# serial_magnitude_comparator

serial_magnitude_comparator, met1 routing:
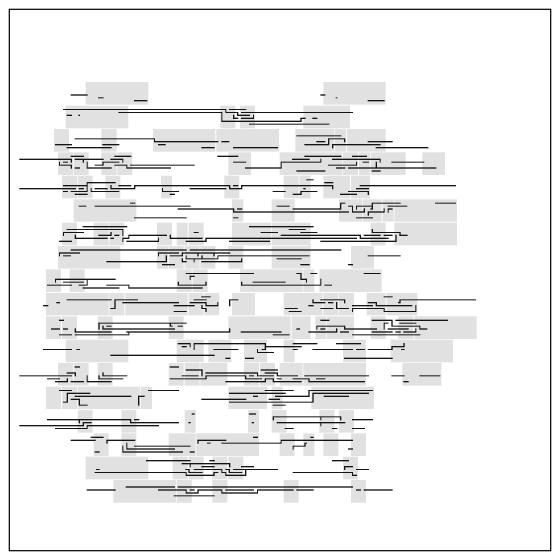

**src/rtl/serial_magnitude_comparator.sv**
```systemverilog
// Serial unsigned magnitude comparator: walks 2-bit slices MSB-first, one slice per clock.
// Define SERIAL_CMP_EARLY_EXIT_EN to stop on the first unequal slice; default is constant-time.
module serial_magnitude_comparator #(
  parameter int WIDTH = 8
) (
  input  logic             clk,
  input  logic             rst,
  input  logic             start,
  input  logic [WIDTH-1:0] a,
  input  logic [WIDTH-1:0] b,
  output logic             busy,
  output logic             done,
  output logic             gt,
  output logic             eq,
  output logic             lt
);

  localparam int NSLICE = WIDTH / 2;
  localparam int IDXW   = (NSLICE > 1) ? $clog2(NSLICE) : 1;

  typedef enum logic [1:0] {
    S_IDLE,
    S_RUN,
    S_DONE
  } state_t;

  state_t           r_state;
  state_t           w_next;
  logic [WIDTH-1:0] r_a;
  logic [WIDTH-1:0] r_b;
  logic [IDXW-1:0]  r_idx;
  logic             r_gt;
  logic             r_eq;
  logic             r_lt;
  logic             r_decided;

  logic [1:0]       w_sa;
  logic [1:0]       w_sb;
  logic             w_ne;
  logic             w_finish;
  logic             w_accept;

  // Slice mux written as a loop so the index never needs a width-mismatched multiply.
  always_comb begin
    w_sa = '0;
    w_sb = '0;
    for (int unsigned i = 0; i < NSLICE; i++) begin
      if (r_idx == IDXW'(i)) begin
        w_sa = r_a[2*i +: 2];
        w_sb = r_b[2*i +: 2];
      end
    end
  end

  assign w_ne     = (w_sa != w_sb);
  assign w_accept = start && (r_state != S_RUN);

`ifdef SERIAL_CMP_EARLY_EXIT_EN
  assign w_finish = (r_idx == '0) || w_ne;
`else
  assign w_finish = (r_idx == '0);
`endif

  always_ff @(posedge clk) begin
    if (rst) r_state <= S_IDLE;
    else     r_state <= w_next;
  end

  always_comb begin
    w_next = r_state;
    unique case (r_state)
      S_IDLE:  if (start) w_next = S_RUN;
      S_RUN:   if (w_finish) w_next = S_DONE;
      S_DONE:  w_next = start ? S_RUN : S_IDLE;
      default: w_next = S_IDLE;
    endcase
  end

  always_ff @(posedge clk) begin
    if (rst) begin
      r_a       <= '0;
      r_b       <= '0;
      r_idx     <= '0;
      r_gt      <= 1'b0;
      r_eq      <= 1'b0;
      r_lt      <= 1'b0;
      r_decided <= 1'b0;
    end else if (w_accept) begin
      r_a       <= a;
      r_b       <= b;
      r_idx     <= IDXW'(NSLICE - 1);
      r_gt      <= 1'b0;
      r_eq      <= 1'b0;
      r_lt      <= 1'b0;
      r_decided <= 1'b0;
    end else if (r_state == S_RUN) begin
      // First differing slice wins; later slices are still walked but cannot override it.
      if (!r_decided && w_ne) begin
        r_gt      <= (w_sa > w_sb);
        r_lt      <= (w_sa < w_sb);
        r_decided <= 1'b1;
      end
      if (w_finish) r_eq <= !r_decided && !w_ne;
      else          r_idx <= r_idx - 1'b1;
    end
  end

  assign busy = (r_state == S_RUN);
  assign done = (r_state == S_DONE);
  assign gt   = r_gt;
  assign eq   = r_eq;
  assign lt   = r_lt;

endmodule

```
**config.mk**
```make
export PLATFORM = sky130hd
export DESIGN_NAME = serial_magnitude_comparator
export DESIGN_NICKNAME = d
export VERILOG_FILES = /design/src/rtl/serial_magnitude_comparator.sv
export SDC_FILE = /design/constraint.sdc
export NUM_CORES = 1
export LEC_CHECK = 0
export CORE_MARGIN = 2
export CORE_UTILIZATION = 35
export DETAILED_ROUTE_END_ITERATION = 10
export DONT_BUFFER_PORTS = 1
export GPL_TIMING_DRIVEN = 0
export MAX_ROUTING_LAYER = met4
export REMOVE_ABC_BUFFERS = 1
export SLEW_MARGIN = 20
export SYNTH_ARGS = -nofsm -noshare
export SYNTH_HDL_FRONTEND = slang
export SYNTH_SLANG_ARGS = --single-unit
```
**constraint.sdc**
```tcl
create_clock -name clk -period 2.9 [get_ports clk]
set_clock_uncertainty 0.15 [all_clocks]
set_input_delay 0.58 -clock clk [delete_from_list [all_inputs] [get_ports clk]]
set_output_delay 0.58 -clock clk [all_outputs]
set_load 0.1 [all_outputs]
```
# res_fifo_ctrl

===== src/rtl/res_fifo_ctrl_pkg.sv =====
// rtl/res_fifo_ctrl_pkg.sv - shared convolver types and constants for the result FIFO controller
package res_fifo_ctrl_pkg;

    // Default result FIFO capacity in 16-bit entries
    localparam int unsigned RES_FIFO_DEPTH = 1352;

    // Width of every job counter and of the result data path
    localparam int unsigned RES_CNT_W = 16;

    typedef enum logic [1:0] {
        ST_IDLE  = 2'd0,
        ST_RUN   = 2'd1,
        ST_DRAIN = 2'd2,
        ST_DONE  = 2'd3
    } res_state_e;

endpackage


===== src/rtl/res_fifo_ctrl.sv =====
// rtl/res_fifo_ctrl.sv - result FIFO write/read arbitration and job sequencing
module res_fifo_ctrl
    import res_fifo_ctrl_pkg::*;
#(
    parameter int unsigned DEPTH = RES_FIFO_DEPTH
) (
    input  logic                 clk,
    input  logic                 n_rst,
    input  logic                 start,
    input  logic [RES_CNT_W-1:0] total_results,
    input  logic                 conv_valid,
    input  logic [RES_CNT_W-1:0] conv_result,
    output logic                 conv_ready,
    input  logic                 rd_req,
    output logic                 rd_valid,
    output logic [RES_CNT_W-1:0] rd_data,
    output logic                 fifo_wenable,
    output logic                 fifo_renable,
    output logic [RES_CNT_W-1:0] fifo_wdata,
    input  logic [RES_CNT_W-1:0] fifo_rdata,
    output logic                 busy,
    output logic                 done,
    output logic                 rd_err
);

    localparam logic [RES_CNT_W-1:0] DEPTH_C = RES_CNT_W'(DEPTH);

    res_state_e           state_q, state_d;
    logic [RES_CNT_W-1:0] total_q, total_d;
    logic [RES_CNT_W-1:0] wr_cnt_q, wr_cnt_d;
    logic [RES_CNT_W-1:0] rd_cnt_q, rd_cnt_d;
    logic [RES_CNT_W-1:0] occ_q, occ_d;
    logic                 rd_err_q, rd_err_d;
    logic                 rd_valid_q, rd_valid_d;
    logic                 rd_hit_q, rd_hit_d;
    logic                 busy_q, busy_d;
    logic                 done_q, done_d;

    logic                 active;
    logic                 rd_grant;
    logic                 wr_ok;
    logic                 wr_fire;
    logic                 start_ok;

    // Same-cycle handshakes: a granted read always blocks the write in that cycle
    always_comb begin
        active   = (state_q == ST_RUN) || (state_q == ST_DRAIN);
        rd_grant = rd_req && active && (occ_q != '0);
        wr_ok    = (state_q == ST_RUN) && (occ_q < DEPTH_C) && (wr_cnt_q < total_q) && !rd_grant;
        wr_fire  = conv_valid && wr_ok;
        start_ok = start && ((state_q == ST_IDLE) || (state_q == ST_DONE));
    end

    // Next-state: job sequencing, counter updates and read response staging
    always_comb begin
        state_d    = state_q;
        total_d    = total_q;
        wr_cnt_d   = wr_cnt_q;
        rd_cnt_d   = rd_cnt_q;
        occ_d      = occ_q;
        rd_err_d   = rd_err_q;
        rd_valid_d = rd_req;
        rd_hit_d   = rd_grant;

        if (start_ok) begin
            total_d  = total_results;
            wr_cnt_d = '0;
            rd_cnt_d = '0;
            occ_d    = '0;
            rd_err_d = 1'b0;
            state_d  = (total_results == '0) ? ST_DONE : ST_RUN;
        end else begin
            // Write and read are mutually exclusive, so at most one of these moves occ
            if (wr_fire) begin
                wr_cnt_d = wr_cnt_q + 1'b1;
                occ_d    = occ_q + 1'b1;
            end
            if (rd_grant) begin
                rd_cnt_d = rd_cnt_q + 1'b1;
                occ_d    = occ_q - 1'b1;
            end
            case (state_q)
                ST_RUN:   if (wr_cnt_d == total_q) state_d = ST_DRAIN;
                ST_DRAIN: if (rd_cnt_d == total_q) state_d = ST_DONE;
                default:  state_d = state_q;
            endcase
        end

        // A request that found nothing to read is flagged until the next job starts
        if (rd_req && !rd_grant) begin
            rd_err_d = 1'b1;
        end

        busy_d = (state_d == ST_RUN) || (state_d == ST_DRAIN);
        done_d = (state_d == ST_DONE);
    end

    // FSM and status registers; a reset abandons any job in flight
    always_ff @(posedge clk or negedge n_rst) begin
        if (!n_rst) begin
            state_q    <= ST_IDLE;
            total_q    <= '0;
            wr_cnt_q   <= '0;
            rd_cnt_q   <= '0;
            occ_q      <= '0;
            rd_err_q   <= 1'b0;
            rd_valid_q <= 1'b0;
            rd_hit_q   <= 1'b0;
            busy_q     <= 1'b0;
            done_q     <= 1'b0;
        end else begin
            state_q    <= state_d;
            total_q    <= total_d;
            wr_cnt_q   <= wr_cnt_d;
            rd_cnt_q   <= rd_cnt_d;
            occ_q      <= occ_d;
            rd_err_q   <= rd_err_d;
            rd_valid_q <= rd_valid_d;
            rd_hit_q   <= rd_hit_d;
            busy_q     <= busy_d;
            done_q     <= done_d;
        end
    end

    // FIFO read data lands one cycle after the grant; failed requests return zero
    always_comb begin
        conv_ready   = wr_ok;
        fifo_wenable = wr_fire;
        fifo_renable = rd_grant;
        fifo_wdata   = conv_result;
        rd_valid     = rd_valid_q;
        rd_data      = rd_hit_q ? fifo_rdata : '0;
        busy         = busy_q;
        done         = done_q;
        rd_err       = rd_err_q;
    end

endmodule


===== config.mk =====
export PLATFORM = sky130hd
export DESIGN_NAME = res_fifo_ctrl
export DESIGN_NICKNAME = d
export VERILOG_FILES = /design/src/rtl/res_fifo_ctrl_pkg.sv /design/src/rtl/res_fifo_ctrl.sv
export SDC_FILE = /design/constraint.sdc
export NUM_CORES = 1
export LEC_CHECK = 0
export CORE_MARGIN = 2
export CORE_UTILIZATION = 49
export DETAILED_ROUTE_END_ITERATION = 7
export GPL_TIMING_DRIVEN = 0
export PLACE_DENSITY = 0.78
export SLEW_MARGIN = 20
export SYNTH_ARGS = -nofsm -noshare
export SYNTH_HDL_FRONTEND = slang
export SYNTH_SLANG_ARGS = --single-unit

===== constraint.sdc =====
create_clock -name clk -period 3.8 [get_ports clk]
set_input_delay 1.14 -clock clk [delete_from_list [all_inputs] [get_ports clk]]
set_output_delay 1.14 -clock clk [all_outputs]
set_load 0.1 [all_outputs]

# core_issue_ctrl

===== config.mk =====
export PLATFORM = sky130hd
export DESIGN_NAME = core_issue_ctrl
export DESIGN_NICKNAME = d
export VERILOG_FILES = /design/src/rtl/core_issue_ctrl.sv
export SDC_FILE = /design/constraint.sdc
export NUM_CORES = 1
export LEC_CHECK = 0
export CORE_MARGIN = 3
export CORE_UTILIZATION = 47
export DETAILED_ROUTE_END_ITERATION = 16
export GPL_ROUTABILITY_DRIVEN = 1
export PLACE_DENSITY = 0.82
export SLEW_MARGIN = 20
export SYNTH_ARGS = -nofsm -noshare
export SYNTH_HDL_FRONTEND = slang
export SYNTH_SLANG_ARGS = --single-unit

===== constraint.sdc =====
create_clock -name i_clk -period 5.1 [get_ports i_clk]
set_input_delay 1.53 -clock i_clk [delete_from_list [all_inputs] [get_ports i_clk]]
set_output_delay 1.53 -clock i_clk [all_outputs]
set_load 0.005 [all_outputs]

===== src/rtl/core_issue_ctrl.sv =====
// core_issue_ctrl: instruction sequencer in front of the CORE ALU/register datapath.
// Upstream instructions are buffered in a small FIFO. They are issued to the datapath
// one at a time, and each result is retired with a one-cycle strobe. If the datapath
// never signals completion, the sequencer raises a sticky error and moves on.

module core_issue_ctrl #(
    parameter int DEPTH   = 4,   // FIFO entries, power of two, >= 2
    parameter int INST_W  = 21,  // instruction width, opcode in the top three bits
    parameter int TIMEOUT = 16   // WAIT cycles before an issued instruction is abandoned
) (
    input  logic                       i_clk,
    input  logic                       i_rsn,
    input  logic [INST_W-1:0]          i_inst,
    input  logic                       i_valid,
    output logic                       o_ready,
    output logic [INST_W-1:0]          o_issue_inst,
    output logic                       o_issue_valid,
    input  logic                       i_exec_done,
    input  logic [5:0]                 i_data,
    input  logic [3:0]                 i_flag,
    output logic [5:0]                 o_res_data,
    output logic [3:0]                 o_res_flag,
    output logic                       o_res_valid,
    output logic                       o_busy,
    output logic [$clog2(DEPTH+1)-1:0] o_count,
    output logic                       o_err
);

    localparam int PTR_W = $clog2(DEPTH);
    localparam int CNT_W = $clog2(DEPTH + 1);
    localparam int TMR_W = $clog2(TIMEOUT);

    localparam logic [2:0]       OPC_NOP  = 3'b000;
    localparam logic [TMR_W-1:0] TMR_LAST = TMR_W'(TIMEOUT - 1);

    typedef enum logic [1:0] {
        S_IDLE,
        S_ISSUE,
        S_WAIT,
        S_RETIRE
    } state_t;

    // FIFO storage and bookkeeping
    logic [INST_W-1:0] mem [DEPTH];
    logic [PTR_W-1:0]  wr_ptr_q;
    logic [PTR_W-1:0]  rd_ptr_q;
    logic [CNT_W-1:0]  count_q;
    logic              push;
    logic              pop;
    logic [INST_W-1:0] head;

    // Sequencer state
    state_t            state_q, state_d;
    logic [TMR_W-1:0]  timer_q, timer_d;
    logic [INST_W-1:0] issue_inst_q, issue_inst_d;
    logic              issue_valid_q;
    logic [5:0]        res_data_q;
    logic [3:0]        res_flag_q;
    logic              res_valid_q;
    logic              err_q, err_d;
    logic              capture;

    // A full FIFO refuses pushes even when the head is popped in the same cycle.
    assign o_ready = (count_q < CNT_W'(DEPTH));
    assign push    = i_valid && o_ready;
    assign head    = mem[rd_ptr_q];

    // Write accepted instructions into the FIFO storage
    // NOTE: the storage array has no reset; an entry is only read after it has been written,
    // and the occupancy count decides that, so clearing the array would cost logic and buy nothing.
    always_ff @(posedge i_clk) begin
        if (push) begin
            mem[wr_ptr_q] <= i_inst;
        end
    end

    // Pointers wrap naturally at the power-of-two depth; count separates full from empty
    // NOTE: sequential state is updated with non-blocking assignments only, so every flop
    // samples values from before the clock edge regardless of the order of the statements.
    always_ff @(posedge i_clk or posedge i_rsn) begin
        if (i_rsn) begin
            wr_ptr_q <= '0;
            rd_ptr_q <= '0;
            count_q  <= '0;
        end else begin
            if (push) begin
                wr_ptr_q <= wr_ptr_q + PTR_W'(1);
            end
            if (pop) begin
                rd_ptr_q <= rd_ptr_q + PTR_W'(1);
            end
            case ({push, pop})
                2'b10:   count_q <= count_q + CNT_W'(1);
                2'b01:   count_q <= count_q - CNT_W'(1);
                default: count_q <= count_q;
            endcase
        end
    end

    // Next-state logic: pop and dispatch, completion wait with timeout, retire
    // NOTE: every signal driven here gets a default value first, so no path leaves one
    // unassigned and no latch is inferred.
    always_comb begin
        state_d      = state_q;
        timer_d      = timer_q;
        issue_inst_d = issue_inst_q;
        err_d        = err_q;
        pop          = 1'b0;
        capture      = 1'b0;

        case (state_q)
            S_IDLE: begin
                if (count_q != '0) begin
                    pop = 1'b1;
                    // NOPs are dropped here and never reach the datapath.
                    if (head[INST_W-1 -: 3] != OPC_NOP) begin
                        issue_inst_d = head;
                        state_d      = S_ISSUE;
                    end
                end
            end
            S_ISSUE: begin
                timer_d = '0;
                state_d = S_WAIT;
            end
            S_WAIT: begin
                // A completion on the final allowed cycle still wins over the timeout.
                if (i_exec_done) begin
                    capture = 1'b1;
                    state_d = S_RETIRE;
                end else if (timer_q == TMR_LAST) begin
                    err_d   = 1'b1;
                    state_d = S_IDLE;
                end else begin
                    timer_d = timer_q + TMR_W'(1);
                end
            end
            S_RETIRE: begin
                state_d = S_IDLE;
            end
            default: begin
                state_d = S_IDLE;
            end
        endcase
    end

    // State, timer and registered outputs
    always_ff @(posedge i_clk or posedge i_rsn) begin
        if (i_rsn) begin
            state_q       <= S_IDLE;
            timer_q       <= '0;
            issue_inst_q  <= '0;
            issue_valid_q <= 1'b0;
            res_data_q    <= '0;
            res_flag_q    <= '0;
            res_valid_q   <= 1'b0;
            err_q         <= 1'b0;
        end else begin
            state_q       <= state_d;
            timer_q       <= timer_d;
            issue_inst_q  <= issue_inst_d;
            err_q         <= err_d;
            // The issue strobe is high exactly while the sequencer sits in ISSUE.
            issue_valid_q <= (state_d == S_ISSUE);
            // The retire strobe follows the RETIRE cycle, one cycle after capture.
            res_valid_q   <= (state_q == S_RETIRE);
            if (capture) begin
                res_data_q <= i_data;
                res_flag_q <= i_flag;
            end
        end
    end

    assign o_issue_inst  = issue_inst_q;
    assign o_issue_valid = issue_valid_q;
    assign o_res_data    = res_data_q;
    assign o_res_flag    = res_flag_q;
    assign o_res_valid   = res_valid_q;
    assign o_err         = err_q;
    assign o_count       = count_q;
    assign o_busy        = (state_q != S_IDLE) || (count_q != '0);

endmodule


core_issue_ctrl, signal wires on met2:
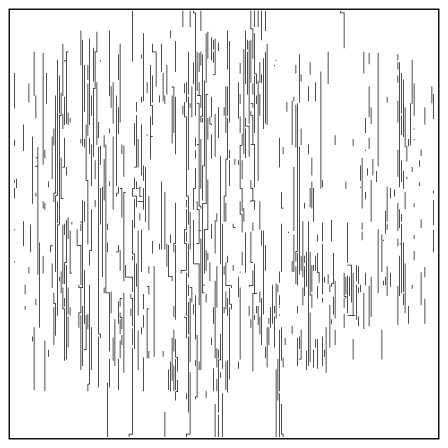
The layer carries 4760 µm of wire. The longest straight run is 47.9 µm.

==> impl_metrics.py, core_issue_ctrl <==
# Flow results
metrics = {
    "outcome": {
        "status": "finished, final reports clean",
    },
    "synthesis": {
        "ys_types": 35,
        "ys_cells": 258,
        "top_cells_by_count": "edfxtp_1, dfrtp_1, mux4_2",
    },
    "layout": {
        "drive_above_1_share": 0.2451,
        "largest-register": "mem",
        "logic_area_um2": 1285,
    },
    "placement": {
        "io_buffers": 73,
    },
    "detailed_routing": {
        "first_iter_violations": 128,
        "top_layer": "met4",
        "drc": 0,
    },
    "worst_hold_path": {
        "min_from": "o_err",
    },
    "clocking": {
        "htree_num_levels": 4,
        "root_buffer": "clkbuf_8",
        "clock_latency_ns": 0.51,
        "clockBufferDepth": 2,
    },
    "critical_path": {
        "rr_worst_depth": 4,
        "ff2ff_setup_slack_ns": 2.31,
        "path_cells": "nor3_1 > nand2_1 > clkdlybuf4s50_1",
    },
    "timing": {
        "finalHoldViolations": 0,
        "fin_setup_tns_ns": 0,
    },
    "power": {
        "power_uw": 4088,
    },
    "grt": {
        "gr-total-overflow": 0,
    },
}
core_issue_ctrl: area by class of cell:
type	count	share of cell area
sequential	131	0.5677
clock buffer	18	0.06414
tap	136	0.02612
inverter	11	0.006530
clock inverter	14	0.02497
multi-input combinational	107	0.1972
timing repair buffer	74	0.1133
core_issue_ctrl: layer usage:
layer	up-vias	GRT usage
met1	1320	0.2139
met2	85	0.2877
li1	1158	-
met4	0	0.06411
met3	10	0.04169
met5	-	0
core_issue_ctrl: power breakdown:
part / leakage, µW / internal [µW] / switching, µW
Combinational: 0.000828 / 802 / 484
Clock: 0.000278 / 741 / 440
Sequential: 0.00133 / 1420 / 197
Total: 0.00244 / 2970 / 1120
core_issue_ctrl: cell families (layout without fill, tap and decap cells):
family | after synthesis | after routing | synth area share
xor gates and xnor gates | 6 | 6 | 0.01036
buffers and inverters | 20 | 117 | 0.01998
AOI/OAI and AO/OA | 17 | 17 | 0.02146
and+or+nand+nor | 27 | 27 | 0.02960
DFF | 131 | 131 | 0.7292
muxes | 50 | 50 | 0.1707
adders and majority gates | 7 | 7 | 0.01875
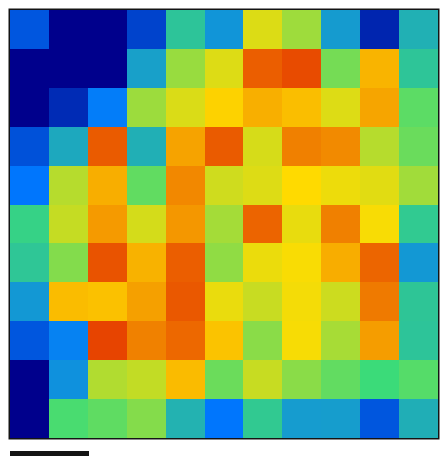
res_fifo_ctrl: placement density heat map
Scale bar: 20 µm. 11 x 11 tiles, from dark blue (low) to red (high), 0 to 100% covered.
The emptiest ninth of the die: top left. 6.6% of the tiles are nearly empty. 29% of the tiles are over 75% full.

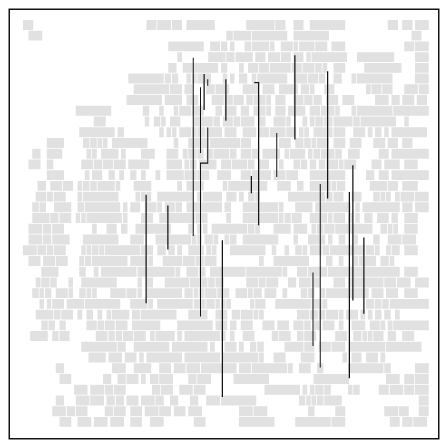
res_fifo_ctrl: the metal 4 layer
15 nets have wire on it. The layer carries 478 µm of wire. The longest straight run is 46.9 µm. The layer holds 3.0% of the routed length. The wires run mostly vertical.

==> impl_metrics.py, res_fifo_ctrl <==
# Flow results
metrics = {
    "outcome": {
        "status": "complete, but fails checks",
        "violations": "setup timing",
    },
    "detailed_routing": {
        "via_per_inst": 5.777,
        "drc": 0,
        "first_iter_violations": 354,
        "wl_met1_um": 6649,
        "detail-route-antenna-nets": 0,
    },
    "critical_path": {
        "rr_worst_depth": 14,
        "crit_start": "total_q[11]",
        "critical_path.top_delay_family": "AND-OR/OR-AND gates",
    },
    "power": {
        "leakage_uw": 0.003057,
        "pwr-share-clk": 0.124,
        "powerSeq_uw": 1180,
    },
    "clocking": {
        "numCtsBuffers": 9,
        "root_buffer": "clkbuf_8",
        "cts_setup_buffers": 24,
    },
    "synthesis": {
        "ys_seq_elements": 71,
        "synth_seq_share": 0.3320,
    },
    "grt": {
        "met2_usage": 0.4679,
        "grt_pass1_vias": 5179,
    },
    "timing": {
        "rsz0062_at_grt": "true",
        "post-route-worst-setup-slack_ns": -0.2671,
        "setup-violations-final": 6,
    },
    "placement": {
        "io_buffers": 74,
    },
    "layout": {
        "lay_top_cells": "nand2_1, dfrtp_1, nor2_1",
        "diodes": 0,
    },
}
[res_fifo_ctrl: through the flow]
stage	util	total power, µW
finish	0.6435	4985
global route	0.6435	5327
CTS	0.6324	4831
detailed placement	0.5866	4036
global placement	0.5843	3941
floorplan	-	3298
[res_fifo_ctrl: synthesized netlist by cell type, types with 3 or more instances]
cell / count
mux2i_1: 3
nor4_1: 6
buf_4: 19
nand4_1: 12
ha_1: 34
inv_1: 27
o211ai_1: 3
dfrtp_1: 71
and2_1: 20
or3_1: 5
xor2_1: 24
nand2_1: 71
nand3_1: 17
or2_2: 3
and3_1: 6
nor2_1: 60
a21o_1: 7
a41o_1: 3
a21oi_1: 40
o32ai_1: 4
a211oi_1: 6
clkbuf_1: 15
a31oi_1: 6
o21ai_0: 34
nor3_1: 18
nand2b_1: 3
a2111oi_0: 3
xnor2_1: 49
[res_fifo_ctrl: cell type report]
class                           count  area share
Multi-Input combinational cell    485      0.4868
Tap cell                          140     0.02533
Inverter                           28     0.01900
Sequential cell                    71      0.2582
Timing Repair Buffer              107      0.1466
Clock buffer                        9     0.01792
Timing Repair inverter              1   0.0009048
Buffer                             38     0.03493
Clock inverter                      6     0.01031
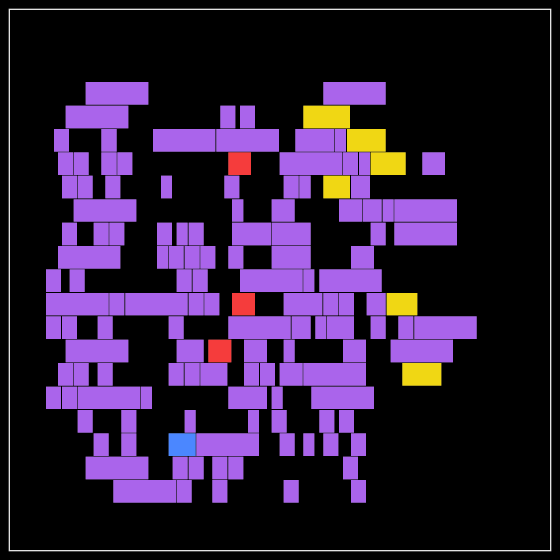
serial_magnitude_comparator: cells by drive strength
Key: _3 and _4 cells = red [cells 3, share 2.2%]; _6 and larger = blue [cells 1, share 0.73%]; _0 and _1 cells = purple [cells 127, share 93%]; _2 cells = yellow [cells 6, share 4.4%]

Notes on 'met1 routing' of serial_magnitude_comparator above:
148 nets have wire on it. The layer holds 48% of the routed length. The layer carries 1230 µm of wire.

==> impl_metrics.py, serial_magnitude_comparator <==
# Flow results
metrics = {
    "floorplan": {
        "dieArea_um2": 3936,
        "coreArea_um2": 3337,
        "die_h_um": 62.74,
        "fp_util": 0.3618,
    },
    "power": {
        "peakVddDrop_v": 0.0002039,
    },
    "detailed_routing": {
        "top_layer": "met4",
        "wl_met2_um": 1172,
    },
    "grt": {
        "use_met1": 0.1864,
        "antenna_found_initial": 0,
    },
    "synthesis": {
        "syn_area_per_cell_um2": 8.327,
        "ys_area_um2": 1207,
    },
    "layout": {
        "drive_above_1_share": 0.07299,
        "fillers": 371,
    },
    "critical_path": {
        "start_kind": "flip-flop",
    },
    "timing": {
        "drv_slew": 0,
    },
    "outcome": {
        "status": "finished, final reports clean",
    },
}
[serial_magnitude_comparator: cells by family after synthesis]
group	after synthesis	synth area share
compound gates	61	0.2839
fa+ha+maj	6	0.06217
simple gates	34	0.1627
flops	24	0.3979
buf+inv	20	0.09326
[serial_magnitude_comparator: cells in the mapped netlist]
cell / instances
a21oi_1: 30
dfxtp_1: 24
o21ai_0: 21
nand3_1: 16
inv_1: 8
ha_1: 6
nand2_1: 6
clkbuf_1: 4
a21o_1: 2
a22o_1: 2
a22oi_1: 2
buf_2: 2
buf_6: 2
nand2b_1: 2
nor2_1: 2
nor3b_1: 2
a21bo_2: 1
a221oi_2: 1
a31oi_1: 1
and2b_1: 1
and4bb_2: 1
buf_1: 1
buf_4: 1
buf_8: 1
inv_6: 1
nand3b_2: 1
nand4b_1: 1
nor3b_2: 1
o21ai_2: 1
or3_1: 1
[serial_magnitude_comparator: worst reg2reg max path, stage by stage, from the launching register on]
cell     delay (ns)
dfxtp_1        0.40
inv_1          0.10
ha_1           0.30
a21oi_1        0.13
o21ai_0        0.10
a22o_1         0.21
ha_1           0.30
nand2_1        0.11
or3_1          0.33
a21oi_1        0.14

# cfu_cmd_issuer

cfu_cmd_issuer, signal wires on met2:
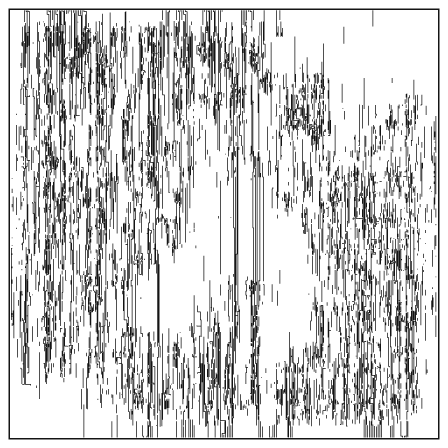

[config.mk]
export PLATFORM = sky130hd
export DESIGN_NAME = cfu_cmd_issuer
export DESIGN_NICKNAME = d
export VERILOG_FILES = /design/src/rtl/cfu_cmd_issuer.sv
export SDC_FILE = /design/constraint.sdc
export NUM_CORES = 1
export LEC_CHECK = 0
export ABC_AREA = 1
export CORE_MARGIN = 3
export CORE_UTILIZATION = 45
export CTS_CLUSTER_DIAMETER = 30
export CTS_CLUSTER_SIZE = 16
export DETAILED_ROUTE_END_ITERATION = 8
export PLACE_DENSITY = 0.72
export SYNTH_ARGS = -nofsm -noshare
export SYNTH_HDL_FRONTEND = slang
export SYNTH_SLANG_ARGS = --single-unit
[constraint.sdc]
create_clock -name clk -period 10 [get_ports clk]
set_input_delay 2 -clock clk [delete_from_list [all_inputs] [get_ports clk]]
set_output_delay 2 -clock clk [all_outputs]
set_load 0.01 [all_outputs]
[src/rtl/cfu_cmd_issuer.sv]
// Autonomous CFU initiator: queues host commands, issues them one at a time on the
// CFU cmd channel, collects kept responses into a FIFO and watches for hung transactions.
module cfu_cmd_issuer #(
  parameter int QDEPTH  = 4,
  parameter int RDEPTH  = 4,
  parameter int TIMEOUT = 1024,
  parameter int CNT_W   = 16
) (
  input  logic             clk,
  input  logic             reset,
  input  logic             q_valid,
  output logic             q_ready,
  input  logic [9:0]       q_function_id,
  input  logic [31:0]      q_inputs_0,
  input  logic [31:0]      q_inputs_1,
  input  logic             q_keep,
  output logic             r_valid,
  input  logic             r_ready,
  output logic [31:0]      r_data,
  output logic             cmd_valid,
  input  logic             cmd_ready,
  output logic [9:0]       cmd_payload_function_id,
  output logic [31:0]      cmd_payload_inputs_0,
  output logic [31:0]      cmd_payload_inputs_1,
  input  logic             rsp_valid,
  output logic             rsp_ready,
  input  logic [31:0]      rsp_payload_outputs_0,
  output logic             busy,
  output logic             timeout_err,
  input  logic             err_clear,
  output logic [CNT_W-1:0] issued_count
);

  localparam int QAW = $clog2(QDEPTH);
  localparam int RAW = $clog2(RDEPTH);
  localparam int WDW = $clog2(TIMEOUT + 1);

  typedef enum logic [1:0] {S_IDLE, S_CMD, S_WAIT} state_t;

  state_t            state_q, state_d;
  logic [74:0]       cmem_q [QDEPTH];
  logic [QAW-1:0]    cwr_q, cwr_d, crd_q, crd_d;
  logic [QAW:0]      ccnt_q, ccnt_d;
  logic [31:0]       rmem_q [RDEPTH];
  logic [RAW-1:0]    rwr_q, rwr_d, rrd_q, rrd_d;
  logic [RAW:0]      rcnt_q, rcnt_d;
  logic [WDW-1:0]    wdog_q, wdog_d;
  logic              err_q, err_d;
  logic              keep_q;
  logic [9:0]        fid_q;
  logic [31:0]       in0_q, in1_q;
  logic [CNT_W-1:0]  cnt_q, cnt_d;
  logic              issue, cmdDone, rspDone;
  logic              cpush, rpush, rpop;
  logic [74:0]       head;

  assign head      = cmem_q[crd_q];
  assign q_ready   = ccnt_q != (QAW+1)'(QDEPTH);
  assign r_valid   = rcnt_q != '0;
  assign r_data    = rmem_q[rrd_q];
  assign cmd_valid = state_q == S_CMD;
  assign rsp_ready = state_q == S_WAIT;
  assign busy      = (state_q != S_IDLE) || (ccnt_q != '0);
  assign timeout_err = err_q;
  assign issued_count = cnt_q;
  assign cmd_payload_function_id = fid_q;
  assign cmd_payload_inputs_0    = in0_q;
  assign cmd_payload_inputs_1    = in1_q;

  assign cpush = q_valid && q_ready;
  assign rpush = rspDone && keep_q;
  assign rpop  = r_ready && r_valid;

  // A kept command only issues once its response slot is guaranteed, so rsp_ready never stalls.
  always_comb begin
    state_d = state_q;
    issue   = 1'b0;
    cmdDone = 1'b0;
    rspDone = 1'b0;
    case (state_q)
      S_IDLE: begin
        if (ccnt_q != '0 && (!head[74] || rcnt_q < (RAW+1)'(RDEPTH))) begin
          issue   = 1'b1;
          state_d = S_CMD;
        end
      end
      S_CMD: begin
        if (cmd_ready) begin
          cmdDone = 1'b1;
          state_d = S_WAIT;
        end
      end
      S_WAIT: begin
        if (rsp_valid) begin
          rspDone = 1'b1;
          state_d = S_IDLE;
        end
      end
      default: state_d = S_IDLE;
    endcase
  end

  always_comb begin
    cwr_d  = cpush ? cwr_q + QAW'(1) : cwr_q;
    crd_d  = issue ? crd_q + QAW'(1) : crd_q;
    ccnt_d = ccnt_q;
    if (cpush && !issue) ccnt_d = ccnt_q + (QAW+1)'(1);
    else if (!cpush && issue) ccnt_d = ccnt_q - (QAW+1)'(1);
    rwr_d  = rpush ? rwr_q + RAW'(1) : rwr_q;
    rrd_d  = rpop ? rrd_q + RAW'(1) : rrd_q;
    rcnt_d = rcnt_q;
    if (rpush && !rpop) rcnt_d = rcnt_q + (RAW+1)'(1);
    else if (!rpush && rpop) rcnt_d = rcnt_q - (RAW+1)'(1);
    cnt_d  = cmdDone ? cnt_q + CNT_W'(1) : cnt_q;
  end

  // Watchdog keeps asserting the flag while saturated, so a concurrent clear loses.
  always_comb begin
    wdog_d = wdog_q;
    if (issue) wdog_d = '0;
    else if (state_q != S_IDLE && wdog_q != WDW'(TIMEOUT)) wdog_d = wdog_q + WDW'(1);
    err_d = err_q;
    if (state_q != S_IDLE && wdog_d == WDW'(TIMEOUT)) err_d = 1'b1;
    else if (err_clear) err_d = 1'b0;
  end

  always_ff @(posedge clk) begin
    if (cpush) cmem_q[cwr_q] <= {q_keep, q_function_id, q_inputs_0, q_inputs_1};
  end

  always_ff @(posedge clk or posedge reset) begin
    if (reset) begin
      state_q <= S_IDLE;
      cwr_q   <= '0;
      crd_q   <= '0;
      ccnt_q  <= '0;
      rwr_q   <= '0;
      rrd_q   <= '0;
      rcnt_q  <= '0;
      wdog_q  <= '0;
      err_q   <= 1'b0;
      keep_q  <= 1'b0;
      fid_q   <= '0;
      in0_q   <= '0;
      in1_q   <= '0;
      cnt_q   <= '0;
      for (int i = 0; i < RDEPTH; i++) rmem_q[i] <= '0;
    end else begin
      state_q <= state_d;
      cwr_q   <= cwr_d;
      crd_q   <= crd_d;
      ccnt_q  <= ccnt_d;
      rwr_q   <= rwr_d;
      rrd_q   <= rrd_d;
      rcnt_q  <= rcnt_d;
      wdog_q  <= wdog_d;
      err_q   <= err_d;
      cnt_q   <= cnt_d;
      if (issue) begin
        keep_q <= head[74];
        fid_q  <= head[73:64];
        in0_q  <= head[63:32];
        in1_q  <= head[31:0];
      end
      if (rpush) rmem_q[rwr_q] <= rsp_payload_outputs_0;
    end
  end

endmodule

# game_ctrl

### src/rtl/game_ctrl.sv
// Round flow controller for SuperFrog: IDLE/PLAY/DYING/OVER, BCD survival score, sprite restart pulse.
// Optional high-score register is built only when GAME_CTRL_HISCORE_EN is defined.
//   state | meaning
//   IDLE  | power-up, waiting for first start press
//   PLAY  | round running, score accrues per FRAMES_PER_PT frames
//   DYING | falling animation, DIE_FRAMES frames long
//   OVER  | round finished, score shown until restart
module game_ctrl #(
  parameter int DIGITS        = 4,
  parameter int FRAMES_PER_PT = 60,
  parameter int DIE_FRAMES    = 120,
  parameter int TIMW          = 8
) (
  input  logic                  clk_pix,
  input  logic                  rst_pix,
  input  logic                  frame,
  input  logic                  dead,
  input  logic                  btn_start,
  output logic                  run,
  output logic                  game_rst,
  output logic                  game_over,
  output logic [1:0]            state,
  output logic [4*DIGITS-1:0]   score,
  output logic [4*DIGITS-1:0]   hiscore
);

  typedef enum logic [1:0] {IDLE = 2'd0, PLAY = 2'd1, DYING = 2'd2, OVER = 2'd3} state_t;

  state_t              state_q, state_d;
  logic [TIMW-1:0]     frame_cnt_q, frame_cnt_d;
  logic [TIMW-1:0]     timer_q, timer_d;
  logic [4*DIGITS-1:0] score_q, score_d, score_inc;
  logic                btn_prev_q;
  logic                run_q, run_d;
  logic                game_rst_q, game_rst_d;
  logic                game_over_q, game_over_d;
  logic                start_edge;
  logic                carry, all_nine;

  assign start_edge = btn_start & ~btn_prev_q;

  // Ripple BCD increment; an all-9s score saturates instead of wrapping.
  always_comb begin
    score_inc = score_q;
    carry     = 1'b1;
    all_nine  = 1'b1;
    for (int i = 0; i < DIGITS; i++) begin
      if (score_q[4*i +: 4] != 4'd9) all_nine = 1'b0;
      if (carry) begin
        if (score_q[4*i +: 4] == 4'd9) begin
          score_inc[4*i +: 4] = 4'd0;
        end else begin
          score_inc[4*i +: 4] = score_q[4*i +: 4] + 4'd1;
          carry = 1'b0;
        end
      end
    end
    if (all_nine) score_inc = score_q;
  end

  always_comb begin
    state_d     = state_q;
    frame_cnt_d = frame_cnt_q;
    timer_d     = timer_q;
    score_d     = score_q;
    game_rst_d  = 1'b0;
    case (state_q)
      IDLE, OVER: begin
        if (start_edge) begin
          state_d     = PLAY;
          game_rst_d  = 1'b1;
          score_d     = '0;
          frame_cnt_d = '0;
        end
      end
      PLAY: begin
        if (dead) begin
          state_d = DYING;
          timer_d = TIMW'(DIE_FRAMES - 1);
        end else if (frame) begin
          if (frame_cnt_q == TIMW'(FRAMES_PER_PT - 1)) begin
            frame_cnt_d = '0;
            score_d     = score_inc;
          end else begin
            frame_cnt_d = frame_cnt_q + TIMW'(1);
          end
        end
      end
      DYING: begin
        if (frame) begin
          if (timer_q == '0) state_d = OVER;
          else               timer_d = timer_q - TIMW'(1);
        end
      end
      default: state_d = IDLE;
    endcase
    run_d       = (state_d == PLAY) || (state_d == DYING);
    game_over_d = (state_d == OVER);
  end

  always_ff @(posedge clk_pix) begin
    if (rst_pix) begin
      state_q     <= IDLE;
      frame_cnt_q <= '0;
      timer_q     <= '0;
      score_q     <= '0;
      btn_prev_q  <= 1'b0;
      run_q       <= 1'b0;
      game_rst_q  <= 1'b0;
      game_over_q <= 1'b0;
    end else begin
      state_q     <= state_d;
      frame_cnt_q <= frame_cnt_d;
      timer_q     <= timer_d;
      score_q     <= score_d;
      btn_prev_q  <= btn_start;
      run_q       <= run_d;
      game_rst_q  <= game_rst_d;
      game_over_q <= game_over_d;
    end
  end

`ifdef GAME_CTRL_HISCORE_EN
  logic [4*DIGITS-1:0] hiscore_q, hiscore_d;
  logic                to_over;

  assign to_over = (state_q == DYING) && frame && (timer_q == '0);

  // Packed BCD digits compare correctly as a plain unsigned vector, MSD first.
  always_comb begin
    hiscore_d = hiscore_q;
    if (to_over && (score_q > hiscore_q)) hiscore_d = score_q;
  end

  always_ff @(posedge clk_pix) begin
    if (rst_pix) hiscore_q <= '0;
    else         hiscore_q <= hiscore_d;
  end

  assign hiscore = hiscore_q;
`else
  assign hiscore = '0;
`endif

  assign state     = state_q;
  assign score     = score_q;
  assign run       = run_q;
  assign game_rst  = game_rst_q;
  assign game_over = game_over_q;

endmodule

### config.mk
export PLATFORM = sky130hd
export DESIGN_NAME = game_ctrl
export DESIGN_NICKNAME = d
export VERILOG_FILES = /design/src/rtl/game_ctrl.sv
export SDC_FILE = /design/constraint.sdc
export NUM_CORES = 1
export LEC_CHECK = 0
export CORE_MARGIN = 3
export CORE_UTILIZATION = 52
export DETAILED_ROUTE_END_ITERATION = 10
export HOLD_SLACK_MARGIN = 0.08
export PLACE_DENSITY_LB_ADDON = 0.25
export SLEW_MARGIN = 20
export SYNTH_ARGS = -nofsm -noshare
export SYNTH_HDL_FRONTEND = slang
export SYNTH_SLANG_ARGS = --single-unit
### constraint.sdc
create_clock -name clk_pix -period 2.7 [get_ports clk_pix]
set_input_delay 0.27 -clock clk_pix [delete_from_list [all_inputs] [get_ports clk_pix]]
set_output_delay 0.27 -clock clk_pix [all_outputs]
set_load 0.005 [all_outputs]
# ex_branch_ctrl

`src/rtl/ex_branch_ctrl.sv`:
```
// ---------------------------------------------------------------------------
// ex_branch_ctrl
//
// EX-stage controller that sits on the far side of the ALU interface.
//  - Decodes the EX opcode into one-hot ALU controls (add/inc/neg/sub).
//  - Captures the ALU Z/N results of ALU instructions into committed flags.
//  - Resolves J / JM / BRZ / BRN against the committed flags and pulses
//    redirect (plus redirect_mem for JM, whose target comes from memory).
//  - Squashes the wrong-path instructions that enter EX after a redirect.
//
// Handshake / flow semantics:
//  There is no valid/ready pair here. id_valid qualifies id_opcode.
//  stall=1 freezes every register in this block (only rst overrides it).
//  redirect is suppressed while stall=1, so a taken transfer pulses exactly
//  once: on the cycle EX actually advances.
//
// Ports:
//  clk, rst                 rising-edge clock, synchronous active-high reset
//  id_valid, id_opcode      instruction presented by the ID/EX register
//  stall                    hold the EX stage
//  alu_z, alu_n             ALU flags for the instruction currently in EX
//  alu_add/inc/neg/sub      one-hot ALU controls, combinational from EX
//  flag_z, flag_n           committed flags
//  redirect, redirect_mem   taken control transfer in EX (mem target for JM)
//  ex_valid                 EX holds a live, non-squashed instruction
// ---------------------------------------------------------------------------
module ex_branch_ctrl #(
  parameter int unsigned SQUASH_DEPTH = 2
) (
  input  logic       clk,
  input  logic       rst,
  input  logic       id_valid,
  input  logic [3:0] id_opcode,
  input  logic       stall,
  input  logic       alu_z,
  input  logic       alu_n,
  output logic       alu_add,
  output logic       alu_inc,
  output logic       alu_neg,
  output logic       alu_sub,
  output logic       flag_z,
  output logic       flag_n,
  output logic       redirect,
  output logic       redirect_mem,
  output logic       ex_valid
);

  localparam logic [3:0] OP_ADD = 4'b0100;
  localparam logic [3:0] OP_INC = 4'b0101;
  localparam logic [3:0] OP_NEG = 4'b0110;
  localparam logic [3:0] OP_SUB = 4'b0111;
  localparam logic [3:0] OP_J   = 4'b1000;
  localparam logic [3:0] OP_BRZ = 4'b1001;
  localparam logic [3:0] OP_JM  = 4'b1010;
  localparam logic [3:0] OP_BRN = 4'b1011;

  // Squash count reload values. When the slot captured on the redirect edge
  // holds a real instruction it is the first squashed one, so DEPTH-1 remain.
  // When it is a bubble nothing wrong-path has been consumed yet, so the full
  // DEPTH remain; this keeps the count in units of valid instructions.
  localparam logic [2:0] SQ_AFTER_VALID  = 3'(SQUASH_DEPTH - 1);
  localparam logic [2:0] SQ_AFTER_BUBBLE = 3'(SQUASH_DEPTH);

  logic [3:0] ex_opcode;
  logic [2:0] squash_cnt;

  logic is_alu_op;
  logic taken;
  logic squash;

  // ALU opcodes are 01xx.
  assign is_alu_op = (ex_opcode[3:2] == 2'b01);

  assign alu_add = ex_valid & (ex_opcode == OP_ADD);
  assign alu_inc = ex_valid & (ex_opcode == OP_INC);
  assign alu_neg = ex_valid & (ex_opcode == OP_NEG);
  assign alu_sub = ex_valid & (ex_opcode == OP_SUB);

  // Branches read the committed flags: the ALU op directly ahead of the
  // branch wrote them on the previous edge, so no forwarding is needed.
  assign taken = ex_valid & ((ex_opcode == OP_J) |
                             (ex_opcode == OP_JM) |
                             ((ex_opcode == OP_BRZ) & flag_z) |
                             ((ex_opcode == OP_BRN) & flag_n));

  assign redirect     = taken & ~stall;
  assign redirect_mem = redirect & (ex_opcode == OP_JM);

  assign squash = redirect | (squash_cnt != 3'd0);

  always_ff @(posedge clk) begin
    if (rst) begin
      ex_valid   <= 1'b0;
      ex_opcode  <= 4'b0000;
      flag_z     <= 1'b0;
      flag_n     <= 1'b0;
      squash_cnt <= 3'd0;
    end else if (!stall) begin
      ex_opcode <= id_opcode;
      ex_valid  <= id_valid & ~squash;

      if (ex_valid && is_alu_op) begin
        flag_z <= alu_z;
        flag_n <= alu_n;
      end

      if (redirect) begin
        squash_cnt <= id_valid ? SQ_AFTER_VALID : SQ_AFTER_BUBBLE;
      end else if (id_valid && (squash_cnt != 3'd0)) begin
        squash_cnt <= squash_cnt - 3'd1;
      end
    end
  end

endmodule

```
`config.mk`:
```
export PLATFORM = sky130hd
export DESIGN_NAME = ex_branch_ctrl
export DESIGN_NICKNAME = d
export VERILOG_FILES = /design/src/rtl/ex_branch_ctrl.sv
export SDC_FILE = /design/constraint.sdc
export NUM_CORES = 1
export LEC_CHECK = 0
export ABC_AREA = 1
export CAP_MARGIN = 40
export CELL_PAD_IN_SITES_DETAIL_PLACEMENT = 1
export CELL_PAD_IN_SITES_GLOBAL_PLACEMENT = 2
export CORE_MARGIN = 1.5
export CORE_UTILIZATION = 20
export CTS_CLUSTER_SIZE = 40
export DETAILED_ROUTE_END_ITERATION = 7
export PLACE_DENSITY_LB_ADDON = 0.1
export SLEW_MARGIN = 20
export SYNTH_ARGS = -nofsm -noshare
export SYNTH_HDL_FRONTEND = slang
export SYNTH_SLANG_ARGS = --single-unit
```
`constraint.sdc`:
```
create_clock -name clk -period 1 [get_ports clk]
set_input_delay 0.2 -clock clk [delete_from_list [all_inputs] [get_ports clk]]
set_output_delay 0.2 -clock clk [all_outputs]
set_load 0.05 [all_outputs]
```
# sequential_restoring_divider

**config.mk**
```make
export PLATFORM = sky130hd
export DESIGN_NAME = sequential_restoring_divider
export DESIGN_NICKNAME = d
export VERILOG_FILES = /design/src/rtl/sequential_restoring_divider.sv
export SDC_FILE = /design/constraint.sdc
export NUM_CORES = 1
export LEC_CHECK = 0
export ABC_CLOCK_PERIOD_IN_PS = 2900
export CORE_ASPECT_RATIO = 0.8
export CORE_MARGIN = 2
export CORE_UTILIZATION = 45
export CTS_BUF_LIST = sky130_fd_sc_hd__clkbuf_8 sky130_fd_sc_hd__clkbuf_16
export DETAILED_ROUTE_END_ITERATION = 6
export HOLD_SLACK_MARGIN = 0.12
export PLACE_DENSITY = 0.71
export RECOVER_POWER = 25
export SLEW_MARGIN = 25
export SYNTH_ARGS = -nofsm -noshare
export SYNTH_HDL_FRONTEND = slang
export SYNTH_SLANG_ARGS = --single-unit
```
**constraint.sdc**
```tcl
create_clock -name clk_i -period 2.9 [get_ports clk_i]
set_input_delay 0.435 -clock clk_i [delete_from_list [all_inputs] [get_ports clk_i]]
set_output_delay 0.435 -clock clk_i [all_outputs]
set_load 0.02 [all_outputs]
```
**src/rtl/sequential_restoring_divider.sv**
```systemverilog
// Sequential restoring divider: one quotient bit per clock.
// Optional two's-complement operation is enabled with the macro DIVIDER_SIGNED_EN;
// without it operands are unsigned and the FIX state is not built.
module sequential_restoring_divider #(
   parameter int DATA_WIDTH = 32
) (
   input  logic                  clk_i,
   input  logic                  rst_n_i,
   input  logic [DATA_WIDTH-1:0] dividend_i,
   input  logic [DATA_WIDTH-1:0] divisor_i,
   input  logic                  data_valid_i,
   output logic [DATA_WIDTH-1:0] quotient_o,
   output logic [DATA_WIDTH-1:0] remainder_o,
   output logic                  divide_by_zero_o,
   output logic                  data_valid_o,
   output logic                  idle_o,
   output logic [1:0]            state_o
);

   // Handshake: a request (data_valid_i=1) is accepted on a rising edge only while
   // idle_o=1; requests while idle_o=0 are dropped, not queued. data_valid_o is a
   // single-cycle pulse marking the cycle in which quotient_o/remainder_o were updated.

   localparam int CW = $clog2(DATA_WIDTH);

   typedef enum logic [1:0] {
      S_IDLE   = 2'd0,
      S_DIVIDE = 2'd1,
`ifdef DIVIDER_SIGNED_EN
      S_FIX    = 2'd2,
`endif
      S_DONE   = 2'd3
   } state_t;

   state_t                state;
   logic [CW-1:0]         cnt;
   logic [DATA_WIDTH-1:0] a_reg;   // dividend bits shift out, quotient bits shift in
   logic [DATA_WIDTH-1:0] d_reg;   // divisor (magnitude)
   logic [DATA_WIDTH-1:0] p_reg;   // partial remainder, always < divisor so W bits suffice

   logic [DATA_WIDTH:0]   shifted;
   logic                  trial_neg;
   logic [DATA_WIDTH-1:0] p_next;
   logic [DATA_WIDTH-1:0] q_next;
   logic [DATA_WIDTH-1:0] dividend_mag;
   logic [DATA_WIDTH-1:0] divisor_mag;
   logic                  accept;

`ifdef DIVIDER_SIGNED_EN
   logic q_neg;
   logic r_neg;
`endif

   assign state_o = state;
   assign accept  = data_valid_i && ((state == S_IDLE) || (state == S_DONE));

   // One restoring step: shift in the next dividend bit and try subtracting the divisor.
   always_comb begin
      shifted   = {p_reg, a_reg[DATA_WIDTH-1]};
      trial_neg = shifted < {1'b0, d_reg};
      // Result of a successful trial is < divisor, so the low W bits are exact.
      p_next    = trial_neg ? shifted[DATA_WIDTH-1:0] : (shifted[DATA_WIDTH-1:0] - d_reg);
      q_next    = {a_reg[DATA_WIDTH-2:0], ~trial_neg};
   end

   // Operand magnitudes fed to the unsigned core.
   always_comb begin
`ifdef DIVIDER_SIGNED_EN
      dividend_mag = dividend_i[DATA_WIDTH-1] ? (~dividend_i + 1'b1) : dividend_i;
      divisor_mag  = divisor_i[DATA_WIDTH-1]  ? (~divisor_i + 1'b1)  : divisor_i;
`else
      dividend_mag = dividend_i;
      divisor_mag  = divisor_i;
`endif
   end

   // Control FSM plus datapath and registered outputs.
   always_ff @(posedge clk_i or negedge rst_n_i) begin
      if (!rst_n_i) begin
         state            <= S_IDLE;
         cnt              <= '0;
         a_reg            <= '0;
         d_reg            <= '0;
         p_reg            <= '0;
         quotient_o       <= '0;
         remainder_o      <= '0;
         divide_by_zero_o <= 1'b0;
         data_valid_o     <= 1'b0;
         idle_o           <= 1'b1;
`ifdef DIVIDER_SIGNED_EN
         q_neg            <= 1'b0;
         r_neg            <= 1'b0;
`endif
      end else begin
         data_valid_o <= 1'b0;
         case (state)
            S_IDLE, S_DONE: begin
               if (accept) begin
                  if (divisor_i == '0) begin
                     // Divide-by-zero completes immediately with all-ones quotient.
                     state            <= S_DONE;
                     quotient_o       <= '1;
                     remainder_o      <= dividend_i;
                     divide_by_zero_o <= 1'b1;
                     data_valid_o     <= 1'b1;
                     idle_o           <= 1'b1;
                  end else begin
                     state            <= S_DIVIDE;
                     a_reg            <= dividend_mag;
                     d_reg            <= divisor_mag;
                     p_reg            <= '0;
                     cnt              <= CW'(DATA_WIDTH - 1);
                     divide_by_zero_o <= 1'b0;
                     idle_o           <= 1'b0;
`ifdef DIVIDER_SIGNED_EN
                     q_neg            <= dividend_i[DATA_WIDTH-1] ^ divisor_i[DATA_WIDTH-1];
                     r_neg            <= dividend_i[DATA_WIDTH-1];
`endif
                  end
               end else begin
                  state            <= S_IDLE;
                  divide_by_zero_o <= 1'b0;
                  idle_o           <= 1'b1;
               end
            end
            S_DIVIDE: begin
               a_reg <= q_next;
               p_reg <= p_next;
               if (cnt == '0) begin
`ifdef DIVIDER_SIGNED_EN
                  state        <= S_FIX;
`else
                  state        <= S_DONE;
                  quotient_o   <= q_next;
                  remainder_o  <= p_next;
                  data_valid_o <= 1'b1;
                  idle_o       <= 1'b1;
`endif
               end else begin
                  cnt <= cnt - 1'b1;
               end
            end
`ifdef DIVIDER_SIGNED_EN
            S_FIX: begin
               // Truncating division: quotient sign from operand signs, remainder follows dividend.
               state        <= S_DONE;
               quotient_o   <= q_neg ? (~a_reg + 1'b1) : a_reg;
               remainder_o  <= r_neg ? (~p_reg + 1'b1) : p_reg;
               data_valid_o <= 1'b1;
               idle_o       <= 1'b1;
            end
`endif
            default: begin
               state  <= S_IDLE;
               idle_o <= 1'b1;
            end
         endcase
      end
   end

endmodule
```
# serial_addsub

--- src/rtl/serial_addsub.sv ---
// serial_addsub: digit-serial adder/subtractor with start/busy/done handshake and signed overflow
module serial_addsub #(
  parameter int WIDTH = 8,
  parameter int DIGIT = 1
) (
  input  logic             clk,
  input  logic             rst,
  input  logic             start,
  input  logic [WIDTH-1:0] A,
  input  logic [WIDTH-1:0] B,
  input  logic             CI,
  input  logic             SUB,
  output logic             busy,
  output logic             done,
  output logic [WIDTH-1:0] S,
  output logic             CO,
  output logic             OV
);
  localparam int N  = WIDTH / DIGIT;
  localparam int CW = N > 1 ? $clog2(N) : 1;
  if (WIDTH < 2 || DIGIT < 1 || WIDTH % DIGIT != 0) begin : g_bad_params
    $error("serial_addsub: WIDTH must be >= 2 and a multiple of DIGIT");
  end
  typedef enum logic {IDLE, RUN} state_t;
  state_t          state_q;
  logic [WIDTH-1:0] a_q, b_q, r_q, r_d;
  logic            c_q;
  logic [CW-1:0]   cnt_q;
  logic [DIGIT:0]  sum_d;
  logic            ov_d, last_d;
  assign busy = state_q == RUN;
  // one digit of the sum; the new digit enters the result from the top so the last one lands in the MSBs
  always_comb begin
    sum_d  = {1'b0, a_q[DIGIT-1:0]} + {1'b0, b_q[DIGIT-1:0]} + {{DIGIT{1'b0}}, c_q};
    r_d    = (r_q >> DIGIT) | (WIDTH'(sum_d[DIGIT-1:0]) << (WIDTH - DIGIT));
    ov_d   = a_q[DIGIT-1] ^ b_q[DIGIT-1] ^ sum_d[DIGIT-1] ^ sum_d[DIGIT];
    last_d = cnt_q == CW'(N - 1);
  end
  // control FSM, operand shifters and registered result outputs
  always_ff @(posedge clk) begin
    if (rst) begin
      state_q <= IDLE;
      a_q     <= '0;
      b_q     <= '0;
      r_q     <= '0;
      c_q     <= 1'b0;
      cnt_q   <= '0;
      done    <= 1'b0;
      S       <= '0;
      CO      <= 1'b0;
      OV      <= 1'b0;
    end else begin
      done <= 1'b0;
      if (state_q == IDLE) begin
        if (start) begin
          state_q <= RUN;
          a_q     <= A;
          b_q     <= B ^ {WIDTH{SUB}};
          c_q     <= CI ^ SUB;
          cnt_q   <= '0;
        end
      end else begin
        a_q   <= a_q >> DIGIT;
        b_q   <= b_q >> DIGIT;
        c_q   <= sum_d[DIGIT];
        r_q   <= r_d;
        cnt_q <= cnt_q + CW'(1);
        if (last_d) begin
          state_q <= IDLE;
          done    <= 1'b1;
          S       <= r_d;
          CO      <= sum_d[DIGIT];
          OV      <= ov_d;
        end
      end
    end
  end
endmodule

--- config.mk ---
export PLATFORM = sky130hd
export DESIGN_NAME = serial_addsub
export DESIGN_NICKNAME = d
export VERILOG_FILES = /design/src/rtl/serial_addsub.sv
export SDC_FILE = /design/constraint.sdc
export NUM_CORES = 1
export LEC_CHECK = 0
export ABC_AREA = 1
export CAP_MARGIN = 30
export CORE_MARGIN = 4
export CORE_UTILIZATION = 35
export DETAILED_ROUTE_END_ITERATION = 8
export SKIP_CTS_REPAIR_TIMING = 1
export SYNTH_ARGS = -nofsm -noshare
export SYNTH_HDL_FRONTEND = slang
export SYNTH_SLANG_ARGS = --single-unit
--- constraint.sdc ---
create_clock -name clk -period 2.3 [get_ports clk]
set_input_delay 0.46 -clock clk [delete_from_list [all_inputs] [get_ports clk]]
set_output_delay 0.46 -clock clk [all_outputs]
set_load 0.005 [all_outputs]
serial_addsub, met1 routing:
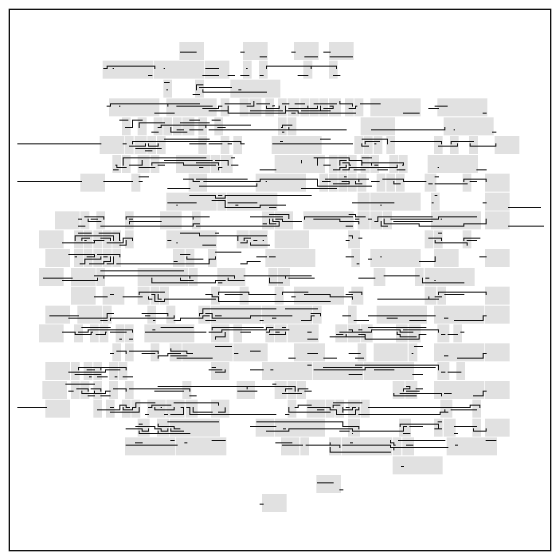
The layer holds 51% of the routed length. The longest straight run is 20.2 µm. The layer carries 1660 µm of wire.

==> impl_metrics.py, serial_addsub <==
# Flow results
metrics = {
    "timing": {
        "finalHoldViolations": 0,
        "relSlewSlack": 0.7237,
        "fin_setup_tns_ns": 0,
        "finalClockPeriodUsage": 0.7892,
        "rsz0062_at_grt": "false",
    },
    "outcome": {
        "status": "finished, final reports clean",
    },
    "worst_hold_path": {
        "min_from": "OV",
    },
    "clocking": {
        "tritoncts": "done",
        "clock_latency_ns": 0.28,
        "clockBufferDepth": 2,
        "root_buffer": "clkbuf_8",
    },
    "layout": {
        "final_cells": 342,
        "nets": 298,
        "nClkBuffers": 7,
        "num-nonclk-inverters": 34,
        "layout.nonclk_buf_frac": 0.1617,
        "logic_area_um2": 743.2,
    },
    "synthesis": {
        "synth_cells": 240,
    },
    "critical_path": {
        "critPathKind": "flip-flop to primary output",
        "slowest_delay_ns": 0.57,
        "reg2reg_from": "a_q[0]",
    },
    "floorplan": {
        "core.rowCount": 25,
        "fp_util": 0.3629,
        "nWellTaps": 67,
    },
    "detailed_routing": {
        "finalWirelength_um": 3260,
        "via_per_inst": 4.287,
    },
    "flow_run": {
        "warnings": 26,
    },
    "power": {
        "power_uw": 1334,
        "switching_share": 0.2507,
        "leakage_uw": 0.001006,
    },
}
-- serial_addsub: cell families (layout without fill, tap and decap cells) --
| kind of cell | count (synthesis) | count (layout) | synth area share |
|---|---|---|---|
| adder cells (fa/ha/maj) | 3 | 3 | 0.02628 |
| buffers and inverters | 43 | 78 | 0.1109 |
| flip-flops | 39 | 39 | 0.4555 |
| XOR/XNOR | 1 | 1 | 0.005110 |
| AND-OR/OR-AND | 43 | 43 | 0.1394 |
| AND/OR/NAND/NOR | 111 | 111 | 0.2628 |
-- serial_addsub: cells in the mapped netlist --
library cell  count  area share
nand2_1          92        0.20
dfxtp_1          39        0.46
inv_1            32       0.070
a21oi_1          18       0.053
o21ai_0          16       0.047
nor2_1            9       0.020
a22oi_1           8       0.035
nand3_1           8       0.023
buf_2             5       0.015
buf_6             3       0.020
ha_1              2       0.015
a21oi_2           1      0.0051
clkbuf_1          1      0.0022
clkinv_1          1      0.0022
fa_1              1       0.012
inv_2             1      0.0022
nor2_4            1      0.0066
nor2_8            1       0.012
xor2_1            1      0.0051
-- serial_addsub: path summary, 6_finish.rpt --
kind | slack, ns | end
max | 0.48 | busy
min | 0.45 | OV
max reg2reg | 0.88 | OV
min reg2reg | 0.45 | OV
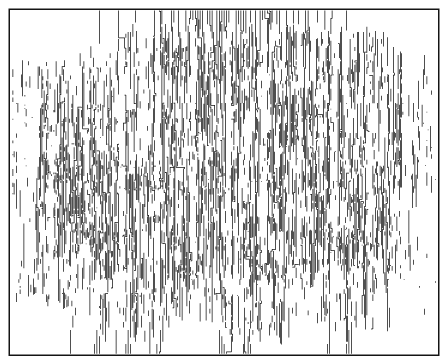
sequential_restoring_divider: signal wires on met2
The layer holds 47% of the routed length. 1161 nets have wire on it.

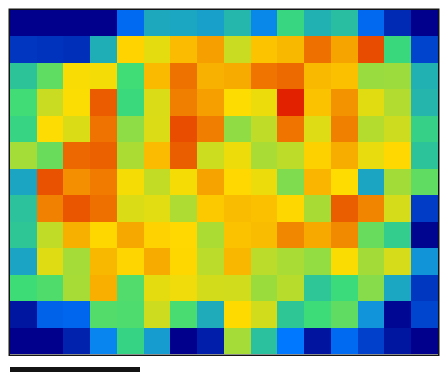
sequential_restoring_divider: placement density heat map
Scale bar: 50 µm. 16 x 13 tiles, from dark blue (low) to red (high), 0 to 100% covered.
32% of the tiles are over 75% full. 5.3% of the tiles are nearly empty. The mean over all tiles is 58%. The emptiest ninth of the die: bottom right. The fullest tile reaches 96%.

==> impl_metrics.py, sequential_restoring_divider <==
# Flow results
metrics = {
    "synthesis": {
        "top_cell": "dfrtp_1",
        "ys_types": 71,
        "syn_nets": 1116,
        "mux_share": 0.02725,
    },
    "worst_hold_path": {
        "worst_hold_path_type": "flip-flop to flip-flop",
        "min_from": "remainder_o[1]",
    },
    "power": {
        "p_comb_frac": 0.616,
    },
    "timing": {
        "finalClockPeriodUsage": 0.9905,
        "timing.hold.ws_ns": 0.5038,
        "tightest_slew_ns": 1.508,
        "post-route-worst-setup-slack_ns": 0.02757,
        "drv_slew": 54,
        "fin_skew_ns": 0.01282,
    },
    "clocking": {
        "root_buffer": "clkbuf_16",
        "numCtsBuffers": 17,
        "tritoncts": "done",
    },
    "layout": {
        "layout.nonclk_buf_frac": 0.2128,
        "fillers": 1677,
        "seq_share": 0.3295,
        "clockNetworkAreaShare": 0.04734,
        "nets": 1371,
    },
    "outcome": {
        "status": "complete, but fails checks",
        "violations": "capacitance limit, slew limit",
    },
    "flow_run": {
        "maxCapViolCount": 1,
    },
}
[sequential_restoring_divider: cell usage in the layout, fill, tap and decap left out, drive strengths merged, types with 6 or more instances in the layout]
cell type and count:
nor4 11, o21a 7, nor2 78, inv 57, clkbuf 19, o211ai 6, nand2 130, or3 8
xnor2 13, o31ai 13, and2 8, nand2b 7, a21oi 65, o21ai 110, nand4 7, a211oi 12
ha 35, xor2 10, a21o 16, nand3 21, dfrtp 169, a31oi 41, mux2i 24, and3 7
clkdlybuf4s50 134, nor3 16, o22a 33, buf 162
[sequential_restoring_divider: power groups by stage]
stage,sequential (µW),clock (µW),combinational [µW]
global placement,4060,0,9610
floorplan,4400,0,5300
detailed placement,4070,0,9760
global route,4170,2570,11400
CTS,4050,2460,10000
finish,4070,2430,10400
[sequential_restoring_divider: layer usage]
layer  routed length (µm)  share of wire  GRT usage
met1                12810           0.45     0.3739
met2                13150           0.47     0.4100
met3                 1622          0.058    0.05253
met4                  631          0.022    0.07700
met5                    0              0          0
[sequential_restoring_divider: what timing repair did]
item                       4_1_cts  5_1_grt
hold endpoints to repair        52        0
gates resized                   14       36
buffers inserted                 3        7
hold buffers                     1        0
setup endpoints to repair       38       54
pin swaps                       10       21
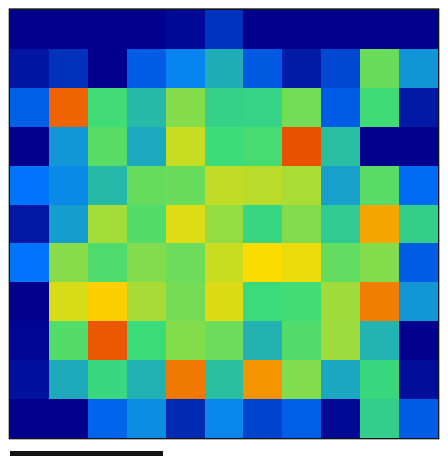
ex_branch_ctrl: placement density heat map
Scale bar: 20 µm. 11 x 11 tiles, from dark blue (low) to red (high), 0 to 100% covered.
The fullest tile reaches 91%. The densest ninth of the die: middle. 17% of the tiles are nearly empty. 6.6% of the tiles are over 75% full.

==> impl_metrics.py, ex_branch_ctrl <==
# Flow results
metrics = {
    "detailed_routing": {
        "wl_met2_um": 793,
        "first_iter_violations": 2,
        "drc": 0,
    },
    "critical_path": {
        "cp_max_fo": 4,
        "required_ns": 0.80,
        "path_cells": "inv_4 > nand2_2 > nor2_4 > nand3_4 > nor2_4 > buf_12",
    },
    "grt": {
        "grt_usage": 0.1186,
        "grt_max_degree": 12,
        "antenna_found_initial": 0,
    },
    "outcome": {
        "status": "complete, but fails checks",
        "violations": "setup timing",
    },
    "power": {
        "internal_power_uw": 798.6,
    },
    "floorplan": {
        "dieArea_um2": 3123,
        "die_h_um": 55.88,
    },
    "layout": {
        "n_all_buffers": 43,
        "seq_area_um2": 220.2,
        "layout.nonclk_buf_frac": 0.3955,
        "area_growth_pct": 120.6,
    },
    "timing": {
        "post-route-worst-setup-slack_ns": -0.4147,
        "setup-violations-final": 15,
    },
    "clocking": {
        "clk_pin_slew_ns": 0.07,
    },
    "synthesis": {
        "ys_area_um2": 559.3,
        "ys_cells": 77,
    },
}
## ex_branch_ctrl: kinds of logic after synthesis
logic type | after synthesis | synth area share
and+or+nand+nor | 34 | 0.3467
buffers and inverters | 16 | 0.1096
AOI/OAI and AO/OA | 14 | 0.1253
DFF | 10 | 0.3579
adders and majority gates | 2 | 0.04474
xor gates and xnor gates | 1 | 0.01566
## ex_branch_ctrl: timing repair
item,in CTS,in global routing
pin swaps,7,3
buffers inserted,5,4
gates resized,20,4
setup endpoints to repair,15,15
## ex_branch_ctrl: per-stage QoR
| step | cell area [µm²] | instances | hold slack, ns | total power (µW) | utilization |
|---|---|---|---|---|---|
| 6_report | 1234 | 153 | 0.4642 | 1121 | 0.4805 |
| 5_1_grt | 1234 | 153 | 0.4807 | 1206 | 0.4805 |
| 4_1_cts | 1202 | 150 | 0.4505 | 1143 | 0.4683 |
| 3_5_place_dp | 1070 | 141 | 0.5233 | 711.3 | 0.4167 |
| 3_3_place_gp | 1070 | 141 | 0.5002 | 705.6 | 0.4167 |
| 2_1_floorplan | 639.4 | 77 | 0.2594 | 578.8 | - |
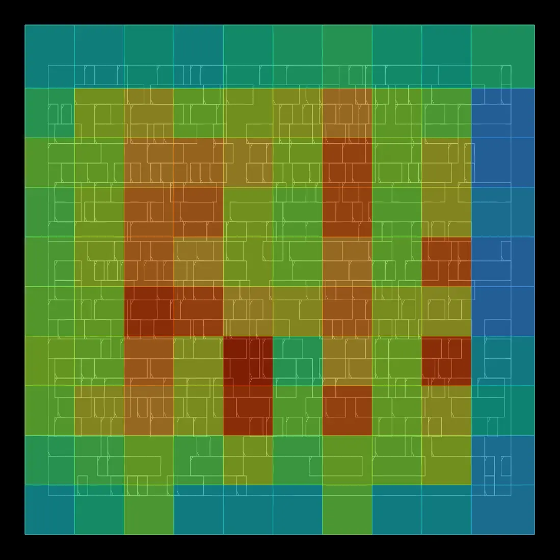
game_ctrl: congestion heat map
Global Route Usage Sum: 0.1868
M2 GR Usage: 0.2894

==> impl_metrics.py, game_ctrl <==
# Flow results
metrics = {
    "timing": {
        "tightest_slew_ns": 0.6170,
        "rsz0062_at_grt": "false",
        "fmaxAchievable_ghz": 0.4270,
    },
    "power": {
        "power_uw": 1319,
        "peakVddDrop_v": 0.0003895,
        "leakage_uw": 0.0009533,
        "cellPowerDensity_nw_per_um2": 515.4,
    },
    "placement": {
        "dp_hpwl_um": 3253,
        "pre_cts_slack_ns": 0.3819,
    },
    "worst_hold_path": {
        "min_from": "frame_cnt_q[1]",
    },
    "detailed_routing": {
        "first_iter_violations": 113,
        "vias": 1829,
    },
    "outcome": {
        "status": "finished, final reports clean",
    },
    "layout": {
        "clockNetworkAreaShare": 0.04254,
        "final_core_util": 0.6640,
        "diodes": 0,
        "largest_register_ffs": 16,
        "largestClassByArea": "logic gates",
        "layout.nonclk_buf_frac": 0.1154,
    },
    "clocking": {
        "clock_latency_ns": 0.30,
        "cts.repair.resized": 0,
    },
    "grt": {
        "gr-total-overflow": 0,
    },
    "synthesis": {
        "ys_seq_elements": 38,
        "yosys_warnings": 0,
    },
    "floorplan": {
        "nWellTaps": 48,
    },
}
[game_ctrl: metal layers]
metal  vias up  global-route usage  routed length [µm]
li1        940                   -                   -
met2        42              0.2894                1951
met1       843              0.2500                2321
met3         4             0.04261                 208
met4         0             0.07724                  49
met5         -                   0                   0
[game_ctrl: worst max-delay path, delay by kind of cell (launching register included)]
family | cells | cell delay [ns]
AND-OR/OR-AND | 3 | 0.82
adder cells (fa/ha/maj) | 1 | 0.36
buffers and inverters | 1 | 0.09
flip-flops | 1 | 0.35
AND/OR/NAND/NOR | 2 | 0.66
[game_ctrl: report_power, final]
group	leakage, µW	switching [µW]	internal [µW]
combinational	0.000588	139	103
clock	0.0000579	206	272
sequential	0.000307	19.4	580
total	0.000953	364	955
[game_ctrl: logic make-up (layout without fill, tap and decap cells)]
logic type,after synthesis,in the layout,synth area share
other,1,16,0.001713
and+or+nand+nor,105,105,0.2594
adders and majority gates,15,15,0.08571
DFF,38,38,0.3474
xor gates and xnor gates,10,10,0.04000
buffers and inverters,37,52,0.09143
AOI/OAI and AO/OA,44,44,0.1463
muxes,6,6,0.02800
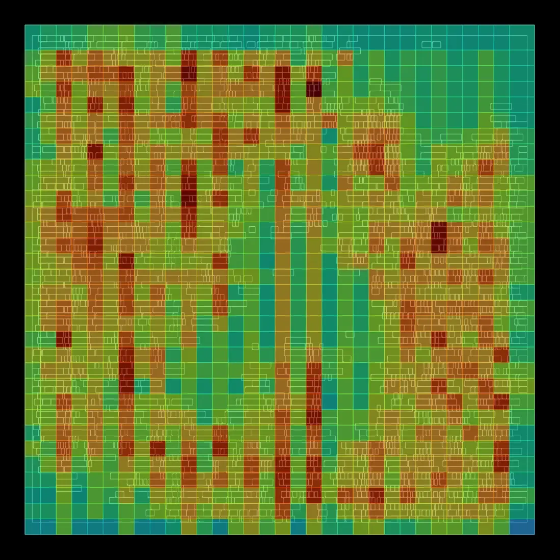
cfu_cmd_issuer: congestion heat map
global routing usage on met1: 0.2562
met3 Use GR: 0.06252

About 'signal wires on met2' of cfu_cmd_issuer:
The wires run mostly vertical. The longest straight run is 97.9 µm. The layer holds 49% of the routed length.

==> impl_metrics.py, cfu_cmd_issuer <==
# Flow results
metrics = {
    "outcome": {
        "status": "finished, final reports clean",
    },
    "layout": {
        "nets": 2338,
        "final_cells": 2910,
    },
    "detailed_routing": {
        "detail-route-antenna-nets": 0,
    },
    "timing": {
        "drv_slew": 0,
        "finalHoldViolations": 0,
    },
    "flow_run": {
        "warnings": 45,
    },
    "critical_path": {
        "required_ns": 8.00,
        "start_kind": "flip-flop",
        "rr_endpoint": "cmd_payload_inputs_0[5]",
        "cp_max_fo": 66,
        "critPathKind": "flip-flop to primary output",
    },
    "clocking": {
        "cts.repair.resized": 0,
        "clk_pin_slew_ns": 0.05,
        "cts_setup_buffers": 0,
    },
    "grt": {
        "gr-total-overflow": 0,
        "antenna_found_initial": 8,
    },
    "floorplan": {
        "die_h_um": 225.0,
    },
    "worst_hold_path": {
        "min_delay_worst_endpoint": "issued_count[15]",
    },
    "synthesis": {
        "syn_nets": 2086,
    },
    "power": {
        "cellPowerDensity_nw_per_um2": 354.2,
    },
}
cfu_cmd_issuer: power groups by stage:
stage               Combinational [µW]  Clock (µW)  Sequential, µW
finish                            2870        3660            3470
global route                      3210        3840            3540
CTS                               2910        3720            3470
detailed placement                2880           0            3490
global placement                  2800           0            3470
floorplan                         1730           0            3440
cfu_cmd_issuer: layout make-up:
type | instances | area (µm²)
Antenna cell | 3 | 7.507
Fill cell | 3607 | 18700
Inverter | 89 | 345.3
Multi-Input combinational cell | 1211 | 5648
Timing Repair Buffer | 253 | 2515
Sequential cell | 547 | 15200
Clock inverter | 77 | 953.4
Clock buffer | 123 | 2829
Tap cell | 607 | 759.5
cfu_cmd_issuer: kinds of logic after synthesis:
| kind of cell | share of synthesized area |
|---|---|
| AND-OR/OR-AND | 0.1131 |
| XOR/XNOR | 0.008524 |
| adder cells (fa/ha/maj) | 0.009395 |
| buffers and inverters | 0.03561 |
| flip-flops | 0.7040 |
| multiplexers | 0.001044 |
| AND/OR/NAND/NOR | 0.1283 |
cfu_cmd_issuer: critical path, cell delays in order, from the launching register on:
cell,delay [ns]
dfrtp_2,0.79
inv_1,0.15
buf_4,0.56
o21ai_0,0.15
o22ai_1,0.32
clkdlybuf4s50_1,0.60

# spi_slave_bridge

==> src/rtl/spi_slave_bridge_pkg.sv <==
// Shared definitions for the SPI slave bridge: FSM encoding, command codes and widths.
package spi_pkg;

    localparam int RX_W   = 10;
    localparam int DATA_W = 8;

    localparam logic [1:0] CMD_WR_ADDR = 2'b00;
    localparam logic [1:0] CMD_WR_DATA = 2'b01;
    localparam logic [1:0] CMD_RD_ADDR = 2'b10;
    localparam logic [1:0] CMD_RD_DATA = 2'b11;

    typedef enum logic [2:0] {
        IDLE      = 3'd0,
        CHK_CMD   = 3'd1,
        WRITE     = 3'd2,
        READ_ADD  = 3'd3,
        READ_DATA = 3'd4,
        WAIT_TX   = 3'd5,
        SEND      = 3'd6,
        DONE      = 3'd7
    } spi_state_e;

endpackage

==> src/rtl/spi_slave_bridge_tx_serializer.sv <==
// Loads a byte and shifts it out MSB-first, one bit per clk. o_done is high during
// the last bit cycle so the owner can leave its send state on the same edge.
module spi_tx_serializer #(
    parameter int DATA_W = 8
) (
    input  logic              clk,
    input  logic              rst,
    input  logic              i_load,
    input  logic              i_clr,
    input  logic [DATA_W-1:0] i_byte,
    output logic              o_miso,
    output logic              o_done
);
    localparam int CW = $clog2(DATA_W);

    logic [DATA_W-1:0] r_sh;
    logic [CW-1:0]     r_cnt;
    logic              r_busy;
    logic              r_miso;

    assign o_miso = r_miso;
    assign o_done = r_busy && (r_cnt == '0);

    always_ff @(posedge clk or posedge rst) begin
        if (rst) begin
            r_sh   <= '0;
            r_cnt  <= '0;
            r_busy <= 1'b0;
            r_miso <= 1'b0;
        end else if (i_clr) begin
            r_cnt  <= '0;
            r_busy <= 1'b0;
            r_miso <= 1'b0;
        end else if (i_load) begin
            // MSB goes out immediately; the remaining bits wait in r_sh
            r_sh   <= {i_byte[DATA_W-2:0], 1'b0};
            r_miso <= i_byte[DATA_W-1];
            r_cnt  <= CW'(DATA_W - 1);
            r_busy <= 1'b1;
        end else if (r_busy) begin
            r_sh <= {r_sh[DATA_W-2:0], 1'b0};
            if (r_cnt == '0) begin
                r_busy <= 1'b0;
                r_miso <= 1'b0;
            end else begin
                r_cnt  <= r_cnt - 1'b1;
                r_miso <= r_sh[DATA_W-1];
            end
        end
    end

endmodule

==> src/rtl/spi_slave_bridge.sv <==
// SPI slave front-end: MOSI frames -> {cmd,payload} rx_data/rx_valid, read bytes -> MISO.
// Define SPI_CMD_CHECK_EN to reject frames whose command bits disagree with the mode/state.
module spi_slave_bridge #(
    parameter int DATA_W      = spi_pkg::DATA_W,
    parameter int RX_W        = spi_pkg::RX_W,
    parameter int TX_WAIT_MAX = 15
) (
    input  logic              clk,
    input  logic              rst,
    input  logic              SS_n,
    input  logic              MOSI,
    output logic              MISO,
    output logic [RX_W-1:0]   rx_data,
    output logic              rx_valid,
    input  logic [DATA_W-1:0] tx_data,
    input  logic              tx_valid
);
    import spi_pkg::*;

    localparam int BW = $clog2(RX_W);
    localparam int WW = $clog2(TX_WAIT_MAX + 1);

    spi_state_e      r_state;
    logic [RX_W-2:0] r_shift;
    logic [BW-1:0]   r_bit_cnt;
    logic [WW-1:0]   r_wait_cnt;
    logic            r_rd_addr_seen;
    logic [RX_W-1:0] r_rx_data;
    logic            r_rx_valid;

    logic [RX_W-1:0] w_frame;
    logic            w_last;
    logic            w_cmd_ok;
    logic            w_load;
    logic            w_ser_done;
    logic            w_miso;

    assign w_frame  = {r_shift, MOSI};
    assign w_last   = (r_bit_cnt == BW'(RX_W - 1));
    assign w_load   = (r_state == WAIT_TX) && !SS_n && tx_valid;
    assign MISO     = w_miso;
    assign rx_data  = r_rx_data;
    assign rx_valid = r_rx_valid;

`ifdef SPI_CMD_CHECK_EN
    always_comb begin
        w_cmd_ok = 1'b1;
        case (r_state)
            WRITE:     w_cmd_ok = (w_frame[RX_W-1] == CMD_WR_ADDR[1]);
            READ_ADD:  w_cmd_ok = (w_frame[RX_W-1 -: 2] == CMD_RD_ADDR);
            READ_DATA: w_cmd_ok = (w_frame[RX_W-1 -: 2] == CMD_RD_DATA);
            default:   w_cmd_ok = 1'b1;
        endcase
    end
`else
    assign w_cmd_ok = 1'b1;
`endif

    // SS_n high clears the serializer so MISO drops with the abort
    spi_tx_serializer #(.DATA_W(DATA_W)) u_tx (
        .clk    (clk),
        .rst    (rst),
        .i_load (w_load),
        .i_clr  (SS_n),
        .i_byte (tx_data),
        .o_miso (w_miso),
        .o_done (w_ser_done)
    );

    always_ff @(posedge clk or posedge rst) begin
        if (rst) begin
            r_state        <= IDLE;
            r_shift        <= '0;
            r_bit_cnt      <= '0;
            r_wait_cnt     <= '0;
            r_rd_addr_seen <= 1'b0;
            r_rx_data      <= '0;
            r_rx_valid     <= 1'b0;
        end else begin
            r_rx_valid <= 1'b0;
            // abort takes priority over everything, including a completing frame
            if (SS_n && (r_state != IDLE)) begin
                r_state    <= IDLE;
                r_bit_cnt  <= '0;
                r_wait_cnt <= '0;
            end else begin
                case (r_state)
                    IDLE: if (!SS_n) r_state <= CHK_CMD;
                    CHK_CMD: begin
                        r_bit_cnt <= '0;
                        if (!MOSI)               r_state <= WRITE;
                        else if (r_rd_addr_seen) r_state <= READ_DATA;
                        else                     r_state <= READ_ADD;
                    end
                    WRITE, READ_ADD, READ_DATA: begin
                        r_shift   <= w_frame[RX_W-2:0];
                        r_bit_cnt <= r_bit_cnt + 1'b1;
                        if (w_last) begin
                            r_bit_cnt <= '0;
                            if (!w_cmd_ok) begin
                                r_state <= DONE;
                            end else begin
                                r_rx_data  <= w_frame;
                                r_rx_valid <= 1'b1;
                                if (r_state == WRITE) begin
                                    r_state <= DONE;
                                end else if (r_state == READ_ADD) begin
                                    r_rd_addr_seen <= 1'b1;
                                    r_state        <= DONE;
                                end else begin
                                    r_rd_addr_seen <= 1'b0;
                                    r_wait_cnt     <= '0;
                                    r_state        <= WAIT_TX;
                                end
                            end
                        end
                    end
                    WAIT_TX: begin
                        if (tx_valid) begin
                            r_wait_cnt <= '0;
                            r_state    <= SEND;
                        end else if (r_wait_cnt == WW'(TX_WAIT_MAX - 1)) begin
                            r_wait_cnt <= '0;
                            r_state    <= DONE;
                        end else begin
                            r_wait_cnt <= r_wait_cnt + 1'b1;
                        end
                    end
                    SEND:    if (w_ser_done) r_state <= DONE;
                    DONE:    r_state <= DONE;
                    default: r_state <= IDLE;
                endcase
            end
        end
    end

endmodule

==> config.mk <==
export PLATFORM = sky130hd
export DESIGN_NAME = spi_slave_bridge
export DESIGN_NICKNAME = d
export VERILOG_FILES = /design/src/rtl/spi_slave_bridge_pkg.sv /design/src/rtl/spi_slave_bridge_tx_serializer.sv /design/src/rtl/spi_slave_bridge.sv
export SDC_FILE = /design/constraint.sdc
export NUM_CORES = 1
export LEC_CHECK = 0
export ABC_AREA = 0
export CAP_MARGIN = 20
export CORE_MARGIN = 1
export CORE_UTILIZATION = 59
export CTS_CLUSTER_SIZE = 20
export DETAILED_ROUTE_END_ITERATION = 6
export PLACE_DENSITY = 0.83
export SYNTH_ARGS = -nofsm -noshare
export SYNTH_HDL_FRONTEND = slang
export SYNTH_HIERARCHICAL = 1
export SYNTH_SLANG_ARGS = --single-unit
==> constraint.sdc <==
create_clock -name clk -period 5 [get_ports clk]
set_input_delay 1 -clock clk [delete_from_list [all_inputs] [get_ports clk]]
set_output_delay 1 -clock clk [all_outputs]
set_load 0.05 [all_outputs]
# fifo_stream_reader_flat

[src/rtl/fifo_stream_reader_pkg.sv]
// Shared types and sizing for the FIFO-to-stream reader and its skid buffer.
package fifo_rd_pkg;

  localparam int DW_DEFAULT = 8;
  localparam int SKID_DEPTH = 3;

  typedef logic [1:0] ptr_t;
  typedef logic [1:0] occ_t;

  // Circular pointer advance over the three buffer slots (2 wraps to 0).
  function automatic ptr_t next_ptr(input ptr_t p);
    return (p == ptr_t'(SKID_DEPTH - 1)) ? ptr_t'(0) : ptr_t'(p + ptr_t'(1));
  endfunction

endpackage

[src/rtl/fifo_stream_reader_if.sv]
// FIFO read-side and valid/ready stream signals; master is the reader block.
interface fifo_stream_reader_if #(
  parameter int DW = 8
);

  logic          fifo_empty;
  logic [DW-1:0] fifo_dout;
  logic          fifo_rd_en;
  logic          m_valid;
  logic [DW-1:0] m_data;
  logic          m_ready;

  modport master (
    input  fifo_empty,
    input  fifo_dout,
    output fifo_rd_en,
    output m_valid,
    output m_data,
    input  m_ready
  );

  modport slave (
    output fifo_empty,
    output fifo_dout,
    input  fifo_rd_en,
    input  m_valid,
    input  m_data,
    output m_ready
  );

endinterface

[src/rtl/fifo_stream_reader_skid_buf.sv]
// Three-entry circular queue that absorbs FIFO read latency ahead of the stream.
module skid_buf
  import fifo_rd_pkg::*;
#(
  parameter int DW = DW_DEFAULT
) (
  input  logic          clk,
  input  logic          rst_n,
  input  logic          push,
  input  logic [DW-1:0] push_data,
  input  logic          pop,
  output logic [DW-1:0] head_data,
  output occ_t          occ
);

  logic [DW-1:0] mem [SKID_DEPTH];
  ptr_t          head;
  ptr_t          tail;

  always_ff @(posedge clk or negedge rst_n) begin
    if (!rst_n) begin
      head <= '0;
      tail <= '0;
      occ  <= '0;
    end else begin
      if (push) tail <= next_ptr(tail);
      if (pop)  head <= next_ptr(head);
      case ({push, pop})
        2'b10:   occ <= occ + occ_t'(1);
        2'b01:   occ <= occ - occ_t'(1);
        default: occ <= occ;
      endcase
    end
  end

  // Storage carries no reset; occupancy alone decides what is meaningful.
  always_ff @(posedge clk) begin
    if (push) mem[tail] <= push_data;
  end

  assign head_data = mem[head];

endmodule

[src/rtl/fifo_stream_reader.sv]
// Pops a registered-output FIFO into a valid/ready stream via a 3-entry skid buffer.
// Optional transfer counter rd_count is enabled by defining FIFO_RD_CNT_EN.
module fifo_stream_reader
  import fifo_rd_pkg::*;
#(
  parameter int DW = DW_DEFAULT
) (
  input  logic clk,
  input  logic rst_n,
  fifo_stream_reader_if.master bus
`ifdef FIFO_RD_CNT_EN
  ,
  output logic [15:0] rd_count
`endif
);

  logic    inflight;
  occ_t    occ;
  logic    pop;
  logic [2:0] level;

  always_ff @(posedge clk or negedge rst_n) begin
    if (!rst_n) inflight <= 1'b0;
    else        inflight <= bus.fifo_rd_en;
  end

  // Request only while the buffer plus the byte already in flight leaves a free slot,
  // so the request never depends on m_ready.
  assign level          = {1'b0, occ} + {2'b00, inflight};
  assign bus.fifo_rd_en = rst_n && !bus.fifo_empty && (level <= 3'd2);

  assign bus.m_valid = (occ != occ_t'(0));
  assign pop         = bus.m_valid && bus.m_ready;

  skid_buf #(.DW(DW)) u_buf (
    .clk       (clk),
    .rst_n     (rst_n),
    .push      (inflight),
    .push_data (bus.fifo_dout),
    .pop       (pop),
    .head_data (bus.m_data),
    .occ       (occ)
  );

`ifdef FIFO_RD_CNT_EN
  always_ff @(posedge clk or negedge rst_n) begin
    if (!rst_n)   rd_count <= '0;
    else if (pop) rd_count <= rd_count + 16'd1;
  end
`endif

endmodule

[src/flat_wrapper.sv]
// flat-port wrapper written by rule: the top's interface ports become plain ports
module fifo_stream_reader_flat import fifo_rd_pkg::*;
#(
  parameter int DW = DW_DEFAULT
)
  (clk, rst_n, bus_fifo_empty, bus_fifo_dout, bus_fifo_rd_en, bus_m_valid, bus_m_data, bus_m_ready);
  fifo_stream_reader_if #(.DW(DW)) bus_i ();
  input  logic clk;
  input  logic rst_n;
  input wire logic [$bits(bus_i.fifo_empty)-1:0] bus_fifo_empty;
  input wire logic [$bits(bus_i.fifo_dout)-1:0] bus_fifo_dout;
  output wire logic [$bits(bus_i.fifo_rd_en)-1:0] bus_fifo_rd_en;
  output wire logic [$bits(bus_i.m_valid)-1:0] bus_m_valid;
  output wire logic [$bits(bus_i.m_data)-1:0] bus_m_data;
  input wire logic [$bits(bus_i.m_ready)-1:0] bus_m_ready;
  assign bus_i.fifo_empty = bus_fifo_empty;
  assign bus_i.fifo_dout = bus_fifo_dout;
  assign bus_fifo_rd_en = bus_i.fifo_rd_en;
  assign bus_m_valid = bus_i.m_valid;
  assign bus_m_data = bus_i.m_data;
  assign bus_i.m_ready = bus_m_ready;
  fifo_stream_reader #(.DW(DW)) u_core (.clk(clk), .rst_n(rst_n), .bus(bus_i));
endmodule
[config.mk]
export PLATFORM = sky130hd
export DESIGN_NAME = fifo_stream_reader_flat
export DESIGN_NICKNAME = d
export VERILOG_FILES = /design/src/rtl/fifo_stream_reader_pkg.sv /design/src/rtl/fifo_stream_reader_if.sv /design/src/rtl/fifo_stream_reader_skid_buf.sv /design/src/rtl/fifo_stream_reader.sv /design/src/flat_wrapper.sv
export SDC_FILE = /design/constraint.sdc
export NUM_CORES = 1
export LEC_CHECK = 0
export CELL_PAD_IN_SITES_DETAIL_PLACEMENT = 0
export CELL_PAD_IN_SITES_GLOBAL_PLACEMENT = 1
export CORE_UTILIZATION = 35
export CTS_CLUSTER_DIAMETER = 80
export DETAILED_ROUTE_END_ITERATION = 12
export MAX_ROUTING_LAYER = met4
export PLACE_DENSITY = 0.65
export SLEW_MARGIN = 25
export SYNTH_ARGS = -nofsm -noshare
export SYNTH_HDL_FRONTEND = slang
export SYNTH_SLANG_ARGS = --single-unit
[constraint.sdc]
create_clock -name clk -period 1.6 [get_ports clk]
set_input_delay 0.24 -clock clk [delete_from_list [all_inputs] [get_ports clk]]
set_output_delay 0.24 -clock clk [all_outputs]
set_load 0.01 [all_outputs]
# fwd_hazard_ctrl

$ cat config.mk
export PLATFORM = sky130hd
export DESIGN_NAME = fwd_hazard_ctrl
export DESIGN_NICKNAME = d
export VERILOG_FILES = /design/src/rtl/pipe_pkg.sv /design/src/rtl/fwd_sel_calc.sv /design/src/rtl/fwd_hazard_ctrl.sv
export SDC_FILE = /design/constraint.sdc
export NUM_CORES = 1
export LEC_CHECK = 0
export CORE_MARGIN = 2
export CORE_UTILIZATION = 35
export DETAILED_ROUTE_END_ITERATION = 7
export HOLD_SLACK_MARGIN = 0.08
export PLACE_DENSITY = 0.57
export SETUP_SLACK_MARGIN = 0.02
export SYNTH_ARGS = -nofsm -noshare
export SYNTH_HDL_FRONTEND = slang
export SYNTH_HIERARCHICAL = 1
export SYNTH_SLANG_ARGS = --single-unit
$ cat constraint.sdc
create_clock -name clk -period 3.6 [get_ports clk]
set_clock_uncertainty 0.1 [all_clocks]
set_input_delay 0.36 -clock clk [delete_from_list [all_inputs] [get_ports clk]]
set_output_delay 0.36 -clock clk [all_outputs]
set_load 0.01 [all_outputs]
$ cat src/rtl/pipe_pkg.sv
// Shared types and constants for the 16-bit pipeline: operand-mux select codes,
// the per-stage destination record, and the forwarding match rule.
package pipe_pkg;

  localparam int unsigned RA_W = 4;

  localparam logic [1:0] SEL_REG = 2'b11;
  localparam logic [1:0] SEL_ALU = 2'b01;
  localparam logic [1:0] SEL_WB  = 2'b00;

  typedef struct packed {
    logic            valid;
    logic [RA_W-1:0] dst;
    logic            wr;
    logic            load;
  } stage_rec_t;

  localparam stage_rec_t REC_BUBBLE = '0;

  // Register 0 is hardwired, so a write to it never produces a forwardable value.
  function automatic logic rec_hit(stage_rec_t rec, logic [RA_W-1:0] src);
    return rec.valid && rec.wr && (rec.dst == src) && (src != '0);
  endfunction

endpackage

$ cat src/rtl/fwd_sel_calc.sv
// Per-operand forwarding select: the EX producer beats the MEM producer, and the
// register-file operand is used when neither stage writes the source.
module fwd_sel_calc
  import pipe_pkg::*;
(
  input  logic [RA_W-1:0] src,
  input  stage_rec_t      ex_rec,
  input  stage_rec_t      mem_rec,
  output logic [1:0]      sel
);

  always_comb begin
    sel = SEL_REG;
    if (rec_hit(ex_rec, src)) begin
      sel = SEL_ALU;
    end else if (rec_hit(mem_rec, src)) begin
      sel = SEL_WB;
    end
  end

  // The load flag only matters for hazard detection in the parent.
  logic unused_load;
  assign unused_load = ex_rec.load | mem_rec.load;

endmodule

$ cat src/rtl/fwd_hazard_ctrl.sv
// Forwarding and load-use hazard controller: tracks EX/MEM destinations, registers
// the EX operand-mux selects, and stalls ID for one cycle on a load-use dependency.
module fwd_hazard_ctrl #(
  parameter int unsigned RA_W  = pipe_pkg::RA_W,
  parameter int unsigned CNT_W = 16
) (
  input  logic             clk,
  input  logic             rst_n,
  input  logic             id_valid_i,
  input  logic [RA_W-1:0]  id_src1_i,
  input  logic [RA_W-1:0]  id_src2_i,
  input  logic [RA_W-1:0]  id_dst_i,
  input  logic             id_wr_en_i,
  input  logic             id_is_load_i,
  input  logic             flush_i,
  input  logic             hold_i,
  output logic [1:0]       sel_op1_o,
  output logic [1:0]       sel_op2_o,
  output logic             ex_valid_o,
  output logic             stall_o,
  output logic [CNT_W-1:0] stall_cnt_o
);

  import pipe_pkg::*;

  stage_rec_t       ex_q;
  stage_rec_t       mem_q;
  stage_rec_t       id_rec;
  logic [1:0]       sel1_q, sel1_d;
  logic [1:0]       sel2_q, sel2_d;
  logic [CNT_W-1:0] cnt_q;
  logic             load_use;
  logic             issue;

  always_comb begin
    id_rec       = REC_BUBBLE;
    id_rec.valid = 1'b1;
    id_rec.dst   = id_dst_i;
    id_rec.wr    = id_wr_en_i;
    id_rec.load  = id_is_load_i;
  end

  // Only an EX-stage load is too late to forward; a MEM-stage load forwards from WB.
  assign load_use = id_valid_i && ex_q.load &&
                    (rec_hit(ex_q, id_src1_i) || rec_hit(ex_q, id_src2_i));

  assign stall_o = load_use && !flush_i && !hold_i;
  assign issue   = id_valid_i && !stall_o && !flush_i;

  fwd_sel_calc u_sel_op1 (
    .src     (id_src1_i),
    .ex_rec  (ex_q),
    .mem_rec (mem_q),
    .sel     (sel1_d)
  );

  fwd_sel_calc u_sel_op2 (
    .src     (id_src2_i),
    .ex_rec  (ex_q),
    .mem_rec (mem_q),
    .sel     (sel2_d)
  );

  always_ff @(posedge clk or negedge rst_n) begin
    if (!rst_n) begin
      ex_q   <= REC_BUBBLE;
      mem_q  <= REC_BUBBLE;
      sel1_q <= SEL_REG;
      sel2_q <= SEL_REG;
      cnt_q  <= '0;
    end else if (!hold_i) begin
      mem_q <= ex_q;
      if (issue) begin
        ex_q   <= id_rec;
        sel1_q <= sel1_d;
        sel2_q <= sel2_d;
      end else begin
        ex_q   <= REC_BUBBLE;
        sel1_q <= SEL_REG;
        sel2_q <= SEL_REG;
      end
      if (stall_o && (cnt_q != {CNT_W{1'b1}})) begin
        cnt_q <= cnt_q + 1'b1;
      end
    end
  end

  assign sel_op1_o   = sel1_q;
  assign sel_op2_o   = sel2_q;
  assign ex_valid_o  = ex_q.valid;
  assign stall_cnt_o = cnt_q;

endmodule

# game_fsm

===== src/rtl/game_fsm.sv =====
// game_fsm: top-level play-session sequencer for the flappy bird design.
// Walks IDLE -> PLAY -> DYING -> GAMEOVER -> PLAY, gates the physics/pipe
// datapath with play_en, pulses game_reset on every entry to PLAY, selects
// the game-over overlay and keeps the score.
//
// Optional feature macro: GAME_FSM_BEST_SCORE_EN
//   defined     -> a best-score register is kept and updated on DYING->GAMEOVER
//   not defined -> no best register; best is tied to zero
module game_fsm #(
    parameter int DIE_FRAMES  = 30,   // frames in DYING before GAMEOVER (1..255)
    parameter int LOCK_FRAMES = 60,   // restart lockout frames in GAMEOVER (1..255)
    parameter int SCORE_MAX   = 999   // score saturation value (< 1024)
) (
    input  logic       clk,
    input  logic       rst_n,
    input  logic       frame_tick,
    input  logic       btn,
    input  logic       collide,
    input  logic       pipe_passed,
    output logic [1:0] state,
    output logic       play_en,
    output logic       game_reset,
    output logic       gameover_en,
    output logic [9:0] score,
    output logic [9:0] best
);

    typedef enum logic [1:0] {
        ST_IDLE     = 2'd0,
        ST_PLAY     = 2'd1,
        ST_DYING    = 2'd2,
        ST_GAMEOVER = 2'd3
    } state_t;

    localparam logic [7:0] DIE_LAST  = 8'(DIE_FRAMES);
    localparam logic [7:0] LOCK_LAST = 8'(LOCK_FRAMES);
    localparam logic [9:0] SCORE_TOP = 10'(SCORE_MAX);

    state_t     state_q;
    logic [7:0] frame_cnt;
    logic [9:0] score_q;
    logic       btn_q;
    logic       press;

`ifdef GAME_FSM_BEST_SCORE_EN
    logic [9:0] best_q;
`endif

    // Rising edge of the (already clean) button level. btn_q resets high so
    // a button held through reset never looks like a fresh press.
    assign press = btn & ~btn_q;

    // Button history register for edge detection.
    always_ff @(posedge clk or negedge rst_n) begin
        if (!rst_n) begin
            btn_q <= 1'b1;
        end else begin
            btn_q <= btn;
        end
    end

    // Session state machine; every output is produced directly by a flop here.
    always_ff @(posedge clk or negedge rst_n) begin
        if (!rst_n) begin
            state_q     <= ST_IDLE;
            play_en     <= 1'b0;
            game_reset  <= 1'b0;
            gameover_en <= 1'b0;
            score_q     <= '0;
            frame_cnt   <= '0;
`ifdef GAME_FSM_BEST_SCORE_EN
            best_q      <= '0;
`endif
        end else begin
            // game_reset is a single-cycle strobe; only restart branches raise it.
            game_reset <= 1'b0;

            case (state_q)
                ST_IDLE: begin
                    score_q <= '0;
                    if (press) begin
                        state_q     <= ST_PLAY;
                        play_en     <= 1'b1;
                        game_reset  <= 1'b1;
                        gameover_en <= 1'b0;
                        frame_cnt   <= '0;
                    end
                end

                ST_PLAY: begin
                    // Score and collision are evaluated independently so a
                    // pipe cleared on the fatal cycle still counts.
                    if (pipe_passed) begin
                        if (score_q < SCORE_TOP) begin
                            score_q <= score_q + 10'd1;
                        end else begin
                            score_q <= SCORE_TOP;
                        end
                    end
                    if (collide) begin
                        state_q   <= ST_DYING;
                        play_en   <= 1'b0;
                        frame_cnt <= '0;
                    end
                end

                ST_DYING: begin
                    // Presses and pipe_passed are deliberately ignored here.
                    if (frame_tick) begin
                        if (frame_cnt + 8'd1 == DIE_LAST) begin
                            state_q     <= ST_GAMEOVER;
                            gameover_en <= 1'b1;
                            frame_cnt   <= '0;
`ifdef GAME_FSM_BEST_SCORE_EN
                            if (score_q > best_q) begin
                                best_q <= score_q;
                            end
`endif
                        end else begin
                            frame_cnt <= frame_cnt + 8'd1;
                        end
                    end
                end

                ST_GAMEOVER: begin
                    // Press is judged on the pre-edge count, so a press that
                    // coincides with the unlocking frame_tick is still ignored.
                    if (press && (frame_cnt == LOCK_LAST)) begin
                        state_q     <= ST_PLAY;
                        play_en     <= 1'b1;
                        game_reset  <= 1'b1;
                        gameover_en <= 1'b0;
                        score_q     <= '0;
                        frame_cnt   <= '0;
                    end else if (frame_tick && (frame_cnt < LOCK_LAST)) begin
                        frame_cnt <= frame_cnt + 8'd1;
                    end
                end

                default: begin
                    state_q <= ST_IDLE;
                    play_en <= 1'b0;
                end
            endcase
        end
    end

    assign state = state_q;
    assign score = score_q;

`ifdef GAME_FSM_BEST_SCORE_EN
    assign best = best_q;
`else
    assign best = '0;
`endif

endmodule


===== config.mk =====
export PLATFORM = sky130hd
export DESIGN_NAME = game_fsm
export DESIGN_NICKNAME = d
export VERILOG_FILES = /design/src/rtl/game_fsm.sv
export SDC_FILE = /design/constraint.sdc
export NUM_CORES = 1
export LEC_CHECK = 0
export CAP_MARGIN = 10
export CORE_ASPECT_RATIO = 1.4
export CORE_MARGIN = 3
export CORE_UTILIZATION = 40
export CTS_BUF_LIST = sky130_fd_sc_hd__clkbuf_4
export DETAILED_ROUTE_END_ITERATION = 16
export HOLD_SLACK_MARGIN = 0.08
export SETUP_SLACK_MARGIN = 0.05
export SLEW_MARGIN = 20
export SYNTH_ARGS = -nofsm -noshare
export SYNTH_HDL_FRONTEND = slang
export SYNTH_SLANG_ARGS = --single-unit
export TNS_END_PERCENT = 10

===== constraint.sdc =====
create_clock -name clk -period 3.6 [get_ports clk]
set_input_delay 0.72 -clock clk [delete_from_list [all_inputs] [get_ports clk]]
set_output_delay 0.72 -clock clk [all_outputs]
set_load 0.005 [all_outputs]

fifo_stream_reader_flat, met1 routing:
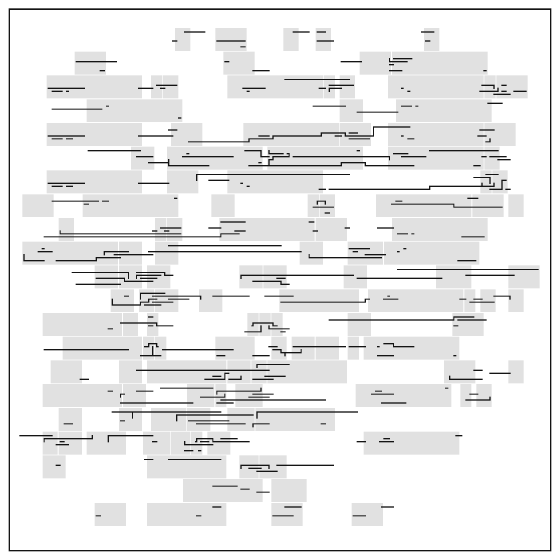
The layer holds 41% of the routed length. The longest straight run is 20.2 µm.

==> impl_metrics.py, fifo_stream_reader_flat <==
# Flow results
metrics = {
    "outcome": {
        "status": "complete, but fails checks",
        "violations": "setup timing",
    },
    "synthesis": {
        "ys_types": 17,
        "synth_seq_share": 0.7146,
    },
    "timing": {
        "post-route-worst-setup-slack_ns": -0.2007,
        "setup-violations-final": 3,
        "tightest_slew_ns": 0.2816,
    },
    "critical_path": {
        "crit_start": "u_core.u_buf.occ[0]",
        "cp.depth": 6,
        "start_kind": "flip-flop",
        "cp-end-kind": "primary output",
    },
    "layout": {
        "mostFrequentLayoutCell": "edfxtp_1",
        "logic_gates": 48,
        "layout.nonclk_buf_frac": 0.1888,
        "num-nonclk-inverters": 4,
    },
    "detailed_routing": {
        "finalWirelength_um": 2019,
    },
    "placement": {
        "io_buffers": 21,
    },
    "power": {
        "leakage_uw": 0.0006887,
    },
}
## fifo_stream_reader_flat: report_power, final
group / total (µW) / switching [µW] / internal (µW)
Sequential: 1110 / 92.9 / 1020
Combinational: 1140 / 516 / 625
Clock: 385 / 230 / 155
Total: 2640 / 839 / 1800
## fifo_stream_reader_flat: cell families (layout without fill, tap and decap cells)
family	count (synthesis)	in the layout	synth area share
buffers and inverters	7	52	0.02894
AOI/OAI and AO/OA	14	14	0.06486
DFF	31	31	0.7146
adders and majority gates	4	4	0.03992
and+or+nand+nor	19	19	0.06687
muxes	8	8	0.06387
xor gates and xnor gates	3	3	0.02096
## fifo_stream_reader_flat: routing by layer
layer  global-route usage  vias up
met5                    -        -
met4              0.06667        0
li1                     -      399
met1               0.1174      358
met3              0.06211        7
met2               0.2074       17
## fifo_stream_reader_flat: registers in the layout, summed over array words and instances (netlist names)
register and flops:
u_core.u_buf.tail 2, u_core.u_buf.mem 24, u_core.u_buf.occ 2, u_core.inflight 1, u_core.u_buf.head 2
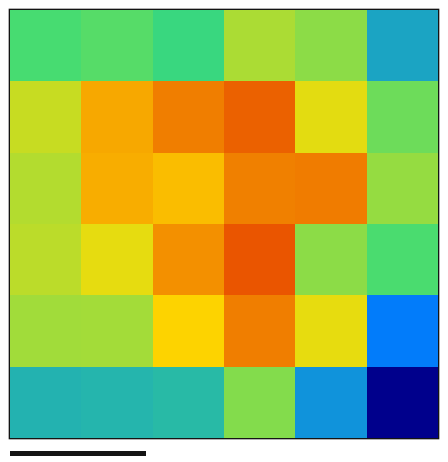
spi_slave_bridge: placement density heat map
Scale bar: 20 µm. 6 x 6 tiles, from dark blue (low) to red (high), 0 to 100% covered.
The mean over all tiles is 62%. The emptiest ninth of the die: bottom right. The fullest tile reaches 90%. The densest ninth of the die: middle.

==> impl_metrics.py, spi_slave_bridge <==
# Flow results
metrics = {
    "layout": {
        "seq_cells": 44,
        "lay_top_cells": "dfrtp_1, clkdlybuf4s50_1, nand2_1",
        "nets": 233,
        "logic_gates": 128,
        "logic_area_um2": 974.7,
        "clockNetworkAreaShare": 0.04543,
        "seq_share": 0.4346,
        "mostFrequentLayoutCell": "dfrtp_1",
    },
    "power": {
        "peakVddDrop_v": 0.0002154,
        "power_uw": 788.9,
    },
    "timing": {
        "setup-violations-final": 0,
        "timing.hold.ws_ns": 0.5076,
        "fin_setup_tns_ns": 0,
        "finalHoldViolations": 0,
        "rsz0062_at_grt": "false",
    },
    "synthesis": {
        "top_cells_by_count": "dfrtp_1, nand2_1, a21oi_1",
        "syn_area_per_cell_um2": 11.44,
        "synth_seq_share": 0.5011,
    },
    "critical_path": {
        "required_ns": 5.20,
        "cp_max_fo": 23,
    },
    "floorplan": {
        "dieArea_um2": 3972,
    },
    "detailed_routing": {
        "drc": 0,
    },
    "grt": {
        "grt_pass1_vias": 1604,
    },
    "worst_hold_path": {
        "min_delay_worst_endpoint": "u_tx/r_sh[6]",
    },
    "placement": {
        "io_buffers": 24,
    },
    "outcome": {
        "status": "finished, final reports clean",
    },
}
spi_slave_bridge: metrics by stage:
step / std cells / util
3_5_place_dp: 253 / 0.7027
3_3_place_gp: 253 / 0.7027
6_report: 261 / 0.7361
4_1_cts: 261 / 0.7361
5_1_grt: 261 / 0.7361
2_1_floorplan: 192 / -
spi_slave_bridge: where the power goes:
group	total, µW	internal (µW)	switching [µW]	leakage (µW)
Sequential	424	393	31.2	0.000581
Combinational	87.7	48.2	39.5	0.000488
Clock	277	150	126	0.0000548
Total	789	592	197	0.00112
spi_slave_bridge: registers in the layout (all words and copies together), names as in the netlist:
register / cells
u_tx/r_busy: 1
r_rd_addr_seen: 1
r_state: 3
rx_data: 10
r_bit_cnt: 4
r_shift: 9
u_tx/o_miso: 1
u_tx/r_cnt: 3
rx_valid: 1
u_tx/r_sh: 7
r_wait_cnt: 4
spi_slave_bridge: critical path, cell delays in order:
cell             delay, ns
clkdlybuf4s50_1       0.84
a21oi_1               0.99
nand2_1               0.27
o311ai_1              0.28
spi_slave_bridge: metal layers:
metal	track usage	vias up	routed length, µm
li1	-	725	-
met1	0.2883	733	1700
met2	0.4220	48	2187
met3	0.07117	16	235
met4	0.1192	0	150
met5	0	-	0
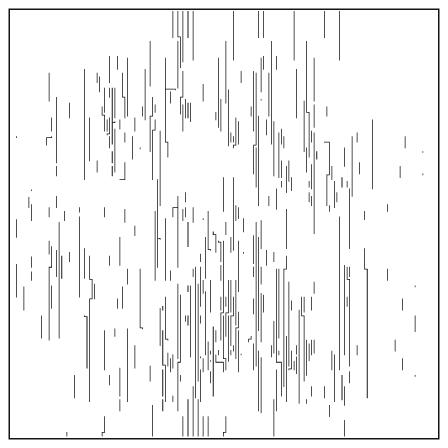
fwd_hazard_ctrl: signal wires on met2
The longest straight run is 27.9 µm. 205 nets have wire on it. The layer carries 1830 µm of wire.

==> impl_metrics.py, fwd_hazard_ctrl <==
# Flow results
metrics = {
    "outcome": {
        "status": "finished, final reports clean",
    },
    "synthesis": {
        "synth_area_um2": 1916,
        "yosys_warnings": 6,
    },
    "critical_path": {
        "rr_endpoint": "stall_cnt_o[14]",
        "required_ns": 3.14,
        "critPathKind": "primary input to primary output",
        "rr_worst_depth": 6,
        "start_kind": "primary input",
        "cp-endpoint": "stall_o",
        "critPathArrivalTime_ns": 2.49,
    },
    "timing": {
        "setup-violations-final": 0,
        "post-route-worst-setup-slack_ns": 0.6479,
        "drv_slew": 0,
        "fmaxAchievable_ghz": 0.3387,
    },
    "layout": {
        "lay_top_cells": "clkdlybuf4s50_1, dfrtp_1, xor2_1",
        "final_core_util": 0.4786,
        "nets": 250,
    },
    "grt": {
        "met2_usage": 0.2336,
        "grt_pass1_vias": 1463,
    },
    "power": {
        "internal_power_uw": 568.4,
    },
    "placement": {
        "pre_cts_slack_ns": 0.6418,
        "dp_hpwl_um": 3046,
    },
    "clocking": {
        "clkSinkCount": 33,
    },
    "floorplan": {
        "die_w_um": 77.98,
    },
    "detailed_routing": {
        "dr.pass1.iters": 4,
    },
}
[fwd_hazard_ctrl: per-layer routing]
layer  part of all wire  vias to the layer above  wire length [µm]
met2               0.45                       35              1827
met4              0.022                        0                88
met1               0.48                      716              1954
li1                   -                      744                 -
met3              0.040                        7               163
met5                  0                        -                 0
[fwd_hazard_ctrl: power by group through the flow]
stage          Clock, µW  Sequential [µW]  Combinational [µW]
6_report             273              397                94.5
5_1_grt              293              400                 105
4_1_cts              280              398                95.5
3_5_place_dp           0              404                95.3
3_3_place_gp           0              404                94.8
2_1_floorplan          0              400                51.0
[fwd_hazard_ctrl: cell type report]
| class | count | area, µm² |
|---|---|---|
| clock buffers | 7 | 76.32 |
| clock inverters | 1 | 7.507 |
| fillers | 505 | 2714 |
| inverters | 9 | 33.78 |
| multi-input cells | 139 | 1040 |
| flip-flops and latches | 33 | 830.8 |
| well taps | 70 | 87.58 |
| repair buffers | 42 | 415.4 |
[fwd_hazard_ctrl: sequential cells by signal, indices dropped and copies added (netlist names)]
name,count
ex_q,6
mem_q,6
ex_valid_o,1
stall_cnt_o,16
sel_op1_o,2
sel_op2_o,2
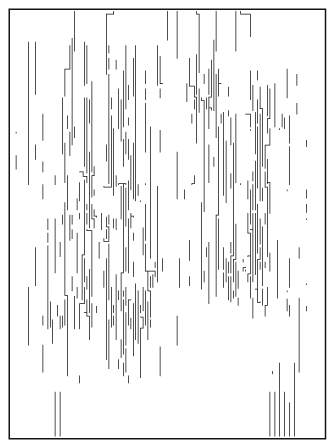
game_fsm: signal wires on met2
The longest straight run is 29.2 µm. The wires run mostly vertical. 181 nets have wire on it. The layer holds 53% of the routed length. The layer carries 1800 µm of wire.

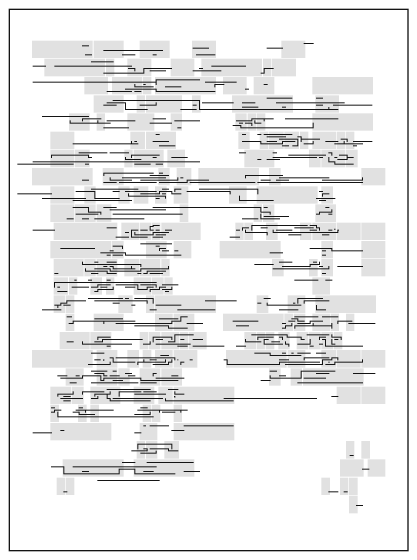
game_fsm: met1 routing
The layer carries 1460 µm of wire. The wires run mostly horizontal. 178 nets have wire on it. The layer holds 43% of the routed length.

==> impl_metrics.py, game_fsm <==
# Flow results
metrics = {
    "layout": {
        "diodes": 0,
        "seq_area_um2": 601.8,
        "largestClassByArea": "logic gates",
        "num-nonclk-inverters": 8,
    },
    "floorplan": {
        "fp_util": 0.4258,
        "dieArea_um2": 4786,
        "die_h_um": 80.67,
    },
    "power": {
        "pwr-share-clk": 0.113,
    },
    "grt": {
        "grt_usage": 0.1586,
        "grt_pass1_wl_um": 6003,
    },
    "timing": {
        "fin_skew_ns": 0.007410,
        "drv_slew": 0,
        "finalHoldViolations": 0,
        "timing.hold.ws_ns": 0.5387,
        "setup-violations-final": 0,
    },
    "outcome": {
        "status": "finished, final reports clean",
    },
}
-- game_fsm: layer usage --
metal,track usage,up-vias,routed length (µm)
li1,-,660,-
met1,0.1892,653,1456
met2,0.2823,33,1804
met3,0.01768,4,118
met4,0.05896,0,40
met5,0,-,0
-- game_fsm: per-stage QoR --
step / utilization / cells
4_1_cts: 0.4853 / 239
6_report: 0.4853 / 239
3_3_place_gp: 0.4783 / 235
5_1_grt: 0.4853 / 239
3_5_place_dp: 0.4783 / 235
2_1_floorplan: - / 188
-- game_fsm: critical path, cell delays in order (launching register included) --
cell     delay, ns
dfrtp_1       0.50
inv_1         0.09
ha_1          0.16
or3b_1        0.37
o31a_1        0.38
nor2_2        0.23
o21ai_1       0.31
or2_1         0.37
o31ai_1       0.26
-- game_fsm: state kept, by name, indices dropped and copies added, names as in the netlist --
| register | flops |
|---|---|
| play_en | 1 |
| gameover_en | 1 |
| btn_q | 1 |
| frame_cnt | 8 |
| game_reset | 1 |
| state | 2 |
| score | 10 |

==> screenshots <==
Cells by drive strength.
picture 1
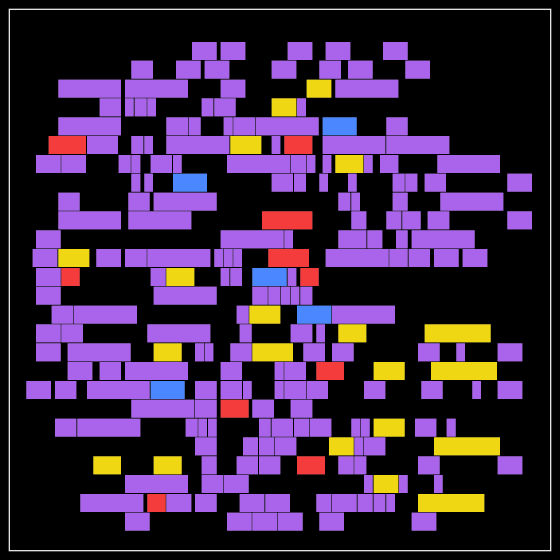
picture 2
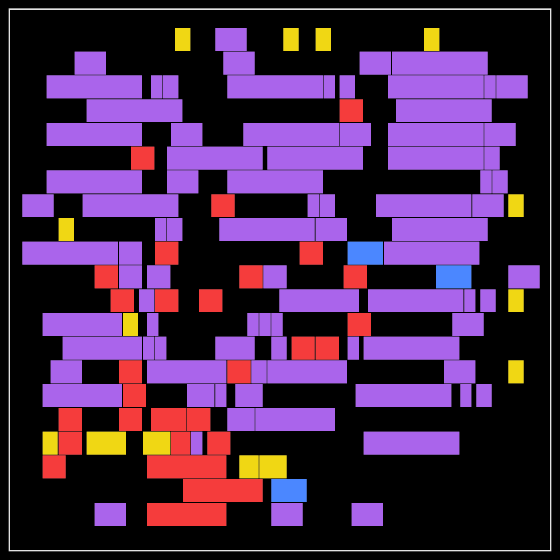
picture 3
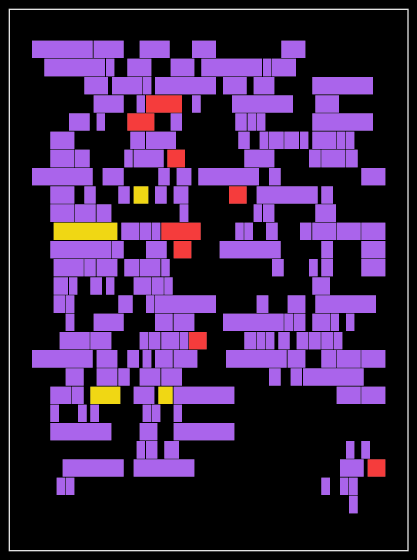
Of these, fewest cells: picture 2
Of these, most cells: picture 1
picture 2 -> fifo_stream_reader_flat
picture 1 -> fwd_hazard_ctrl
picture 3 -> game_fsm


# brush_stamp_ctrl_flat

### src/rtl/brush_stamp_ctrl_if.sv
// Framebuffer pixel-write port: valid/ready handshake carrying coordinates,
// linear address and colour.
interface brush_stamp_ctrl_if #(
    parameter int ADDR_W = 18
);
    logic              wr_valid_out;
    logic              wr_ready_in;
    logic [9:0]        wr_x_out;
    logic [8:0]        wr_y_out;
    logic [ADDR_W-1:0] wr_addr_out;
    logic [3:0]        wr_data_out;

    modport master (
        output wr_valid_out, wr_x_out, wr_y_out, wr_addr_out, wr_data_out,
        input  wr_ready_in
    );

    modport slave (
        input  wr_valid_out, wr_x_out, wr_y_out, wr_addr_out, wr_data_out,
        output wr_ready_in
    );
endinterface

### src/rtl/brush_stamp_ctrl.sv
// Stamps a clipped square brush around the cursor into the framebuffer,
// one pixel write per handshake, once per qualifying new-frame strobe.
module brush_stamp_ctrl #(
    parameter int FB_WIDTH  = 640,
    parameter int FB_HEIGHT = 360,
    parameter int ADDR_W    = 18
) (
    input  logic              clk_in,
    input  logic              rst_n_in,
    input  logic [9:0]        cursor_x_in,
    input  logic [8:0]        cursor_y_in,
    input  logic [3:0]        color_in,
    input  logic [2:0]        stroke_width_in,
    input  logic              draw_en_in,
    input  logic              nf_in,
    brush_stamp_ctrl_if.master wr,
    output logic              busy_out,
    output logic              done_out,
    output logic              frame_miss_out
);

    typedef enum logic [1:0] {IDLE, LATCH, STAMP, DONE} state_t;

    localparam logic signed [11:0] X_MAX   = 12'(FB_WIDTH - 1);
    localparam logic signed [11:0] Y_MAX   = 12'(FB_HEIGHT - 1);
    localparam logic [ADDR_W-1:0]  ROW_INC = ADDR_W'(FB_WIDTH);

    state_t            state_reg;
    logic [9:0]        cx_reg;
    logic [8:0]        cy_reg;
    logic [3:0]        col_reg;
    logic [2:0]        rad_reg;
    logic [9:0]        x_lo_reg;
    logic [9:0]        x_hi_reg;
    logic [8:0]        y_hi_reg;
    logic [9:0]        wr_x_reg;
    logic [8:0]        wr_y_reg;
    logic [ADDR_W-1:0] addr_reg;
    logic [ADDR_W-1:0] row_base_reg;
    logic              valid_reg;
    logic              busy_reg;
    logic              done_reg;
    logic              miss_reg;

    logic signed [11:0] xs, ys, rs;
    logic signed [11:0] x_lo_c, x_hi_c, y_lo_c, y_hi_c;
    logic               empty_c;
    logic [ADDR_W-1:0]  row_base_c;

    // Clipped bounds from the captured cursor; the one multiply happens here,
    // outside the per-pixel loop.
    always_comb begin
        xs         = $signed({2'b00, cx_reg});
        ys         = $signed({3'b000, cy_reg});
        rs         = $signed({9'd0, rad_reg});
        x_lo_c     = (xs < rs) ? 12'sd0 : (xs - rs);
        x_hi_c     = ((xs + rs) > X_MAX) ? X_MAX : (xs + rs);
        y_lo_c     = (ys < rs) ? 12'sd0 : (ys - rs);
        y_hi_c     = ((ys + rs) > Y_MAX) ? Y_MAX : (ys + rs);
        empty_c    = (x_lo_c > x_hi_c) || (y_lo_c > y_hi_c);
        row_base_c = ADDR_W'(y_lo_c[8:0]) * ROW_INC;
    end

    always_ff @(posedge clk_in or negedge rst_n_in) begin
        if (!rst_n_in) begin
            state_reg    <= IDLE;
            cx_reg       <= '0;
            cy_reg       <= '0;
            col_reg      <= '0;
            rad_reg      <= '0;
            x_lo_reg     <= '0;
            x_hi_reg     <= '0;
            y_hi_reg     <= '0;
            wr_x_reg     <= '0;
            wr_y_reg     <= '0;
            addr_reg     <= '0;
            row_base_reg <= '0;
            valid_reg    <= 1'b0;
            busy_reg     <= 1'b0;
            done_reg     <= 1'b0;
            miss_reg     <= 1'b0;
        end else begin
            done_reg <= 1'b0;
            if (nf_in && (state_reg != IDLE))
                miss_reg <= 1'b1;

            case (state_reg)
                IDLE: begin
                    if (nf_in && draw_en_in) begin
                        cx_reg    <= cursor_x_in;
                        cy_reg    <= cursor_y_in;
                        col_reg   <= color_in;
                        rad_reg   <= stroke_width_in;
                        busy_reg  <= 1'b1;
                        state_reg <= LATCH;
                    end
                end
                LATCH: begin
                    x_lo_reg <= x_lo_c[9:0];
                    x_hi_reg <= x_hi_c[9:0];
                    y_hi_reg <= y_hi_c[8:0];
                    if (empty_c) begin
                        state_reg <= DONE;
                    end else begin
                        wr_x_reg     <= x_lo_c[9:0];
                        wr_y_reg     <= y_lo_c[8:0];
                        row_base_reg <= row_base_c;
                        addr_reg     <= row_base_c + ADDR_W'(x_lo_c[9:0]);
                        valid_reg    <= 1'b1;
                        state_reg    <= STAMP;
                    end
                end
                STAMP: begin
                    if (valid_reg && wr.wr_ready_in) begin
                        if (wr_x_reg < x_hi_reg) begin
                            wr_x_reg <= wr_x_reg + 10'd1;
                            addr_reg <= addr_reg + 1'b1;
                        end else if (wr_y_reg < y_hi_reg) begin
                            wr_x_reg     <= x_lo_reg;
                            wr_y_reg     <= wr_y_reg + 9'd1;
                            row_base_reg <= row_base_reg + ROW_INC;
                            addr_reg     <= row_base_reg + ROW_INC + ADDR_W'(x_lo_reg);
                        end else begin
                            valid_reg <= 1'b0;
                            state_reg <= DONE;
                        end
                    end
                end
                DONE: begin
                    done_reg  <= 1'b1;
                    busy_reg  <= 1'b0;
                    state_reg <= IDLE;
                end
                default: state_reg <= IDLE;
            endcase
        end
    end

    assign wr.wr_valid_out = valid_reg;
    assign wr.wr_x_out     = wr_x_reg;
    assign wr.wr_y_out     = wr_y_reg;
    assign wr.wr_addr_out  = addr_reg;
    assign wr.wr_data_out  = col_reg;
    assign busy_out        = busy_reg;
    assign done_out        = done_reg;
    assign frame_miss_out  = miss_reg;

endmodule

### src/flat_wrapper.sv
// flat-port wrapper written by rule: the top's interface ports become plain ports
module brush_stamp_ctrl_flat 
#(
    parameter int FB_WIDTH  = 640,
    parameter int FB_HEIGHT = 360,
    parameter int ADDR_W    = 18
)
  (clk_in, rst_n_in, cursor_x_in, cursor_y_in, color_in, stroke_width_in, draw_en_in, nf_in, busy_out, done_out, frame_miss_out, wr_wr_valid_out, wr_wr_x_out, wr_wr_y_out, wr_wr_addr_out, wr_wr_data_out, wr_wr_ready_in);
  brush_stamp_ctrl_if #(.ADDR_W(ADDR_W)) wr_i ();
  input  logic clk_in;
  input  logic rst_n_in;
  input  logic [9:0] cursor_x_in;
  input  logic [8:0] cursor_y_in;
  input  logic [3:0] color_in;
  input  logic [2:0] stroke_width_in;
  input  logic draw_en_in;
  input  logic nf_in;
  output logic busy_out;
  output logic done_out;
  output logic frame_miss_out;
  output wire logic [$bits(wr_i.wr_valid_out)-1:0] wr_wr_valid_out;
  output wire logic [$bits(wr_i.wr_x_out)-1:0] wr_wr_x_out;
  output wire logic [$bits(wr_i.wr_y_out)-1:0] wr_wr_y_out;
  output wire logic [$bits(wr_i.wr_addr_out)-1:0] wr_wr_addr_out;
  output wire logic [$bits(wr_i.wr_data_out)-1:0] wr_wr_data_out;
  input wire logic [$bits(wr_i.wr_ready_in)-1:0] wr_wr_ready_in;
  assign wr_wr_valid_out = wr_i.wr_valid_out;
  assign wr_wr_x_out = wr_i.wr_x_out;
  assign wr_wr_y_out = wr_i.wr_y_out;
  assign wr_wr_addr_out = wr_i.wr_addr_out;
  assign wr_wr_data_out = wr_i.wr_data_out;
  assign wr_i.wr_ready_in = wr_wr_ready_in;
  brush_stamp_ctrl #(.FB_WIDTH(FB_WIDTH), .FB_HEIGHT(FB_HEIGHT), .ADDR_W(ADDR_W)) u_core (.clk_in(clk_in), .rst_n_in(rst_n_in), .cursor_x_in(cursor_x_in), .cursor_y_in(cursor_y_in), .color_in(color_in), .stroke_width_in(stroke_width_in), .draw_en_in(draw_en_in), .nf_in(nf_in), .wr(wr_i), .busy_out(busy_out), .done_out(done_out), .frame_miss_out(frame_miss_out));
endmodule
### config.mk
export PLATFORM = sky130hd
export DESIGN_NAME = brush_stamp_ctrl_flat
export DESIGN_NICKNAME = d
export VERILOG_FILES = /design/src/rtl/brush_stamp_ctrl_if.sv /design/src/rtl/brush_stamp_ctrl.sv /design/src/flat_wrapper.sv
export SDC_FILE = /design/constraint.sdc
export NUM_CORES = 1
export LEC_CHECK = 0
export ABC_AREA = 1
export CORE_UTILIZATION = 41
export DETAILED_ROUTE_END_ITERATION = 8
export GPL_TIMING_DRIVEN = 0
export PLACE_DENSITY = 0.69
export SLEW_MARGIN = 30
export SYNTH_ARGS = -nofsm -noshare
export SYNTH_HDL_FRONTEND = slang
export SYNTH_SLANG_ARGS = --single-unit
### constraint.sdc
create_clock -name clk_in -period 5 [get_ports clk_in]
set_clock_uncertainty 0.2 [all_clocks]
set_input_delay 1.5 -clock clk_in [delete_from_list [all_inputs] [get_ports clk_in]]
set_output_delay 1.5 -clock clk_in [all_outputs]
set_load 0.02 [all_outputs]
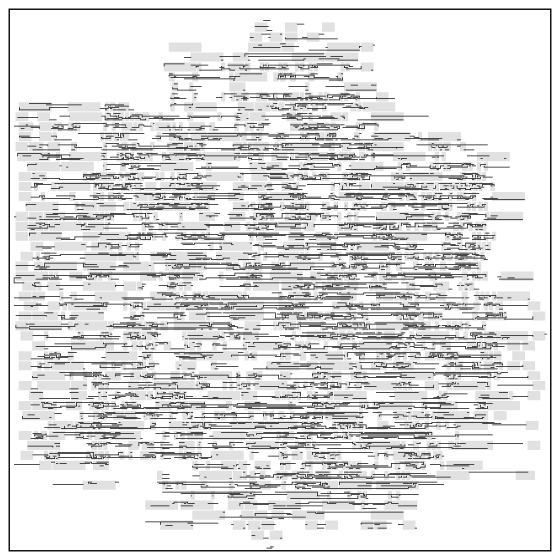
brush_stamp_ctrl_flat: met1 routing
The layer carries 10900 µm of wire. The longest straight run is 38.6 µm. The wires run mostly horizontal. 1329 nets have wire on it.

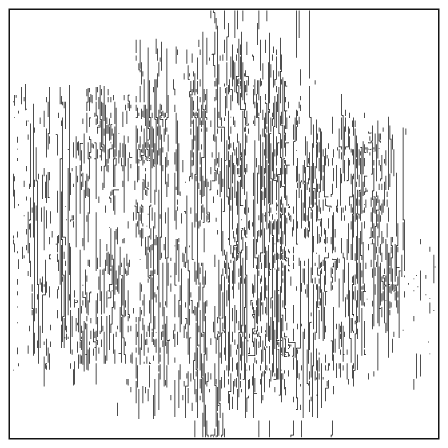
brush_stamp_ctrl_flat: signal wires on met2
The wires run mostly vertical. The layer carries 10800 µm of wire. 1142 nets have wire on it. The layer holds 47% of the routed length. The longest straight run is 59.8 µm.

==> impl_metrics.py <==
# Flow results
metrics = {
    "grt": {
        "met2_usage": 0.3677,
    },
    "critical_path": {
        "slowest_delay_ns": 0.51,
        "required_ns": 5.07,
        "critPathArrivalTime_ns": 4.68,
        "cp-endpoint": "u_core.wr.wr_addr_out[15]",
    },
    "timing": {
        "relSlewSlack": 0.5763,
        "tightest_slew_ns": 0.6356,
        "setup-violations-final": 0,
    },
    "clocking": {
        "root_buffer": "clkbuf_16",
        "cts_setup_buffers": 0,
        "clock_latency_ns": 0.37,
        "clkSinkCount": 109,
        "clk_pin_slew_ns": 0.08,
    },
    "outcome": {
        "status": "finished, final reports clean",
    },
    "flow_run": {
        "maxCapViolCount": 0,
    },
    "worst_hold_path": {
        "min_delay_worst_endpoint": "u_core.row_base_reg[17]",
    },
    "layout": {
        "n_all_buffers": 113,
        "area_growth_pct": 16.51,
        "largest_register_ffs": 18,
        "num-nonclk-inverters": 163,
        "lay_top_cells": "nand2_1, inv_1, dfrtp_1",
        "comb_area_share": 0.5116,
    },
    "detailed_routing": {
        "top_layer": "met4",
        "first_iter_violations": 533,
    },
    "floorplan": {
        "nWellTaps": 270,
        "num_io_pins": 76,
    },
}
[synth_stat cells, types with 5 or more instances]
cell | instances | area, µm²
fa_1 | 6 | 120.1
a21oi_1 | 57 | 285.3
nor3_1 | 10 | 50.05
o21ai_1 | 5 | 25.02
dfrtp_1 | 109 | 2728
nand2_1 | 397 | 1490
mux2_2 | 10 | 112.6
xor2_1 | 38 | 332.8
or2_2 | 6 | 37.54
nor2_1 | 86 | 322.8
inv_1 | 160 | 600.6
o21ai_0 | 94 | 470.5
ha_1 | 77 | 963.4
nand4_1 | 13 | 81.33
xnor2_1 | 5 | 43.79
buf_1 | 8 | 30.03
nand3_1 | 88 | 440.4
o211ai_1 | 6 | 45.04
clkbuf_1 | 18 | 67.56
nand3b_1 | 5 | 37.54
[repair_timing]
action | 4_1_cts | 5_1_grt
hold endpoints to repair | 0 | 0
setup endpoints to repair | 0 | 3
resized | 0 | 2


==> notes/layouts.md <==
Pictures saved along the way, in no particular order.

Met1 routing.
shot_01.png
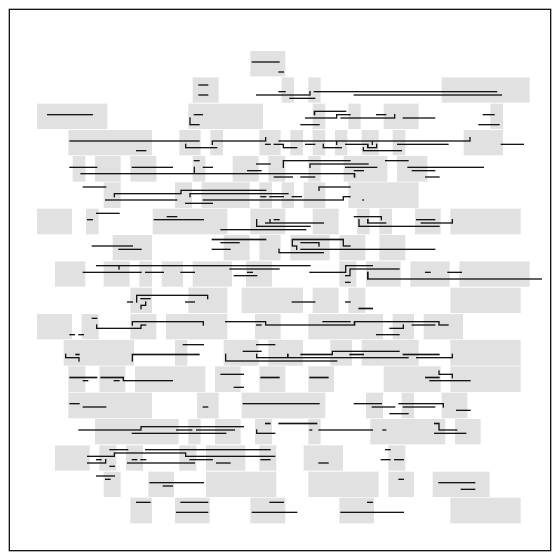
shot_02.png
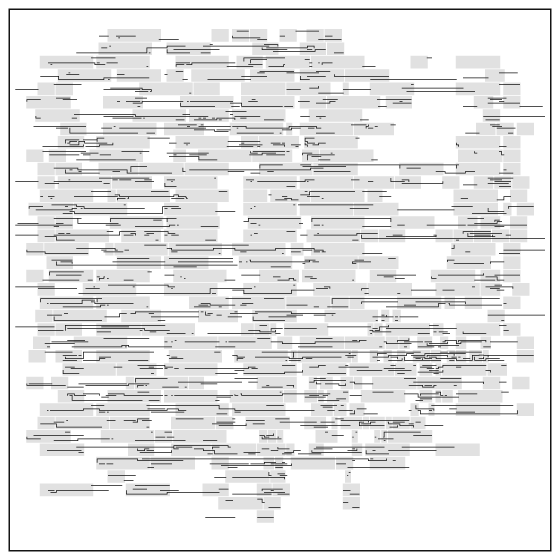
shot_03.png
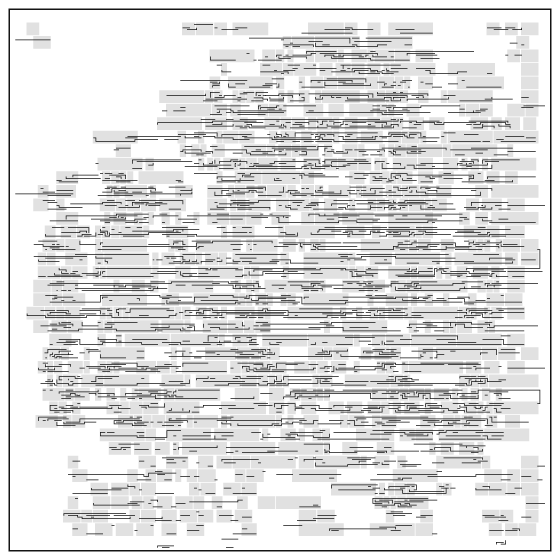
shot_04.png
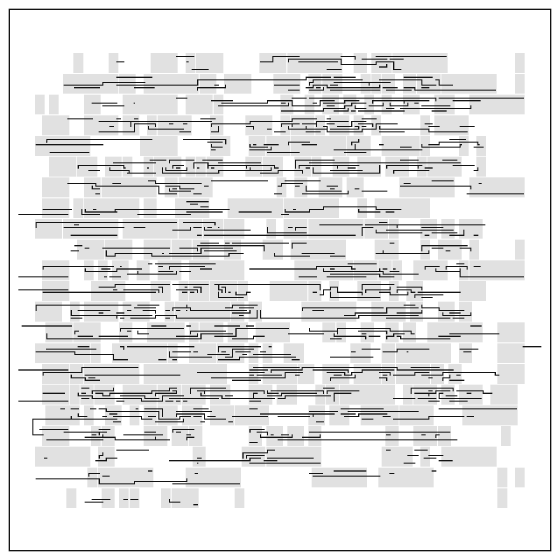
shot_05.png
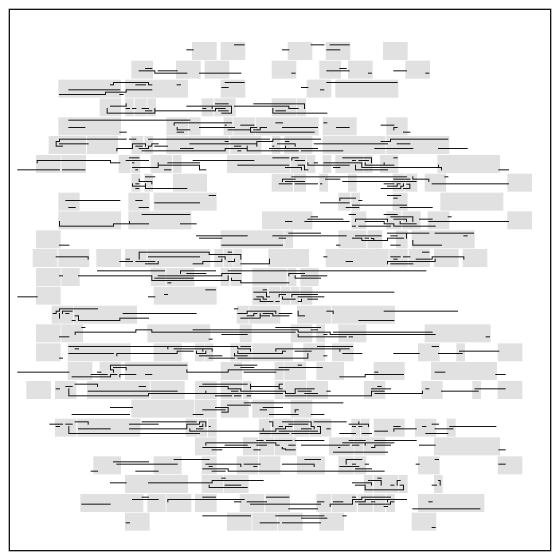
shot_06.png
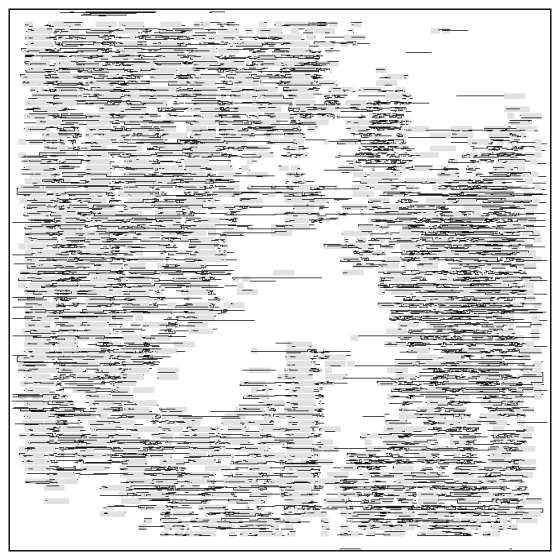
core_issue_ctrl -> shot_02.png
fwd_hazard_ctrl -> shot_05.png
ex_branch_ctrl -> shot_01.png
game_ctrl -> shot_04.png
cfu_cmd_issuer -> shot_06.png
res_fifo_ctrl -> shot_03.png


==> layout pictures side by side <==
Congestion heat map.
Plate I
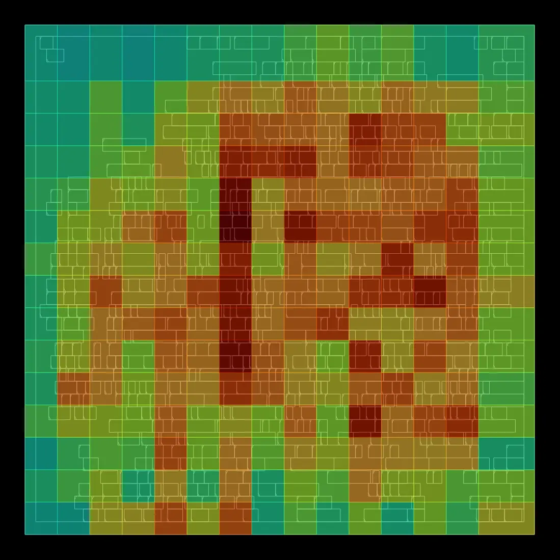
Plate II
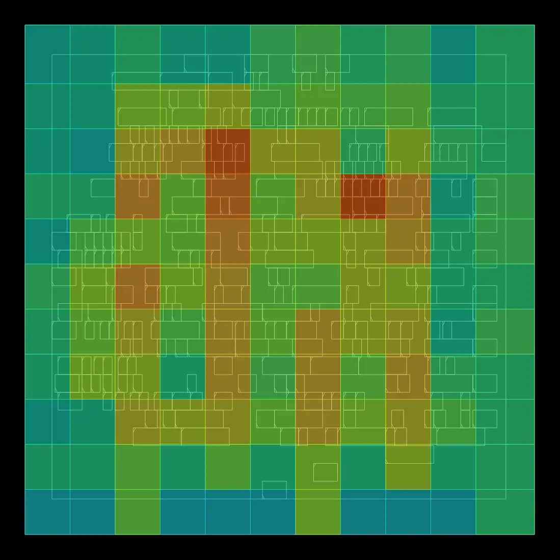
Plate III
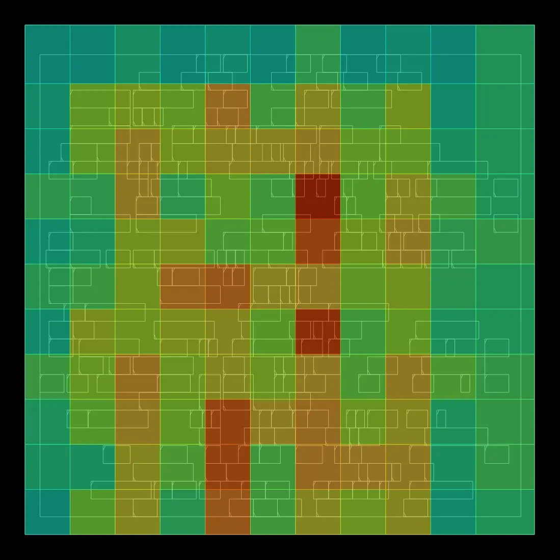
Plate IV
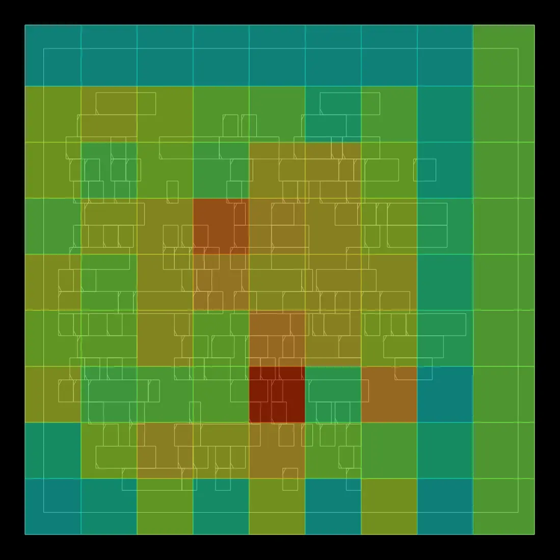
Plate V
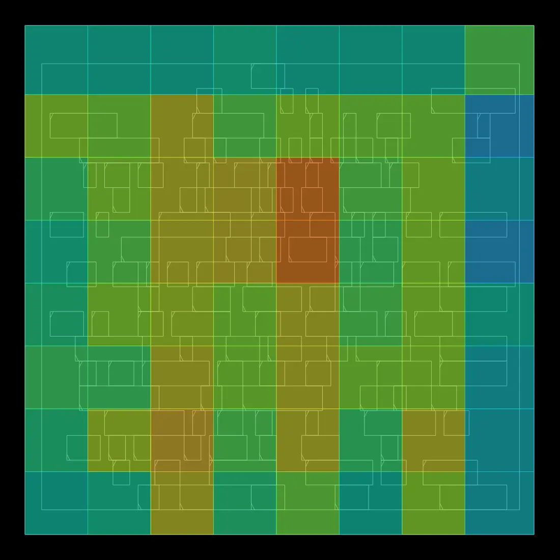
- most wire per cell: Plate I
- highest track usage: Plate I
Plate I is res_fifo_ctrl.
Plate IV is serial_magnitude_comparator.
Plate V is ex_branch_ctrl.
Plate II is serial_addsub.
Plate III is fwd_hazard_ctrl.

Power figures rest on the tool's default switching activity, not on a simulated workload.
